# ---- protein_seq_decoder ----
--- config.mk ---
export PLATFORM = sky130hd
export DESIGN_NAME = protein_seq_decoder
export DESIGN_NICKNAME = d
export VERILOG_FILES = /design/src/rtl/protein_seq_decoder_pkg.sv /design/src/rtl/protein_seq_decoder_fifo.sv /design/src/rtl/protein_seq_decoder.sv
export SDC_FILE = /design/constraint.sdc
export NUM_CORES = 1
export LEC_CHECK = 0
export ABC_CLOCK_PERIOD_IN_PS = 3300
export CORE_MARGIN = 4
export CORE_UTILIZATION = 59
export DETAILED_ROUTE_END_ITERATION = 7
export GPL_ROUTABILITY_DRIVEN = 0
export PLACE_DENSITY = 0.87
export SYNTH_ARGS = -nofsm -noshare
export SYNTH_HDL_FRONTEND = slang
export SYNTH_SLANG_ARGS = --single-unit
--- constraint.sdc ---
create_clock -name clk -period 3.3 [get_ports clk]
set_clock_uncertainty 0.2 [all_clocks]
set_input_delay 0.33 -clock clk [delete_from_list [all_inputs] [get_ports clk]]
set_output_delay 0.33 -clock clk [all_outputs]
set_load 0.01 [all_outputs]
--- src/rtl/protein_seq_decoder_pkg.sv ---
// Shared types and ASCII helpers for the protein input front end.
// protein_base encodes the residue letter as its offset from 'A'.
package protein_seq_decoder_pkg;

  typedef enum logic [4:0] {
    A, B, C, D, E, F, G, H, I, J, K, L, M,
    N, O, P, Q, R, S, T, U, V, W, X, Y, Z
  } protein_base;

  typedef enum logic [1:0] {DEC_EMPTY, DEC_HOLD, DEC_DROP} dec_state_t;

  localparam logic [7:0] ASCII_LF  = 8'h0A;
  localparam logic [7:0] ASCII_CR  = 8'h0D;
  localparam logic [7:0] ASCII_NUL = 8'h00;
  localparam logic [7:0] ASCII_SP  = 8'h20;
  localparam logic [7:0] ASCII_TAB = 8'h09;

  function automatic logic is_letter(input logic [7:0] c);
    return ((c >= 8'h41) && (c <= 8'h5A)) || ((c >= 8'h61) && (c <= 8'h7A));
  endfunction

  function automatic logic is_term(input logic [7:0] c);
    return (c == ASCII_LF) || (c == ASCII_CR) || (c == ASCII_NUL);
  endfunction

  function automatic logic is_space(input logic [7:0] c);
    return (c == ASCII_SP) || (c == ASCII_TAB);
  endfunction

  // Clearing bit 5 folds lowercase onto uppercase before offsetting from 'A'.
  function automatic protein_base ascii_to_base(input logic [7:0] c);
    if (is_letter(c)) return protein_base'(5'((c & 8'hDF) - 8'h41));
    return A;
  endfunction

endpackage

--- src/rtl/protein_seq_decoder_fifo.sv ---
// Generic show-ahead synchronous FIFO; head entry is always visible on pop_data.
// Pointers carry one extra wrap bit to tell full from empty.
module seq_fifo #(
  parameter int unsigned WIDTH = 6,
  parameter int unsigned DEPTH = 16
) (
  input  logic             clk,
  input  logic             rst_n,
  input  logic             push,
  input  logic [WIDTH-1:0] push_data,
  input  logic             pop,
  output logic [WIDTH-1:0] pop_data,
  output logic             full,
  output logic             empty
);

  localparam int unsigned AW = $clog2(DEPTH);

  logic [WIDTH-1:0] mem [DEPTH];
  logic [AW:0]      wr_ptr;
  logic [AW:0]      rd_ptr;
  logic             wr_en;
  logic             rd_en;

  assign empty = (wr_ptr == rd_ptr);
  assign full  = (wr_ptr[AW] != rd_ptr[AW]) && (wr_ptr[AW-1:0] == rd_ptr[AW-1:0]);
  assign wr_en = push && !full;
  assign rd_en = pop && !empty;
  assign pop_data = mem[rd_ptr[AW-1:0]];

  always_ff @(posedge clk or negedge rst_n) begin
    if (!rst_n) begin
      wr_ptr <= '0;
      rd_ptr <= '0;
    end else begin
      if (wr_en) wr_ptr <= wr_ptr + 1'b1;
      if (rd_en) rd_ptr <= rd_ptr + 1'b1;
    end
  end

  always_ff @(posedge clk) begin
    if (wr_en) mem[wr_ptr[AW-1:0]] <= push_data;
  end

endmodule

--- src/rtl/protein_seq_decoder.sv ---
// ASCII residue stream decoder: classifies bytes, frames sequences and
// buffers decoded residues with an end-of-sequence flag in an output FIFO.
module protein_seq_decoder
  import protein_seq_decoder_pkg::*;
#(
  parameter int unsigned MAX_LEN    = 1024,
  parameter int unsigned FIFO_DEPTH = 16
) (
  input  logic                         clk,
  input  logic                         rst_n,
  input  logic                         in_valid,
  output logic                         in_ready,
  input  logic [7:0]                   in_data,
  output logic                         out_valid,
  input  logic                         out_ready,
  output protein_base                  out_base,
  output logic                         out_last,
  output logic                         seq_done,
  output logic [$clog2(MAX_LEN+1)-1:0] seq_len,
  input  logic                         err_clr,
  output logic                         err_char,
  output logic                         err_ovf
);

  localparam int unsigned CW = $clog2(MAX_LEN + 1);
  localparam int unsigned FW = $bits(protein_base) + 1;
  localparam logic [CW-1:0] MAX_CNT = CW'(MAX_LEN);

  dec_state_t       state;
  logic [CW-1:0]    count;
  protein_base      hold_base;

  logic             accept;
  logic             letter;
  logic             term;
  logic             space;
  logic             push;
  logic             push_last;
  logic             char_bad;
  logic             ovf_hit;
  logic [FW-1:0]    head;
  logic             fifo_full;
  logic             fifo_empty;

  assign accept   = in_valid && in_ready;
  assign letter   = is_letter(in_data);
  assign term     = is_term(in_data);
  assign space    = is_space(in_data);
  assign char_bad = accept && !letter && !term && !space;
  assign ovf_hit  = push && push_last && letter;

  // The held residue is pushed only once the following byte decides its last flag.
  always_comb begin
    push      = 1'b0;
    push_last = 1'b0;
    if (accept && (state == DEC_HOLD)) begin
      if (letter) begin
        push      = 1'b1;
        push_last = (count == MAX_CNT);
      end else if (term) begin
        push      = 1'b1;
        push_last = 1'b1;
      end
    end
  end

  always_ff @(posedge clk or negedge rst_n) begin
    if (!rst_n) begin
      state     <= DEC_EMPTY;
      count     <= '0;
      hold_base <= A;
      seq_done  <= 1'b0;
      seq_len   <= '0;
      err_char  <= 1'b0;
      err_ovf   <= 1'b0;
    end else begin
      seq_done <= 1'b0;
      if (accept) begin
        case (state)
          DEC_EMPTY: begin
            if (letter) begin
              state     <= DEC_HOLD;
              hold_base <= ascii_to_base(in_data);
              count     <= CW'(1);
            end
          end
          DEC_HOLD: begin
            if (letter) begin
              if (count == MAX_CNT) begin
                state    <= DEC_DROP;
                seq_done <= 1'b1;
                seq_len  <= MAX_CNT;
              end else begin
                hold_base <= ascii_to_base(in_data);
                count     <= count + 1'b1;
              end
            end else if (term) begin
              state    <= DEC_EMPTY;
              seq_done <= 1'b1;
              seq_len  <= count;
            end
          end
          DEC_DROP: begin
            if (term) state <= DEC_EMPTY;
          end
          default: state <= DEC_EMPTY;
        endcase
      end
      err_char <= char_bad || (err_char && !err_clr);
      err_ovf  <= ovf_hit || (err_ovf && !err_clr);
    end
  end

  seq_fifo #(
    .WIDTH (FW),
    .DEPTH (FIFO_DEPTH)
  ) u_fifo (
    .clk       (clk),
    .rst_n     (rst_n),
    .push      (push),
    .push_data ({push_last, hold_base}),
    .pop       (out_ready),
    .pop_data  (head),
    .full      (fifo_full),
    .empty     (fifo_empty)
  );

  assign in_ready  = !fifo_full;
  assign out_valid = !fifo_empty;
  assign out_base  = fifo_empty ? A : protein_base'(head[FW-2:0]);
  assign out_last  = !fifo_empty && head[FW-1];

endmodule

# ---- display_scan_scheduler ----
### src/rtl/display_scan_scheduler_pkg.sv
// Package display_pkg
//   Shared types and constants for the scanned 7-segment display path.
//   - scan_state_t : display source state (blank / CT count / F count)
//   - GLY_*        : glyph codes understood by the downstream segment decoder
//                    (digit glyphs 0..9 use their own value as the code)
//   - NUM_DIGITS   : number of multiplexed digits, IDX_W bits to index them
//   - ones_glyph() : glyph code for the units digit of a 0..15 value
package display_pkg;

  typedef enum logic [1:0] {
    S_BLANK   = 2'd0,
    S_SHOW_CT = 2'd1,
    S_SHOW_F  = 2'd2
  } scan_state_t;

  localparam int NUM_DIGITS = 4;
  localparam int IDX_W      = $clog2(NUM_DIGITS);

  localparam logic [3:0] GLY_0     = 4'h0;
  localparam logic [3:0] GLY_1     = 4'h1;
  localparam logic [3:0] GLY_C     = 4'hC;
  localparam logic [3:0] GLY_F     = 4'hE;
  localparam logic [3:0] GLY_BLANK = 4'hF;

  // Units digit of a 4-bit binary value; the tens digit can only be 0 or 1,
  // so a single conditional subtract is enough.
  function automatic logic [3:0] ones_glyph(input logic [3:0] v);
    return GLY_0 + ((v >= 4'd10) ? (v - 4'd10) : v);
  endfunction

endpackage

### src/rtl/display_scan_scheduler_scan_prescaler.sv
// Module scan_prescaler
//   Divides the system clock into digit scan slots. The counter runs
//   0..PRESCALE-1 and slot_tick is high during the cycle in which it sits at
//   PRESCALE-1, after which it wraps to 0. PRESCALE=1 ticks every cycle.
// Ports
//   clk        in  system clock, rising edge
//   rst        in  asynchronous reset, active-low
//   slot_tick  out one-cycle pulse marking the end of a scan slot
module scan_prescaler #(
  parameter int              WIDTH    = 16,
  parameter logic [WIDTH-1:0] PRESCALE = WIDTH'(1)
) (
  input  logic clk,
  input  logic rst,
  output logic slot_tick
);

  localparam logic [WIDTH-1:0] LAST = PRESCALE - WIDTH'(1);

  logic [WIDTH-1:0] count_q;

  assign slot_tick = (count_q == LAST);

  // Free-running slot counter, wraps on the tick.
  always_ff @(posedge clk or negedge rst) begin
    if (!rst) begin
      count_q <= '0;
    end else if (slot_tick) begin
      count_q <= '0;
    end else begin
      count_q <= count_q + WIDTH'(1);
    end
  end

endmodule

### src/rtl/display_scan_scheduler.sv
// Module display_scan_scheduler
//   Time-multiplexes the 4-digit display between the CT count and the F count.
//   The source is picked manually (funct_select) or alternated every DWELL
//   frames (auto_en). The source and the displayed value only change at a
//   frame boundary, so one frame never mixes two samples.
// Ports
//   clk           in   system clock, rising edge
//   rst           in   asynchronous reset, active-low
//   funct_select  in   manual source: 0 = CT, 1 = F
//   auto_en       in   1 = alternate CT/F every DWELL frames (wins over funct_select)
//   blank         in   1 = all digits off, scanning keeps running
//   count_ct      in   CT count 0..15
//   count_f       in   F count 0..15
//   digit_en      out  digit anodes, active-low
//   glyph         out  glyph code for the enabled digit
//   src_is_f      out  source currently displayed (0 = CT, 1 = F)
//   frame_tick    out  one-cycle pulse after the digit index wraps 3->0
module display_scan_scheduler
  import display_pkg::*;
#(
  parameter logic [15:0] PRESCALE = 16'd50000,
  parameter logic [7:0]  DWELL    = 8'd200
) (
  input  logic       clk,
  input  logic       rst,
  input  logic       funct_select,
  input  logic       auto_en,
  input  logic       blank,
  input  logic [3:0] count_ct,
  input  logic [3:0] count_f,
  output logic [3:0] digit_en,
  output logic [3:0] glyph,
  output logic       src_is_f,
  output logic       frame_tick
);

  localparam logic [7:0]       DWELL_LAST = DWELL - 8'd1;
  localparam logic [IDX_W-1:0] LAST_IDX   = IDX_W'(NUM_DIGITS - 1);

  logic             slot_tick;
  logic             boundary;
  logic             auto_rise;
  scan_state_t      state_q, state_d;
  logic [IDX_W-1:0] idx_q;
  logic [7:0]       dwell_q, dwell_d, dwell_eff;
  logic [3:0]       snap_q, snap_d;
  logic             auto_q;
  logic             show;
  logic [3:0]       glyph_raw, glyph_d, digit_en_d;

  scan_prescaler #(
    .WIDTH    (16),
    .PRESCALE (PRESCALE)
  ) u_prescaler (
    .clk       (clk),
    .rst       (rst),
    .slot_tick (slot_tick)
  );

  // Digit index advances once per scan slot.
  always_ff @(posedge clk or negedge rst) begin
    if (!rst) begin
      idx_q <= '0;
    end else if (slot_tick) begin
      idx_q <= (idx_q == LAST_IDX) ? '0 : idx_q + 1'b1;
    end
  end

  // A frame boundary is the slot tick that wraps the index back to digit 0.
  // A rising auto_en restarts the dwell count; if it rises on a boundary the
  // cleared value is what that boundary's auto decision sees.
  always_comb begin
    boundary  = slot_tick && (idx_q == LAST_IDX);
    auto_rise = auto_en && !auto_q;
    dwell_eff = auto_rise ? 8'd0 : dwell_q;
    state_d   = state_q;
    dwell_d   = dwell_eff;
    snap_d    = snap_q;
    if (boundary) begin
      case (state_q)
        S_BLANK: begin
          state_d = (!auto_en && funct_select) ? S_SHOW_F : S_SHOW_CT;
          dwell_d = 8'd0;
        end
        default: begin
          if (auto_en) begin
            if (dwell_eff == DWELL_LAST) begin
              dwell_d = 8'd0;
              state_d = (state_q == S_SHOW_F) ? S_SHOW_CT : S_SHOW_F;
            end else begin
              dwell_d = dwell_eff + 8'd1;
            end
          end else begin
            state_d = funct_select ? S_SHOW_F : S_SHOW_CT;
            dwell_d = 8'd0;
          end
        end
      endcase
      snap_d = (state_d == S_SHOW_F) ? count_f : count_ct;
    end
  end

  // Source state, dwell count, value snapshot and auto_en history.
  always_ff @(posedge clk or negedge rst) begin
    if (!rst) begin
      state_q <= S_BLANK;
      dwell_q <= 8'd0;
      snap_q  <= 4'd0;
      auto_q  <= 1'b0;
    end else begin
      state_q <= state_d;
      dwell_q <= dwell_d;
      snap_q  <= snap_d;
      auto_q  <= auto_en;
    end
  end

  // Digit content from the frame snapshot. blank is taken live so it acts
  // on the very next clock rather than waiting for a boundary.
  always_comb begin
    show      = (state_q != S_BLANK) && !blank;
    glyph_raw = GLY_BLANK;
    case (idx_q)
      2'd0:    glyph_raw = ones_glyph(snap_q);
      2'd1:    glyph_raw = (snap_q >= 4'd10) ? GLY_1 : GLY_BLANK;
      2'd2:    glyph_raw = GLY_BLANK;
      default: glyph_raw = (state_q == S_SHOW_F) ? GLY_F : GLY_C;
    endcase
    digit_en_d = show ? ~(4'b0001 << idx_q) : 4'b1111;
    glyph_d    = show ? glyph_raw : GLY_BLANK;
  end

  // Registered outputs. src_is_f follows the next state so it changes on the
  // same edge as the state register, one clock ahead of the digit outputs.
  always_ff @(posedge clk or negedge rst) begin
    if (!rst) begin
      digit_en   <= 4'b1111;
      glyph      <= GLY_BLANK;
      src_is_f   <= 1'b0;
      frame_tick <= 1'b0;
    end else begin
      digit_en   <= digit_en_d;
      glyph      <= glyph_d;
      src_is_f   <= (state_d == S_SHOW_F);
      frame_tick <= boundary;
    end
  end

endmodule

### config.mk
export PLATFORM = sky130hd
export DESIGN_NAME = display_scan_scheduler
export DESIGN_NICKNAME = d
export VERILOG_FILES = /design/src/rtl/display_scan_scheduler_pkg.sv /design/src/rtl/display_scan_scheduler_scan_prescaler.sv /design/src/rtl/display_scan_scheduler.sv
export SDC_FILE = /design/constraint.sdc
export NUM_CORES = 1
export LEC_CHECK = 0
export CORE_UTILIZATION = 50
export DETAILED_ROUTE_END_ITERATION = 10
export MAX_ROUTING_LAYER = met4
export PLACE_DENSITY = 0.81
export REMOVE_ABC_BUFFERS = 1
export SLEW_MARGIN = 40
export SYNTH_ARGS = -nofsm -noshare
export SYNTH_HDL_FRONTEND = slang
export SYNTH_SLANG_ARGS = --single-unit
### constraint.sdc
create_clock -name clk -period 5.5 [get_ports clk]
set_input_delay 1.1 -clock clk [delete_from_list [all_inputs] [get_ports clk]]
set_output_delay 1.1 -clock clk [all_outputs]
set_load 0.01 [all_outputs]
protein_seq_decoder, clock routing:
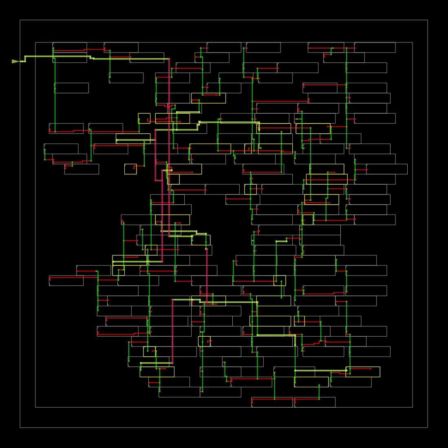
worst skew pair latency: 0.52 ns
final sequential cell count: 138

==> reports/metrics.yaml, protein_seq_decoder <==
synth.lib_cells_used.distinct: 51
combinationalPower_uw: 1510
vert_die_dim_um: 109
cts.path.max_buffers: 2
logic_area_um2: 1970
layout.cells.most_common_list: "sky130_fd_sc_hd__edfxtp_1 (96), sky130_fd_sc_hd__dfrtp_1 (41), sky130_fd_sc_hd__mux4_2 (30)"
tightestPinTransition_ns: 0.966
synth_xor_xnor_area_share_pct: 2.46
ff_type: "sky130_fd_sc_hd__edfxtp_1"
status: "complete, no violations"
post_cts_resized: 8
async_reset_ff_share_pct: 30.4
cts.hold.buffers_added: 1
post-synth-top-count-cell: "sky130_fd_sc_hd__edfxtp_1"
placeableCoreArea_um2: 9910
cts_setup_buffers: 0
n_all_buffers: 54
global_route.overflow_total: 0
power-per-cell-area_nw_per_um2: 796
clock_power_share_pct: 33.2
critical_path_buf_inv_count: 2
num_vias: 3637
synth_stat.cells: 384
setup.worst_path.class: "flop to primary output"
enable_flop_cells: 96
layout_overhead_on_the_synthesized_area_pct: 19.3
worst_slew_margin_rel_pct: 35.6
buf_share_pct: 7.14
top_power_group: "sequential cells"
critPathLaunchType: "flop"
chipArea_um2: 12000
layout.area.seq_um2: 3940
grt_pass1_wl_mm: 21.4
fillerInstances: 582
inverters_excl_clock: 13
wire_per_inst_um: 23.3
rows: 36
slew_viol_final: 0
largest_register_ffs: 96
==> protein_seq_decoder: per-layer routing <==
| metal | GRT usage [%] | vias up | share of wire, % | routed length [um] |
|---|---|---|---|---|
| li1 | - | 1589 | - | - |
| met1 | 31.4 | 1859 | 38 | 5080 |
| met2 | 42.1 | 162 | 53 | 7160 |
| met3 | 6.22 | 27 | 6.8 | 921 |
| met4 | 8.90 | 0 | 2.6 | 346 |
| met5 | 0 | - | 0 | 0 |
==> protein_seq_decoder: stage by stage <==
stage                     worst slack (ns)  total power, uW  instance area (um2)  utilization (%)  hold WS [ns]
final                                0.114             5760                 7240             73.0         0.260
after global routing               0.00423             6010                 7240             73.0         0.265
after CTS                           0.0900             5780                 7230             73.0         0.249
after detailed placement            0.0784             3870                 6600             66.6         0.294
after global placement               0.150             3810                 6600             66.6         0.288
after floorplan                      0.698             3290                 6060                -        -0.166
==> protein_seq_decoder: worst min-delay path by stage <==
stage,startpoint,end,cells after the start
detailed placement,seq_len[8],seq_len[8],1
CTS,err_clr,err_ovf,2
floorplan,rst_n,count[0],0
global route,err_clr,err_ovf,2
finish,err_clr,err_ovf,2
global placement,seq_len[3],seq_len[3],1
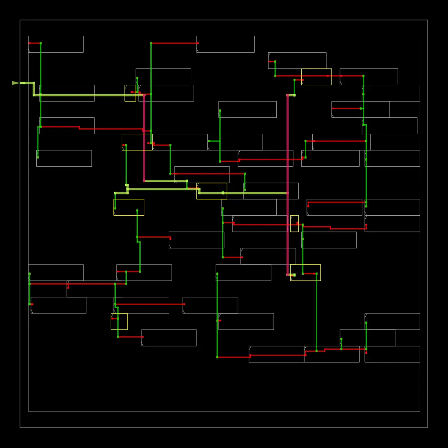
display_scan_scheduler: clock routing
power in the clock group: 194 uW
final sequential cell count: 43

==> reports/metrics.yaml, display_scan_scheduler <==
synth_stat.cells: 230
setup_violations: 0
part_of_the_power_in_registers_pct: 59.8
synth.lib_cells_used.distinct: 43
sequential_element_share_of_the_synthesized_area_pct: 49.9
critPathLaunchType: "primary input"
ff_type: "sky130_fd_sc_hd__dfrtp_1"
worst_slew_margin_rel_pct: 53.4
top_power_group: "sequential cells"
power-per-cell-area_nw_per_um2: 210
warning_count: 28
top_usage_layer: "met2"
route.detailed.vias_per_inst: 5.67
synth_cells: 230
drt-total-wl_mm: 4.07
rows: 23
status: "complete, no violations"
crit_startpoint: "auto_en"
final_net_count: 274
==> display_scan_scheduler: cell families after synthesis <==
logic type / count (synthesis) / share of synthesized area [%]
compound gates: 44 / 13.2
xor+xnor: 11 / 4.43
fa+ha+maj: 7 / 4.03
buf+inv: 16 / 3.05
flops: 43 / 49.9
mux: 1 / 0.518
simple gates: 108 / 24.9
==> display_scan_scheduler: registers in the layout, indices dropped and copies added (netlist names) <==
name	cells
auto_q	1
digit_en	4
dwell_q	8
frame_tick	1
glyph	4
idx_q	2
snap_q	4
src_is_f	1
state_q	2
u_prescaler.count_q	16
==> display_scan_scheduler: how the worst max path moves through the flow <==
stage                             to  slack, ns  cells past startpoint
after global routing      state_q[0]       1.86                      9
after floorplan           state_q[0]       2.75                      8
after CTS                 state_q[0]       2.14                      9
after detailed placement  state_q[0]       1.81                      9
final                     state_q[0]       2.10                      9
after global placement    state_q[0]       1.89                      9
==> display_scan_scheduler: final cells by class <==
type / instances / area, um2
multi-input cells: 171 / 1020
flip-flops and latches: 43 / 1090
fillers: 339 / 1560
clock inverters: 2 / 12.5
repair buffers: 23 / 225
clock buffers: 6 / 72.6
well taps: 50 / 62.6
inverters: 10 / 42.5

## Gallery

Placement by cell class.
Plate I
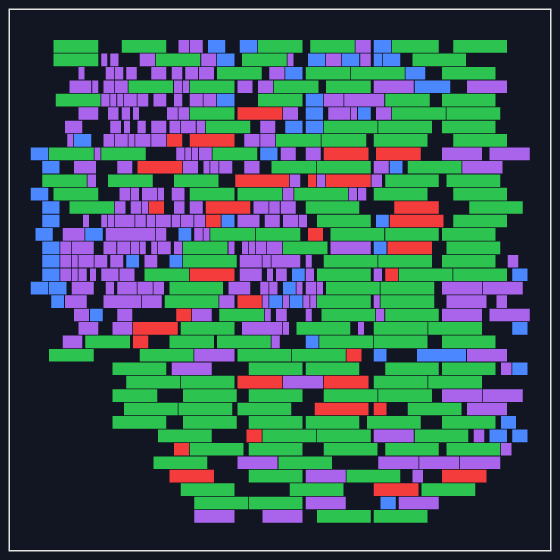
Plate II
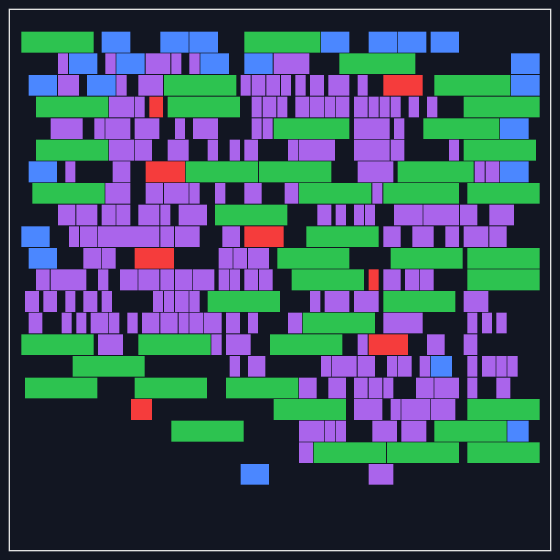
The one with the most cells is Plate I.
protein_seq_decoder: Plate I
display_scan_scheduler: Plate II


# ---- clk_gate_ctrl ----
clk_gate_ctrl, clock distribution:
Scale bar: 10 um.
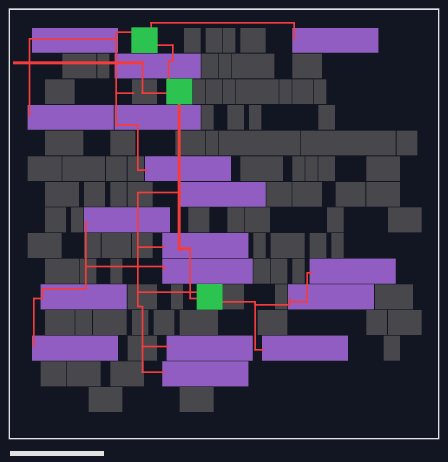

==> src/rtl/clk_gate_ctrl.sv <==
// Enable controller for the ALU clock gate: wakes the gated domain on request,
// acknowledges once the clock is stable, and gates it off after an idle window.
module clk_gate_ctrl #(
  parameter int unsigned IDLE_CYCLES = 4,
  parameter int unsigned WAKE_CYCLES = 1,
  parameter int unsigned CNT_W       = 4
) (
  input  logic       CLK,
  input  logic       RST,
  input  logic       test_en,
  input  logic       REQ,
  input  logic       BUSY,
  output logic       ACK,
  output logic       CLK_EN,
  output logic [7:0] WAKE_COUNT
);

  typedef enum logic [1:0] {OFF, WAKE, ON, HOLD} state_t;

  localparam logic [CNT_W-1:0] WAKE_LOAD = CNT_W'(WAKE_CYCLES - 1);
  localparam logic [CNT_W-1:0] IDLE_LOAD = CNT_W'(IDLE_CYCLES - 1);

  state_t           state;
  logic [CNT_W-1:0] cnt;
  logic             en_r;
  logic             rst_sync;

  // rst_sync blocks the first edge after reset release so release is synchronous
  always_ff @(posedge CLK or posedge RST) begin
    if (RST) begin
      state      <= OFF;
      cnt        <= '0;
      en_r       <= 1'b0;
      ACK        <= 1'b0;
      WAKE_COUNT <= '0;
      rst_sync   <= 1'b1;
    end else if (rst_sync) begin
      rst_sync <= 1'b0;
    end else begin
      case (state)
        OFF: begin
          if (REQ) begin
            state <= WAKE;
            en_r  <= 1'b1;
            cnt   <= WAKE_LOAD;
            if (WAKE_COUNT != 8'hFF) WAKE_COUNT <= WAKE_COUNT + 8'd1;
          end
        end
        WAKE: begin
          // Wake always completes; REQ and BUSY are ignored here
          if (cnt == '0) begin
            state <= ON;
            ACK   <= 1'b1;
          end else begin
            cnt <= cnt - CNT_W'(1);
          end
        end
        ON: begin
          if (!REQ && !BUSY) begin
            ACK <= 1'b0;
            if (IDLE_CYCLES == 0) begin
              state <= OFF;
              en_r  <= 1'b0;
            end else begin
              state <= HOLD;
              cnt   <= IDLE_LOAD;
            end
          end
        end
        HOLD: begin
          // Clock never stopped, so a re-request returns straight to ON
          if (REQ || BUSY) begin
            state <= ON;
            ACK   <= 1'b1;
          end else if (cnt == '0) begin
            state <= OFF;
            en_r  <= 1'b0;
          end else begin
            cnt <= cnt - CNT_W'(1);
          end
        end
        default: begin
          state <= OFF;
          en_r  <= 1'b0;
          ACK   <= 1'b0;
        end
      endcase
    end
  end

  assign CLK_EN = en_r | test_en;

endmodule

==> config.mk <==
export PLATFORM = sky130hd
export DESIGN_NAME = clk_gate_ctrl
export DESIGN_NICKNAME = d
export VERILOG_FILES = /design/src/rtl/clk_gate_ctrl.sv
export SDC_FILE = /design/constraint.sdc
export NUM_CORES = 1
export LEC_CHECK = 0
export CAP_MARGIN = 15
export CORE_MARGIN = 1.5
export CORE_UTILIZATION = 51
export CTS_CLUSTER_SIZE = 12
export DETAILED_ROUTE_END_ITERATION = 10
export GPL_TIMING_DRIVEN = 0
export PLACE_DENSITY_LB_ADDON = 0.2
export SYNTH_ARGS = -nofsm -noshare
export SYNTH_HDL_FRONTEND = slang
export SYNTH_SLANG_ARGS = --single-unit
==> constraint.sdc <==
create_clock -name CLK -period 2.2 [get_ports CLK]
set_input_delay 0.66 -clock CLK [delete_from_list [all_inputs] [get_ports CLK]]
set_output_delay 0.66 -clock CLK [all_outputs]
set_load 0.03 [all_outputs]
# ---- flit_sender_flat ----
==> config.mk <==
export PLATFORM = sky130hd
export DESIGN_NAME = flit_sender_flat
export DESIGN_NICKNAME = d
export VERILOG_FILES = /design/src/rtl/flit_sender_if.sv /design/src/rtl/flit_sender.sv /design/src/flat_wrapper.sv
export SDC_FILE = /design/constraint.sdc
export NUM_CORES = 1
export LEC_CHECK = 0
export ABC_AREA = 1
export CAP_MARGIN = 20
export CORE_MARGIN = 1.5
export CORE_UTILIZATION = 35
export CTS_BUF_LIST = sky130_fd_sc_hd__clkbuf_8
export DETAILED_ROUTE_END_ITERATION = 8
export PLACE_DENSITY = 0.6
export SLEW_MARGIN = 40
export SYNTH_ARGS = -nofsm -noshare
export SYNTH_HDL_FRONTEND = slang
export SYNTH_SLANG_ARGS = --single-unit
==> constraint.sdc <==
create_clock -name clk -period 3.2 [get_ports clk]
set_input_delay 0.32 -clock clk [delete_from_list [all_inputs] [get_ports clk]]
set_output_delay 0.32 -clock clk [all_outputs]
set_load 0.05 [all_outputs]
==> src/rtl/flit_sender_if.sv <==
// Pop-side queue handshake, serial link and response signals of flit_sender.
// master is the sender's view; slave is the queue/link side.
interface flit_sender_if #(
  parameter int FLIT_WIDTH = 64,
  parameter int PHY_WIDTH  = 16
);
  logic                  flit_valid;
  logic [FLIT_WIDTH-1:0] flit_in;
  logic                  flit_ready;
  logic                  tx_valid;
  logic [PHY_WIDTH-1:0]  tx_data;
  logic                  tx_last;
  logic                  tx_ready;
  logic                  ack_valid;
  logic                  ack_ok;
  logic                  sent;
  logic                  dropped;
  logic                  busy;

  modport master (
    input  flit_valid, flit_in, tx_ready, ack_valid, ack_ok,
    output flit_ready, tx_valid, tx_data, tx_last, sent, dropped, busy
  );

  modport slave (
    output flit_valid, flit_in, tx_ready, ack_valid, ack_ok,
    input  flit_ready, tx_valid, tx_data, tx_last, sent, dropped, busy
  );
endinterface

==> src/rtl/flit_sender.sv <==
// Pops one flit, sends it LSB chunk first over the link, and waits for ack/nack,
// retransmitting on nack or timeout up to MAX_RETRY times before dropping it.
module flit_sender #(
  parameter int FLIT_WIDTH = 64,
  parameter int PHY_WIDTH  = 16,
  parameter int TIMEOUT    = 32,
  parameter int MAX_RETRY  = 3
) (
  input  logic          clk,
  input  logic          rst,
  flit_sender_if.master bus
);
  localparam int NCHUNK = FLIT_WIDTH / PHY_WIDTH;
  localparam int IDX_W  = (NCHUNK > 1) ? $clog2(NCHUNK) : 1;
  localparam int RTY_W  = (MAX_RETRY > 0) ? $clog2(MAX_RETRY + 1) : 1;
  localparam int TMO_W  = $clog2(TIMEOUT + 1);

  localparam logic [1:0] IDLE     = 2'd0;
  localparam logic [1:0] SEND     = 2'd1;
  localparam logic [1:0] WAIT_ACK = 2'd2;

  logic [1:0]                       state;
  logic [1:0]                       state_nx;
  logic [FLIT_WIDTH-1:0]            flit_q;
  logic [NCHUNK-1:0][PHY_WIDTH-1:0] chunks;
  logic [IDX_W-1:0]                 idx;
  logic [RTY_W-1:0]                 rty;
  logic [TMO_W-1:0]                 tmo;
  logic                             ready_q;
  logic                             sent_q;
  logic                             dropped_q;
  logic                             last;
  logic                             accept;
  logic                             ack_hit;
  logic                             fail;
  logic                             can_retry;

  assign chunks    = flit_q;
  assign last      = (idx == IDX_W'(NCHUNK - 1));
  assign accept    = (state == IDLE) && ready_q && bus.flit_valid;
  assign ack_hit   = (state == WAIT_ACK) && bus.ack_valid && bus.ack_ok;
  // A response on the final timeout cycle takes precedence over the timeout.
  assign fail      = (state == WAIT_ACK) &&
                     (bus.ack_valid ? !bus.ack_ok : (tmo == TMO_W'(TIMEOUT - 1)));
  assign can_retry = (rty < RTY_W'(MAX_RETRY));

  always_comb begin
    state_nx = state;
    case (state)
      IDLE:     if (accept) state_nx = SEND;
      SEND:     if (bus.tx_ready && last) state_nx = WAIT_ACK;
      WAIT_ACK: begin
        if (ack_hit)   state_nx = IDLE;
        else if (fail) state_nx = can_retry ? SEND : IDLE;
      end
      default:  state_nx = IDLE;
    endcase
  end

  // flit_ready is registered so it stays low through reset and has no input path.
  always_ff @(posedge clk or posedge rst) begin
    if (rst) begin
      state     <= IDLE;
      flit_q    <= '0;
      idx       <= '0;
      rty       <= '0;
      tmo       <= '0;
      ready_q   <= 1'b0;
      sent_q    <= 1'b0;
      dropped_q <= 1'b0;
    end else begin
      state     <= state_nx;
      ready_q   <= (state_nx == IDLE);
      sent_q    <= ack_hit;
      dropped_q <= fail && !can_retry;
      case (state)
        IDLE: begin
          if (accept) begin
            flit_q <= bus.flit_in;
            idx    <= '0;
            rty    <= '0;
          end
        end
        SEND: begin
          if (bus.tx_ready) begin
            if (last) begin
              idx <= '0;
              tmo <= '0;
            end else begin
              idx <= idx + IDX_W'(1);
            end
          end
        end
        WAIT_ACK: begin
          if (fail && can_retry) begin
            rty <= rty + RTY_W'(1);
            idx <= '0;
          end else if (!bus.ack_valid) begin
            tmo <= tmo + TMO_W'(1);
          end
        end
        default: ;
      endcase
    end
  end

  assign bus.flit_ready = ready_q;
  assign bus.tx_valid   = (state == SEND);
  assign bus.tx_data    = (state == SEND) ? chunks[idx] : '0;
  assign bus.tx_last    = (state == SEND) && last;
  assign bus.sent       = sent_q;
  assign bus.dropped    = dropped_q;
  assign bus.busy       = (state != IDLE);
endmodule

==> src/flat_wrapper.sv <==
// flat-port wrapper written by rule: the top's interface ports become plain ports
module flit_sender_flat 
#(
  parameter int FLIT_WIDTH = 64,
  parameter int PHY_WIDTH  = 16,
  parameter int TIMEOUT    = 32,
  parameter int MAX_RETRY  = 3
)
  (clk, rst, bus_flit_valid, bus_flit_in, bus_tx_ready, bus_ack_valid, bus_ack_ok, bus_flit_ready, bus_tx_valid, bus_tx_data, bus_tx_last, bus_sent, bus_dropped, bus_busy);
  flit_sender_if #(.FLIT_WIDTH(FLIT_WIDTH), .PHY_WIDTH(PHY_WIDTH)) bus_i ();
  input  logic clk;
  input  logic rst;
  input wire logic [$bits(bus_i.flit_valid)-1:0] bus_flit_valid;
  input wire logic [$bits(bus_i.flit_in)-1:0] bus_flit_in;
  input wire logic [$bits(bus_i.tx_ready)-1:0] bus_tx_ready;
  input wire logic [$bits(bus_i.ack_valid)-1:0] bus_ack_valid;
  input wire logic [$bits(bus_i.ack_ok)-1:0] bus_ack_ok;
  output wire logic [$bits(bus_i.flit_ready)-1:0] bus_flit_ready;
  output wire logic [$bits(bus_i.tx_valid)-1:0] bus_tx_valid;
  output wire logic [$bits(bus_i.tx_data)-1:0] bus_tx_data;
  output wire logic [$bits(bus_i.tx_last)-1:0] bus_tx_last;
  output wire logic [$bits(bus_i.sent)-1:0] bus_sent;
  output wire logic [$bits(bus_i.dropped)-1:0] bus_dropped;
  output wire logic [$bits(bus_i.busy)-1:0] bus_busy;
  assign bus_i.flit_valid = bus_flit_valid;
  assign bus_i.flit_in = bus_flit_in;
  assign bus_i.tx_ready = bus_tx_ready;
  assign bus_i.ack_valid = bus_ack_valid;
  assign bus_i.ack_ok = bus_ack_ok;
  assign bus_flit_ready = bus_i.flit_ready;
  assign bus_tx_valid = bus_i.tx_valid;
  assign bus_tx_data = bus_i.tx_data;
  assign bus_tx_last = bus_i.tx_last;
  assign bus_sent = bus_i.sent;
  assign bus_dropped = bus_i.dropped;
  assign bus_busy = bus_i.busy;
  flit_sender #(.FLIT_WIDTH(FLIT_WIDTH), .PHY_WIDTH(PHY_WIDTH), .TIMEOUT(TIMEOUT), .MAX_RETRY(MAX_RETRY)) u_core (.clk(clk), .rst(rst), .bus(bus_i));
endmodule
# ---- led_pattern_sequencer_flat ----
## config.mk

```make
export PLATFORM = sky130hd
export DESIGN_NAME = led_pattern_sequencer_flat
export DESIGN_NICKNAME = d
export VERILOG_FILES = /design/src/rtl/led_seq_pkg.sv /design/src/rtl/led_pattern_sequencer_if.sv /design/src/rtl/tick_divider.sv /design/src/rtl/led_pattern_sequencer.sv /design/src/flat_wrapper.sv
export SDC_FILE = /design/constraint.sdc
export NUM_CORES = 1
export LEC_CHECK = 0
export CORE_UTILIZATION = 52
export CTS_CLUSTER_DIAMETER = 150
export DETAILED_ROUTE_END_ITERATION = 10
export GPL_ROUTABILITY_DRIVEN = 0
export PLACE_DENSITY = 0.8
export REMOVE_ABC_BUFFERS = 1
export SLEW_MARGIN = 30
export SYNTH_ARGS = -nofsm -noshare
export SYNTH_HDL_FRONTEND = slang
export SYNTH_SLANG_ARGS = --single-unit
export TNS_END_PERCENT = 50
```

## constraint.sdc

```tcl
create_clock -name clk -period 2 [get_ports clk]
set_clock_uncertainty 0.15 [all_clocks]
set_input_delay 0.4 -clock clk [delete_from_list [all_inputs] [get_ports clk]]
set_output_delay 0.4 -clock clk [all_outputs]
set_load 0.005 [all_outputs]
```

## src/rtl/led_seq_pkg.sv

```systemverilog
// Shared state encodings, LED patterns and mode decode for the LED pattern sequencer.
package led_seq_pkg;

    typedef enum logic [1:0] {
        S_PASS  = 2'd0,
        S_BLINK = 2'd1,
        S_CHASE = 2'd2,
        S_COUNT = 2'd3
    } state_e;

    localparam logic [3:0] BLINK_A    = 4'b1111;
    localparam logic [3:0] BLINK_B    = 4'b0110;
    localparam logic [3:0] CHASE_INIT = 4'b0001;
    localparam logic [3:0] COUNT_INIT = 4'b0000;

    // Only switches 3 and 0 select the mode.
    function automatic state_e decode_mode(input logic [3:0] ps);
        state_e m;
        case ({ps[3], ps[0]})
            2'b00:   m = S_BLINK;
            2'b10:   m = S_CHASE;
            2'b01:   m = S_COUNT;
            default: m = S_PASS;
        endcase
        return m;
    endfunction

endpackage

```

## src/rtl/led_pattern_sequencer_if.sv

```systemverilog
// Switch/LED bundle between the board pins and the LED pattern sequencer.
interface led_pattern_sequencer_if;
    logic [3:0] P;
    logic [3:0] L;
    logic       tick;
    logic [1:0] mode;

    modport master (output P, input L, input tick, input mode);
    modport slave  (input P, output L, output tick, output mode);
endinterface

```

## src/rtl/tick_divider.sv

```systemverilog
// Prescaler: tick is high while cnt == TICK_DIV-1; clr restarts the count and beats the wrap.
module tick_divider #(
    parameter int unsigned TICK_DIV = 25_000_000,
    parameter int unsigned CNT_W    = 25
) (
    input  logic clk,
    input  logic rst,
    input  logic clr,
    output logic tick
);

    localparam logic [CNT_W-1:0] CntMax = CNT_W'(TICK_DIV - 1);

    logic [CNT_W-1:0] cnt_q, cnt_d;

    assign tick = (cnt_q == CntMax);

    always_comb begin
        cnt_d = cnt_q + CNT_W'(1);
        if (clr) begin
            cnt_d = '0;
        end else if (tick) begin
            cnt_d = '0;
        end
    end

    always_ff @(posedge clk or posedge rst) begin
        if (rst) begin
            cnt_q <= '0;
        end else begin
            cnt_q <= cnt_d;
        end
    end

endmodule

```

## src/rtl/led_pattern_sequencer.sv

```systemverilog
// LED bank mode controller: pass-through, blink, chase and binary count on prescaler ticks.
// Optional switch debouncer enabled by defining DEBOUNCE_EN.
module led_pattern_sequencer
    import led_seq_pkg::*;
#(
    parameter int unsigned TICK_DIV  = 25_000_000,
    parameter int unsigned CNT_W     = 25,
    parameter int unsigned DB_CYCLES = 1_000_000
) (
    input logic                     clk,
    input logic                     rst,
    led_pattern_sequencer_if.slave  bus
);

    if (TICK_DIV < 2 || DB_CYCLES < 1) begin : g_bad_params
        $error("led_pattern_sequencer: TICK_DIV must be >= 2 and DB_CYCLES >= 1");
    end

    logic [3:0] p_meta_q, ps_q, ps_eff;

    always_ff @(posedge clk or posedge rst) begin
        if (rst) begin
            p_meta_q <= '0;
            ps_q     <= '0;
        end else begin
            p_meta_q <= bus.P;
            ps_q     <= p_meta_q;
        end
    end

`ifdef DEBOUNCE_EN
    localparam int unsigned DbW = $clog2(DB_CYCLES + 1);

    logic [3:0]     ps_last_q, ps_db_q;
    logic [DbW-1:0] db_cnt_q;

    // db_cnt_q counts consecutive cycles ps_q has matched its previous value.
    always_ff @(posedge clk or posedge rst) begin
        if (rst) begin
            ps_last_q <= '0;
            ps_db_q   <= '0;
            db_cnt_q  <= '0;
        end else begin
            ps_last_q <= ps_q;
            if (ps_q != ps_last_q) begin
                db_cnt_q <= '0;
            end else if (db_cnt_q != DbW'(DB_CYCLES - 1)) begin
                db_cnt_q <= db_cnt_q + DbW'(1);
            end else begin
                ps_db_q <= ps_last_q;
            end
        end
    end

    assign ps_eff = ps_db_q;
`else
    assign ps_eff = ps_q;
`endif

    state_e     state_q, state_d;
    logic [3:0] led_q, led_d;
    logic       phase_q, phase_d;
    logic       mode_chg, tick;

    tick_divider #(
        .TICK_DIV (TICK_DIV),
        .CNT_W    (CNT_W)
    ) u_tick_divider (
        .clk  (clk),
        .rst  (rst),
        .clr  (mode_chg),
        .tick (tick)
    );

    always_comb begin
        state_d  = decode_mode(ps_eff);
        mode_chg = (state_d != state_q);
        led_d    = led_q;
        phase_d  = phase_q;
        if (mode_chg) begin
            // A mode change swallows any tick landing in the same cycle.
            phase_d = 1'b0;
            unique case (state_d)
                S_PASS:  led_d = ps_eff;
                S_BLINK: led_d = BLINK_A;
                S_CHASE: led_d = CHASE_INIT;
                S_COUNT: led_d = COUNT_INIT;
            endcase
        end else begin
            unique case (state_q)
                S_PASS:  led_d = ps_eff;
                S_BLINK: begin
                    if (tick) begin
                        phase_d = ~phase_q;
                        led_d   = phase_q ? BLINK_A : BLINK_B;
                    end
                end
                S_CHASE: begin
                    if (tick) led_d = {led_q[2:0], led_q[3]};
                end
                S_COUNT: begin
                    if (tick) led_d = led_q + 4'd1;
                end
            endcase
        end
    end

    always_ff @(posedge clk or posedge rst) begin
        if (rst) begin
            state_q <= S_PASS;
            led_q   <= '0;
            phase_q <= 1'b0;
        end else begin
            state_q <= state_d;
            led_q   <= led_d;
            phase_q <= phase_d;
        end
    end

    assign bus.L    = led_q;
    assign bus.tick = tick;
    assign bus.mode = state_q;

endmodule
```

## src/flat_wrapper.sv

```systemverilog
// flat-port wrapper written by rule: the top's interface ports become plain ports
module led_pattern_sequencer_flat import led_seq_pkg::*;
#(
    parameter int unsigned TICK_DIV  = 25_000_000,
    parameter int unsigned CNT_W     = 25,
    parameter int unsigned DB_CYCLES = 1_000_000
)
  (clk, rst, bus_P, bus_L, bus_tick, bus_mode);
  led_pattern_sequencer_if bus_i ();
  input logic clk;
  input logic rst;
  input wire logic [$bits(bus_i.P)-1:0] bus_P;
  output wire logic [$bits(bus_i.L)-1:0] bus_L;
  output wire logic [$bits(bus_i.tick)-1:0] bus_tick;
  output wire logic [$bits(bus_i.mode)-1:0] bus_mode;
  assign bus_i.P = bus_P;
  assign bus_L = bus_i.L;
  assign bus_tick = bus_i.tick;
  assign bus_mode = bus_i.mode;
  led_pattern_sequencer #(.TICK_DIV(TICK_DIV), .CNT_W(CNT_W), .DB_CYCLES(DB_CYCLES)) u_core (.clk(clk), .rst(rst), .bus(bus_i));
endmodule
```

# ---- sr_tx_flat ----
===== config.mk =====
export PLATFORM = sky130hd
export DESIGN_NAME = sr_tx_flat
export DESIGN_NICKNAME = d
export VERILOG_FILES = /design/src/rtl/sr_pkg.sv /design/src/rtl/sr_tx_if.sv /design/src/rtl/sr_tx_div.sv /design/src/rtl/sr_tx.sv /design/src/flat_wrapper.sv
export SDC_FILE = /design/constraint.sdc
export NUM_CORES = 1
export LEC_CHECK = 0
export ABC_AREA = 1
export CORE_MARGIN = 10
export CORE_UTILIZATION = 40
export DETAILED_ROUTE_END_ITERATION = 16
export PLACE_DENSITY = 0.65
export SLEW_MARGIN = 5
export SYNTH_ARGS = -nofsm -noshare
export SYNTH_HDL_FRONTEND = slang
export SYNTH_SLANG_ARGS = --single-unit

===== constraint.sdc =====
create_clock -name i_clk -period 1.92 [get_ports i_clk]
set_input_delay 0.192 -clock i_clk [delete_from_list [all_inputs] [get_ports i_clk]]
set_output_delay 0.192 -clock i_clk [all_outputs]
set_load 0.02 [all_outputs]

===== src/rtl/sr_pkg.sv =====
// sr_pkg: shared shift-register transmitter types and sizes for the display path.
package sr_pkg;
    localparam int SR_WIDTH = 8;
    localparam int DIGITS   = 6;
    localparam logic [1:0] ST_IDLE   = 2'd0;
    localparam logic [1:0] ST_LOW    = 2'd1;
    localparam logic [1:0] ST_HIGH   = 2'd2;
    localparam logic [1:0] ST_STROBE = 2'd3;
    typedef enum logic [1:0] {
        S_IDLE   = ST_IDLE,
        S_LOW    = ST_LOW,
        S_HIGH   = ST_HIGH,
        S_STROBE = ST_STROBE
    } state_t;
endpackage


===== src/rtl/sr_tx_if.sv =====
// sr_tx_if: parallel load handshake and serial pins between controller and sr_tx.
interface sr_tx_if
    import sr_pkg::*;
#(
    parameter int WIDTH = SR_WIDTH
);
    logic             i_load;
    logic [WIDTH-1:0] i_data;
    logic             o_busy;
    logic             o_sclk;
    logic             o_sdata;
    logic             o_strobe;
    modport master (output i_load, i_data, input o_busy, o_sclk, o_sdata, o_strobe);
    modport slave  (input i_load, i_data, output o_busy, o_sclk, o_sdata, o_strobe);
endinterface


===== src/rtl/sr_tx_div.sv =====
// sr_tx_div: half-period tick counter; tick is high for one cycle every DIV cycles after restart.
module sr_tx_div #(
    parameter int DIV = 2
)(
    input  logic i_clk,
    input  logic i_rst,
    input  logic restart,
    output logic tick
);
    localparam int CW = $clog2(DIV + 1);
    logic [CW-1:0] cnt;
    assign tick = cnt == CW'(DIV - 1);
    always_ff @(posedge i_clk) begin
        if (i_rst || restart) cnt <= '0;
        else                  cnt <= tick ? '0 : cnt + 1'b1;
    end
endmodule


===== src/rtl/sr_tx.sv =====
// sr_tx: MSB-first serial transmitter for 74HC595-style chains.
// Define SR_TX_STROBE_EN to add the storage-latch strobe after each word.
module sr_tx
    import sr_pkg::*;
#(
    parameter int WIDTH = SR_WIDTH,
    parameter int DIV   = 2
`ifdef SR_TX_STROBE_EN
    ,
    parameter int STB_LEN = 1
`endif
)(
    input  logic     i_clk,
    input  logic     i_rst,
    sr_tx_if.slave   bus
);
    localparam int BW = $clog2(WIDTH);
    localparam logic [BW-1:0] LAST = BW'(WIDTH - 1);
    state_t           state, state_nx;
    logic [WIDTH-2:0] sreg, sreg_nx;
    logic [BW-1:0]    bit_cnt, bit_nx;
    logic             busy, busy_nx, sclk, sclk_nx, sdata, sdata_nx;
    logic             tick;
    // Divider is held cleared while idle so the first half-period starts on the accepting edge.
    sr_tx_div #(.DIV(DIV)) u_div (
        .i_clk   (i_clk),
        .i_rst   (i_rst),
        .restart (state == S_IDLE),
        .tick    (tick)
    );
`ifdef SR_TX_STROBE_EN
    localparam int SW = $clog2(STB_LEN + 1);
    logic [SW-1:0] stb_cnt, stb_nx;
    logic          strobe, strobe_nx;
    always_ff @(posedge i_clk) begin
        if (i_rst) begin
            stb_cnt <= '0;
            strobe  <= 1'b0;
        end else begin
            stb_cnt <= stb_nx;
            strobe  <= strobe_nx;
        end
    end
    assign bus.o_strobe = strobe;
`else
    assign bus.o_strobe = 1'b0;
`endif
    always_ff @(posedge i_clk) begin
        if (i_rst) begin
            state   <= S_IDLE;
            sreg    <= '0;
            bit_cnt <= '0;
            busy    <= 1'b0;
            sclk    <= 1'b0;
            sdata   <= 1'b0;
        end else begin
            state   <= state_nx;
            sreg    <= sreg_nx;
            bit_cnt <= bit_nx;
            busy    <= busy_nx;
            sclk    <= sclk_nx;
            sdata   <= sdata_nx;
        end
    end
    always_comb begin
        state_nx  = state;
        sreg_nx   = sreg;
        bit_nx    = bit_cnt;
        busy_nx   = busy;
        sclk_nx   = sclk;
        sdata_nx  = sdata;
`ifdef SR_TX_STROBE_EN
        stb_nx    = stb_cnt;
        strobe_nx = strobe;
`endif
        case (state)
            S_IDLE: if (bus.i_load) begin
                state_nx = S_LOW;
                sreg_nx  = bus.i_data[WIDTH-2:0];
                bit_nx   = '0;
                busy_nx  = 1'b1;
                sclk_nx  = 1'b0;
                sdata_nx = bus.i_data[WIDTH-1];
            end
            S_LOW: if (tick) begin
                state_nx = S_HIGH;
                sclk_nx  = 1'b1;
            end
            S_HIGH: if (tick) begin
                sclk_nx = 1'b0;
                if (bit_cnt != LAST) begin
                    state_nx = S_LOW;
                    sdata_nx = sreg[WIDTH-2];
                    sreg_nx  = sreg << 1;
                    bit_nx   = bit_cnt + 1'b1;
                end else begin
`ifdef SR_TX_STROBE_EN
                    state_nx  = S_STROBE;
                    strobe_nx = 1'b1;
                    stb_nx    = '0;
`else
                    state_nx = S_IDLE;
                    busy_nx  = 1'b0;
                    sdata_nx = 1'b0;
`endif
                end
            end
`ifdef SR_TX_STROBE_EN
            S_STROBE: if (stb_cnt == SW'(STB_LEN - 1)) begin
                state_nx  = S_IDLE;
                strobe_nx = 1'b0;
                busy_nx   = 1'b0;
                sdata_nx  = 1'b0;
            end else begin
                stb_nx = stb_cnt + 1'b1;
            end
`endif
            default: state_nx = S_IDLE;
        endcase
    end
    assign bus.o_busy  = busy;
    assign bus.o_sclk  = sclk;
    assign bus.o_sdata = sdata;
endmodule

===== src/flat_wrapper.sv =====
// flat-port wrapper written by rule: the top's interface ports become plain ports
module sr_tx_flat import sr_pkg::*;
#(
    parameter int WIDTH = SR_WIDTH,
    parameter int DIV   = 2

)
  (i_clk, i_rst, bus_i_load, bus_i_data, bus_o_busy, bus_o_sclk, bus_o_sdata, bus_o_strobe);
  sr_tx_if #(.WIDTH(WIDTH)) bus_i ();
  input  logic i_clk;
  input  logic i_rst;
  input wire logic [$bits(bus_i.i_load)-1:0] bus_i_load;
  input wire logic [$bits(bus_i.i_data)-1:0] bus_i_data;
  output wire logic [$bits(bus_i.o_busy)-1:0] bus_o_busy;
  output wire logic [$bits(bus_i.o_sclk)-1:0] bus_o_sclk;
  output wire logic [$bits(bus_i.o_sdata)-1:0] bus_o_sdata;
  output wire logic [$bits(bus_i.o_strobe)-1:0] bus_o_strobe;
  assign bus_i.i_load = bus_i_load;
  assign bus_i.i_data = bus_i_data;
  assign bus_o_busy = bus_i.o_busy;
  assign bus_o_sclk = bus_i.o_sclk;
  assign bus_o_sdata = bus_i.o_sdata;
  assign bus_o_strobe = bus_i.o_strobe;
  sr_tx #(.WIDTH(WIDTH), .DIV(DIV)) u_core (.i_clk(i_clk), .i_rst(i_rst), .bus(bus_i));
endmodule

sr_tx_flat, clock distribution:
Scale bar: 20 um.
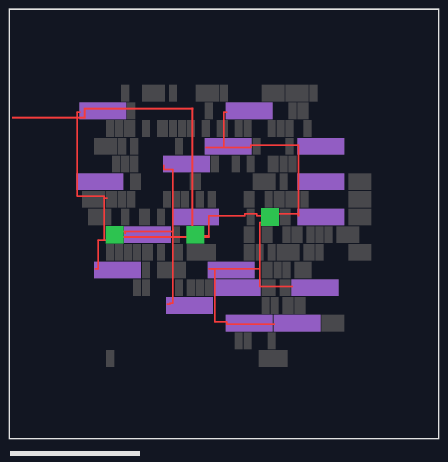
purple -> flip-flops  # count 17
green -> clock-net drivers  # count 3
red -> clock wires  # length 222 um
routed clock nets = 4
Post-Route Skew: 0.00592 ns
power in the clock group: 187 uW
clock network fraction of total power: 22.8%

==> reports/metrics.yaml, sr_tx_flat <==
status: "complete, no violations"
grt_max_degree: 22
worstPathMaxFanout: 21
biggestRegsByFlops: "u_core.sreg x7, u_core.bit_cnt x3"
global_route.overflow_total: 0
inverters_excl_clock: 20
vert_die_dim_um: 65.8
synth_nets: 140
yosys.area.top_type_share_pct: 40.5
ff_type: "sky130_fd_sc_hd__dfxtp_1"
drt-total-wl_mm: 1.55
warning_count: 26
numPortBuffers: 13
worst-endpoint-required_ns: 2.11
number_of_antenna_violations_at_the_first_check_in_global_routing: 0
cts_setup_buffers: 0
worst_path_max_delay_cell: "sky130_fd_sc_hd__nand3_2"
setup.worst_path.class: "flop to flop"
worst-r2r-setup-slack_ns: 0.24
multiInputCombCellCount: 84
sr_tx_flat: path summary, 6_finish.rpt:
kind                                           from                   to
worst max-delay path              u_core.bit_cnt[0]       u_core.sreg[0]
worst min-delay path            u_core.u_div.cnt[0]  u_core.u_div.cnt[0]
worst max register to register    u_core.bit_cnt[0]       u_core.sreg[0]
worst min register to register  u_core.u_div.cnt[0]  u_core.u_div.cnt[0]
sr_tx_flat: cell families after synthesis:
group / Yosys count / synth area share (%)
and+or+nand+nor: 61 / 29.8
buffers and inverters: 25 / 13.1
AOI/OAI and AO/OA: 19 / 11.8
DFF: 17 / 40.5
adders and majority gates: 3 / 4.46
other: 1 / 0.446
sr_tx_flat: routing by layer:
layer / vias to the layer above / share of wire, % / GRT usage (%)
met2: 12 / 43 / 13.3
li1: 410 / - / -
met1: 310 / 49 / 8.32
met5: - / 0 / 0
met3: 2 / 6.7 / 3.90
met4: 0 / 1.2 / 2.41
sr_tx_flat: power by group through the flow:
stage	combinational (uW)	clock [uW]	sequential (uW)
after floorplan	161	0	432
after global placement	210	0	427
after detailed placement	215	0	428
after CTS	216	197	420
after global routing	256	211	424
final	213	187	420
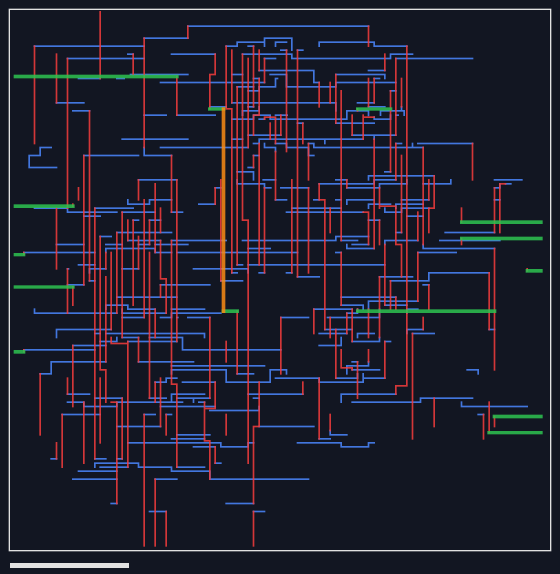
clk_gate_ctrl: metal layers overlaid
Scale bar: 10 um.
red -> M2  # wire length 805 um
blue -> M1  # wire length 774 um
green -> M3  # wire length 63.9 um
orange -> M4  # wire length 17.0 um
overall routed net length: 1.66 mm
Global Route Usage Sum: 18.3%
via count: 734
detail-routed net length per standard cell: 12.4 um

Notes on 'clock distribution' of clk_gate_ctrl above:
green -> clock-net drivers  # count 3
purple -> flip-flops  # count 17
red -> clock wires  # length 202 um
flops lie = widely spread
worst skew pair latency: 0.30 ns
power in the clock group: 177 uW
Post-Route Skew: 0.0121 ns
clock network fraction of total power: 21.2%

==> reports/metrics.yaml, clk_gate_ctrl <==
rows: 15
multiInputCombCellCount: 63
post_synth_mux_area_share_pct: 2.46
clk_pin_slew_worst_paths_ns: 0.11
synth.lib_cells_used.distinct: 32
timing.hold.worst_path_depth: 1
global_route.overflow_total: 0
p_leak_uw: 0.000497
clkSinkCount: 17
grt_pass1_wl_mm: 2.75
vdd.ir_drop.worst_v: 0.000445
dr.first_iter.drc_count: 8
crit_cells: 3
buf_share_pct: 15.3
cts.path.max_buffers: 2
h-tree-depth: 1
mostFrequentLayoutCell: "sky130_fd_sc_hd__dfrtp_1"
post_route_drc: 0
status: "complete, no violations"
critical_path_buf_inv_count: 2
simple_gate_share_pct: 23.6
biggestRegsByFlops: "WAKE_COUNT x8, cnt x4, state x2"
part_of_the_power_in_registers_pct: 49.5
ios: 15
preCtsSetupSlack_ns: -0.359
crit_startpoint: "test_en"
synth_chip_area_um2: 916
setup.worst_path.class: "primary input to primary output"
==> clk_gate_ctrl: synthesized netlist by cell type, types with 2 or more instances <==
| cell | instances |
|---|---|
| sky130_fd_sc_hd__ha_1 | 3 |
| sky130_fd_sc_hd__or2_2 | 2 |
| sky130_fd_sc_hd__o21ai_0 | 4 |
| sky130_fd_sc_hd__nand3_1 | 4 |
| sky130_fd_sc_hd__and3_1 | 2 |
| sky130_fd_sc_hd__nand4_1 | 5 |
| sky130_fd_sc_hd__o221ai_1 | 2 |
| sky130_fd_sc_hd__a21oi_1 | 7 |
| sky130_fd_sc_hd__nor3_1 | 2 |
| sky130_fd_sc_hd__xnor2_1 | 4 |
| sky130_fd_sc_hd__nor2_1 | 4 |
| sky130_fd_sc_hd__mux2_1 | 2 |
| sky130_fd_sc_hd__nand2_1 | 8 |
| sky130_fd_sc_hd__dfrtp_1 | 16 |
| sky130_fd_sc_hd__inv_1 | 6 |
==> clk_gate_ctrl: layer usage <==
layer / wire length, um / GRT usage (%) / vias to the layer above
li1: - / - / 362
met2: 805 / 27.7 / 16
met3: 63 / 3.57 / 2
met1: 774 / 26.7 / 354
met5: 0 / 0 / -
met4: 17 / 5.29 / 0
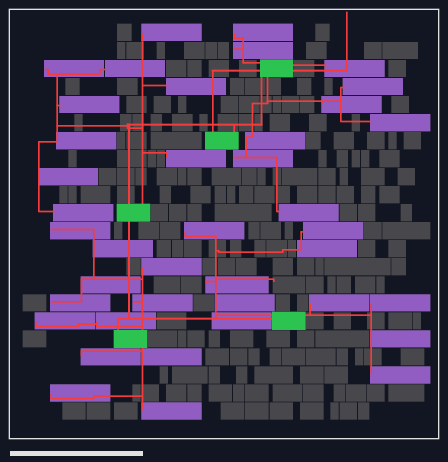
led_pattern_sequencer_flat: clock distribution
Scale bar: 20 um.
green -> clock-net drivers  # count 5
red -> clock wires  # length 468 um
purple -> flip-flops  # count 40
routed clock nets = 6
flops lie = widely spread
worst skew pair latency: 0.29 ns
clock network fraction of total power: 31.3%
power in the clock group: 554 uW

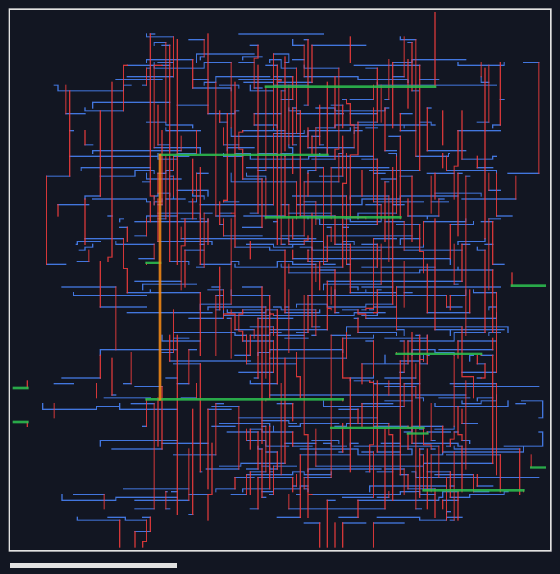
led_pattern_sequencer_flat: metal layers overlaid
Scale bar: 20 um.
orange -> M4  # wire length 29.2 um
red -> M2  # wire length 1910 um
green -> M3  # wire length 126 um
blue -> M1  # wire length 2010 um
via count: 1527
Global Route Usage Sum: 22.3%

==> reports/metrics.yaml, led_pattern_sequencer_flat <==
post_cts_resized: 7
layout_cell_area_excl_fill_um2: 2620
pg_seq_uw: 891
worstReg2RegEnd: "u_core.bus.L[2]"
power.internal_uw: 1290
setup_violations: 3
fa_ha_area_share_pct: 3.69
top_usage_layer: "met2"
use_met1_pct: 30.4
worstPathMaxFanout: 4
timing.final.ws_setup_ns: -0.0674
post_synth_mux_area_share_pct: 4.05
share_comb_of_total_power_pct: 18.2
status: "complete, but fails checks"
largest_register_ffs: 25
synth_xor_xnor_area_share_pct: 11.6
failing_checks: "setup timing"
initial_utilization_pct: 54.8
## led_pattern_sequencer_flat: layout by cell type, fill, tap and decap left out, types with 7 or more instances in the layout
cell type,Yosys,final
sky130_fd_sc_hd__nor2_2,0,8
sky130_fd_sc_hd__inv_1,8,7
sky130_fd_sc_hd__buf_4,1,37
sky130_fd_sc_hd__nand2_1,7,7
sky130_fd_sc_hd__dfrtp_1,40,39
sky130_fd_sc_hd__clkdlybuf4s50_1,0,11
sky130_fd_sc_hd__nor2_1,30,21
sky130_fd_sc_hd__xor2_1,17,17
sky130_fd_sc_hd__xnor2_1,10,9
sky130_fd_sc_hd__nand3_1,13,13
## led_pattern_sequencer_flat: layer usage
layer	share of wire, %	wire length, um
met1	49	2010
met2	47	1910
met3	3.1	125
met4	0.71	29
met5	0	0
## led_pattern_sequencer_flat: final cells by class
class	instances	area (um2)
clock inverters	2	10.0
repair buffers	50	413
multi-input cells	135	1020
flip-flops and latches	40	1000
inverters	8	30.0
well taps	48	60.1
clock buffers	6	82.6
fillers	269	1100
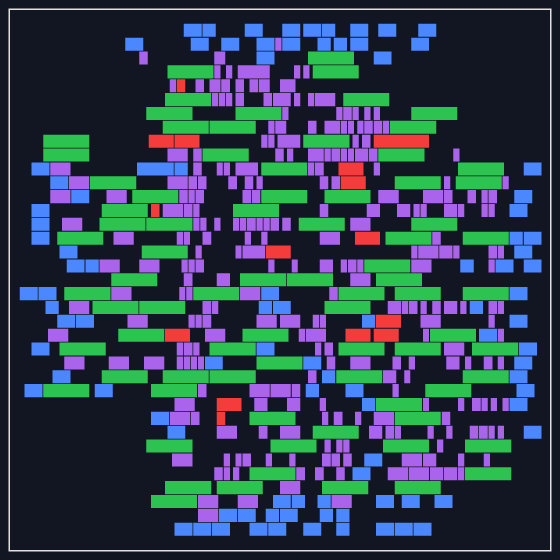
flit_sender_flat: placement by cell class
green -> registers  # cells 79, share of their area 42%
blue -> remaining buffers and delay cells  # cells 96, share of their area 20%
purple -> remaining logic cells  # cells 271, share of their area 34%
red -> clock drivers and dummy loads  # cells 15, share of their area 4.2%
Core Region: 10300 um2
final core utilization: 47.3%

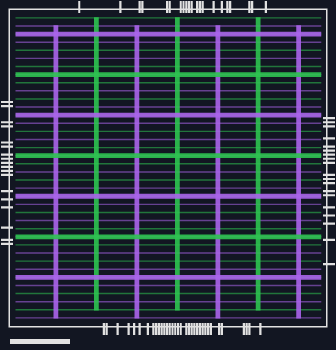
flit_sender_flat: PDN straps and rails
Scale bar: 20 um. Pins as bars on the die edge.
purple -> VSS
green -> VDD
met4 straps = 7
met1 rails = 38
signal pins = 92
met5 straps = 7
Vert. Die Dim: 106 um
Worst VDD drop: 0.000455 V
Chip Width: 106 um

==> reports/metrics.yaml, flit_sender_flat <==
status: "complete, no violations"
power-per-cell-area_nw_per_um2: 975
worstReg2RegEnd: "u_core.idx[1]"
wl_met3_um: 389
synth_cells: 372
largest_register_ffs: 64
slew_viol_final: 0
combinationalPower_uw: 2270
power.clock.total_uw: 745
critPathCapture: "bus_tx_data[10]"
wire_per_inst_um: 15.1
wl_met1_mm: 4.37
warning_count: 26
synth_xor_xnor_area_share_pct: 0.472
grt_use_met3_pct: 3.00
top_power_group: "combinational logic"
timing.max_cap.violations: 0
drt_pre_antenna_iters: 4
initial_utilization_pct: 36.0
cts.path.max_buffers: 2
post_synth_mux_area_share_pct: 14.9
cts_setup_buffers: 0
final_sequential_cell_count: 79
yosys.area.top_type_share_pct: 53.3
smallest_hold_slack_ns: 0.373
chipArea_um2: 11200
setup_violations: 0
p_leak_uw: 0.00215
syn-mean-instance-area_um2: 9.98
synth_stat.cells: 372
period_minus_slack_ns: 2.47
ys_top_cells_by_area: "sky130_fd_sc_hd__dfrtp_1 (53%), sky130_fd_sc_hd__mux2_1 (15%), sky130_fd_sc_hd__nor2_1 (5.4%), sky130_fd_sc_hd__a21oi_1 (4.4%), sky130_fd_sc_hd__nand2_1 (3.9%)"
fillerInstances: 975
worst_setup_path_end_kind: "primary output"
grtUsageTotal_pct: 16.7
route.detailed.vias_per_inst: 4.68
layout.area.seq_um2: 1980
part_of_the_power_in_registers_pct: 36.7
-- flit_sender_flat: critical path, cell delays in order (launching register included) --
cell	delay (ns)
sky130_fd_sc_hd__dfrtp_1	0.67
sky130_fd_sc_hd__buf_4	0.44
sky130_fd_sc_hd__nor2_1	0.09
sky130_fd_sc_hd__nor2_1	0.08
sky130_fd_sc_hd__o21ai_0	0.12
sky130_fd_sc_hd__a21oi_1	0.18
sky130_fd_sc_hd__buf_4	0.22
-- flit_sender_flat: cell usage after synthesis (5+ instances only) --
cell	n
sky130_fd_sc_hd__nand2_1	39
sky130_fd_sc_hd__mux2_1	49
sky130_fd_sc_hd__buf_2	6
sky130_fd_sc_hd__dfrtp_1	79
sky130_fd_sc_hd__o21ai_0	18
sky130_fd_sc_hd__clkbuf_1	9
sky130_fd_sc_hd__o21ai_1	9
sky130_fd_sc_hd__nand3_1	11
sky130_fd_sc_hd__inv_1	27
sky130_fd_sc_hd__a21oi_1	33
sky130_fd_sc_hd__nor2_1	53
sky130_fd_sc_hd__o211ai_1	15
sky130_fd_sc_hd__buf_6	5

==> screenshots <==
Clock routing.
(a)
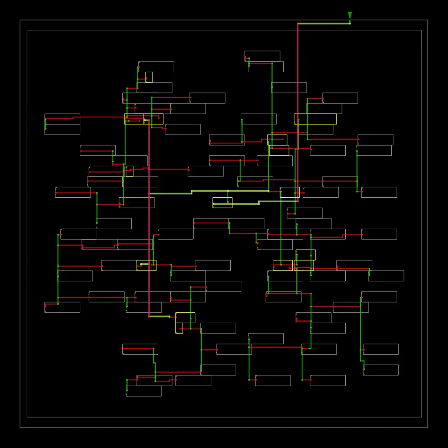
(b)
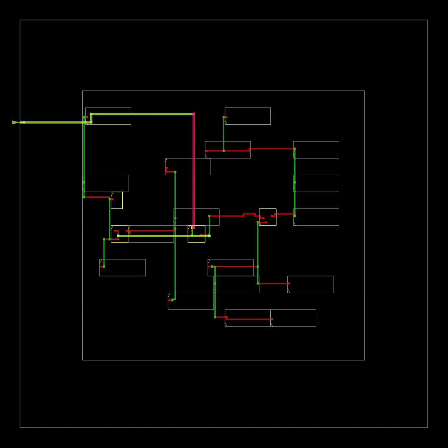
(c)
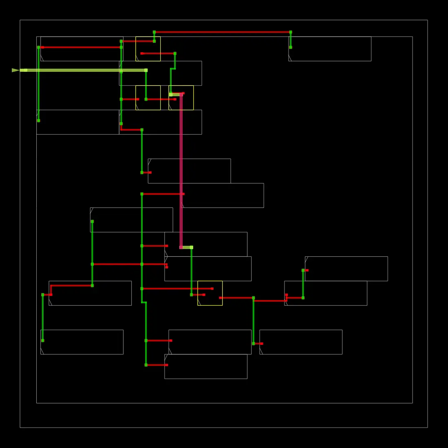
(d)
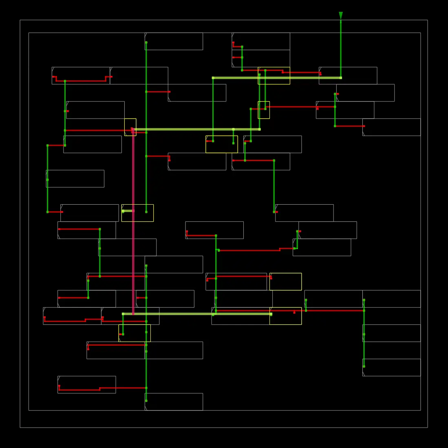
Of these, most sequential cells: (a)
| picture | from |
|---|---|
| (a) | flit_sender_flat |
| (b) | sr_tx_flat |
| (c) | clk_gate_ctrl |
| (d) | led_pattern_sequencer_flat |



==> notes/layouts.md <==
Pictures saved along the way, in no particular order.

PDN straps and rails.
shot_01.png
Scale bar: 20 um. Pins as bars on the die edge.
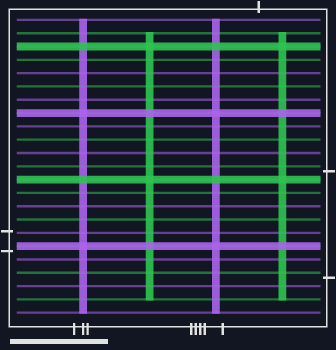
shot_02.png
Scale bar: 20 um. Pins as bars on the die edge.
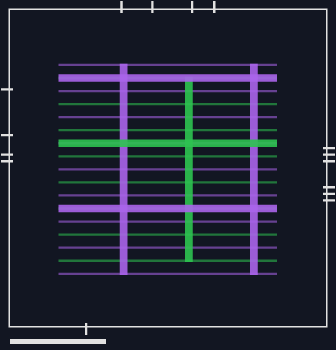
shot_03.png
Scale bar: 10 um. Pins as bars on the die edge.
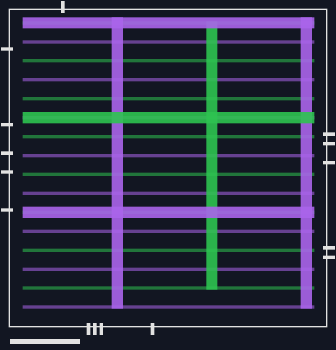
shot_04.png
Scale bar: 20 um. Pins as bars on the die edge.
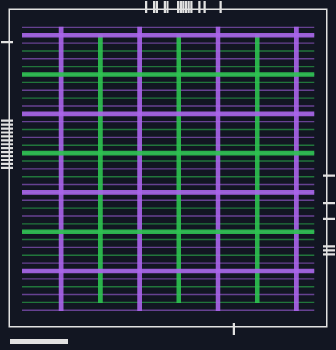
shot_05.png
Scale bar: 20 um. Pins as bars on the die edge.
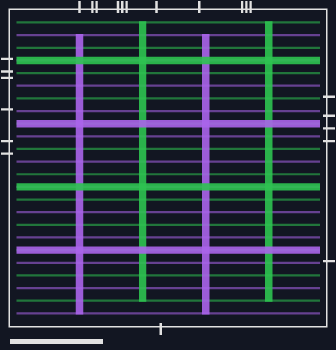
The one with the smallest die is shot_03.png.
The one with the most pins is shot_04.png.
shot_03.png is clk_gate_ctrl.
shot_02.png is sr_tx_flat.
shot_04.png is protein_seq_decoder.
shot_05.png is display_scan_scheduler.
shot_01.png is led_pattern_sequencer_flat.

Key to shot_01.png:
green -> VDD
purple -> VSS
met5 straps = 4
met4 straps = 4


## Gallery

Metal layers overlaid.
Scale bar: 20 um.
picture 1
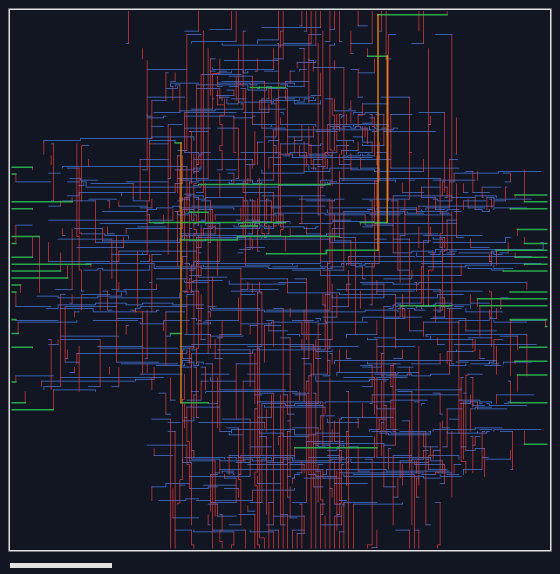
picture 2
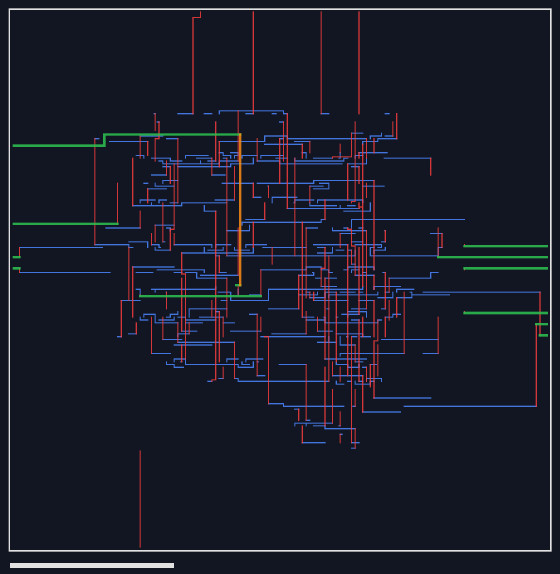
picture 3
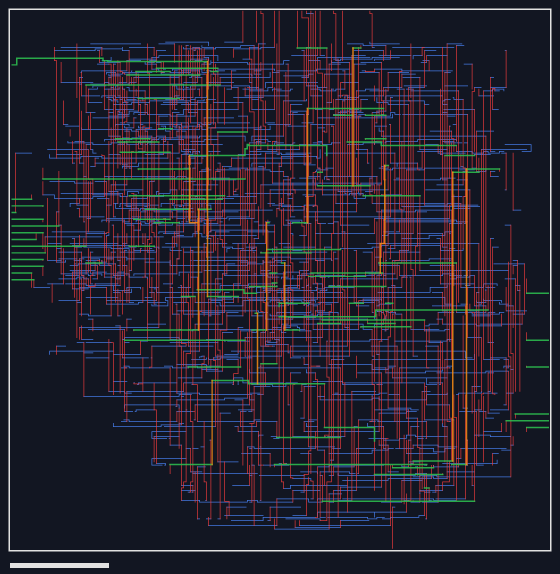
picture 4
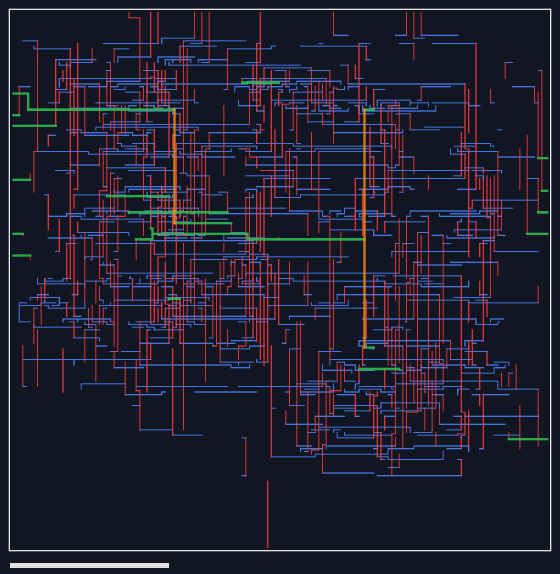
flit_sender_flat is picture 1.
protein_seq_decoder is picture 3.
display_scan_scheduler is picture 4.
sr_tx_flat is picture 2.
Of these, most wire: picture 3

Key to picture 2:
red -> M2  # wire length 659 um
green -> M3  # wire length 103 um
orange -> M4  # wire length 18.4 um
blue -> M1  # wire length 766 um

Power and IR drop assume default switching activity.
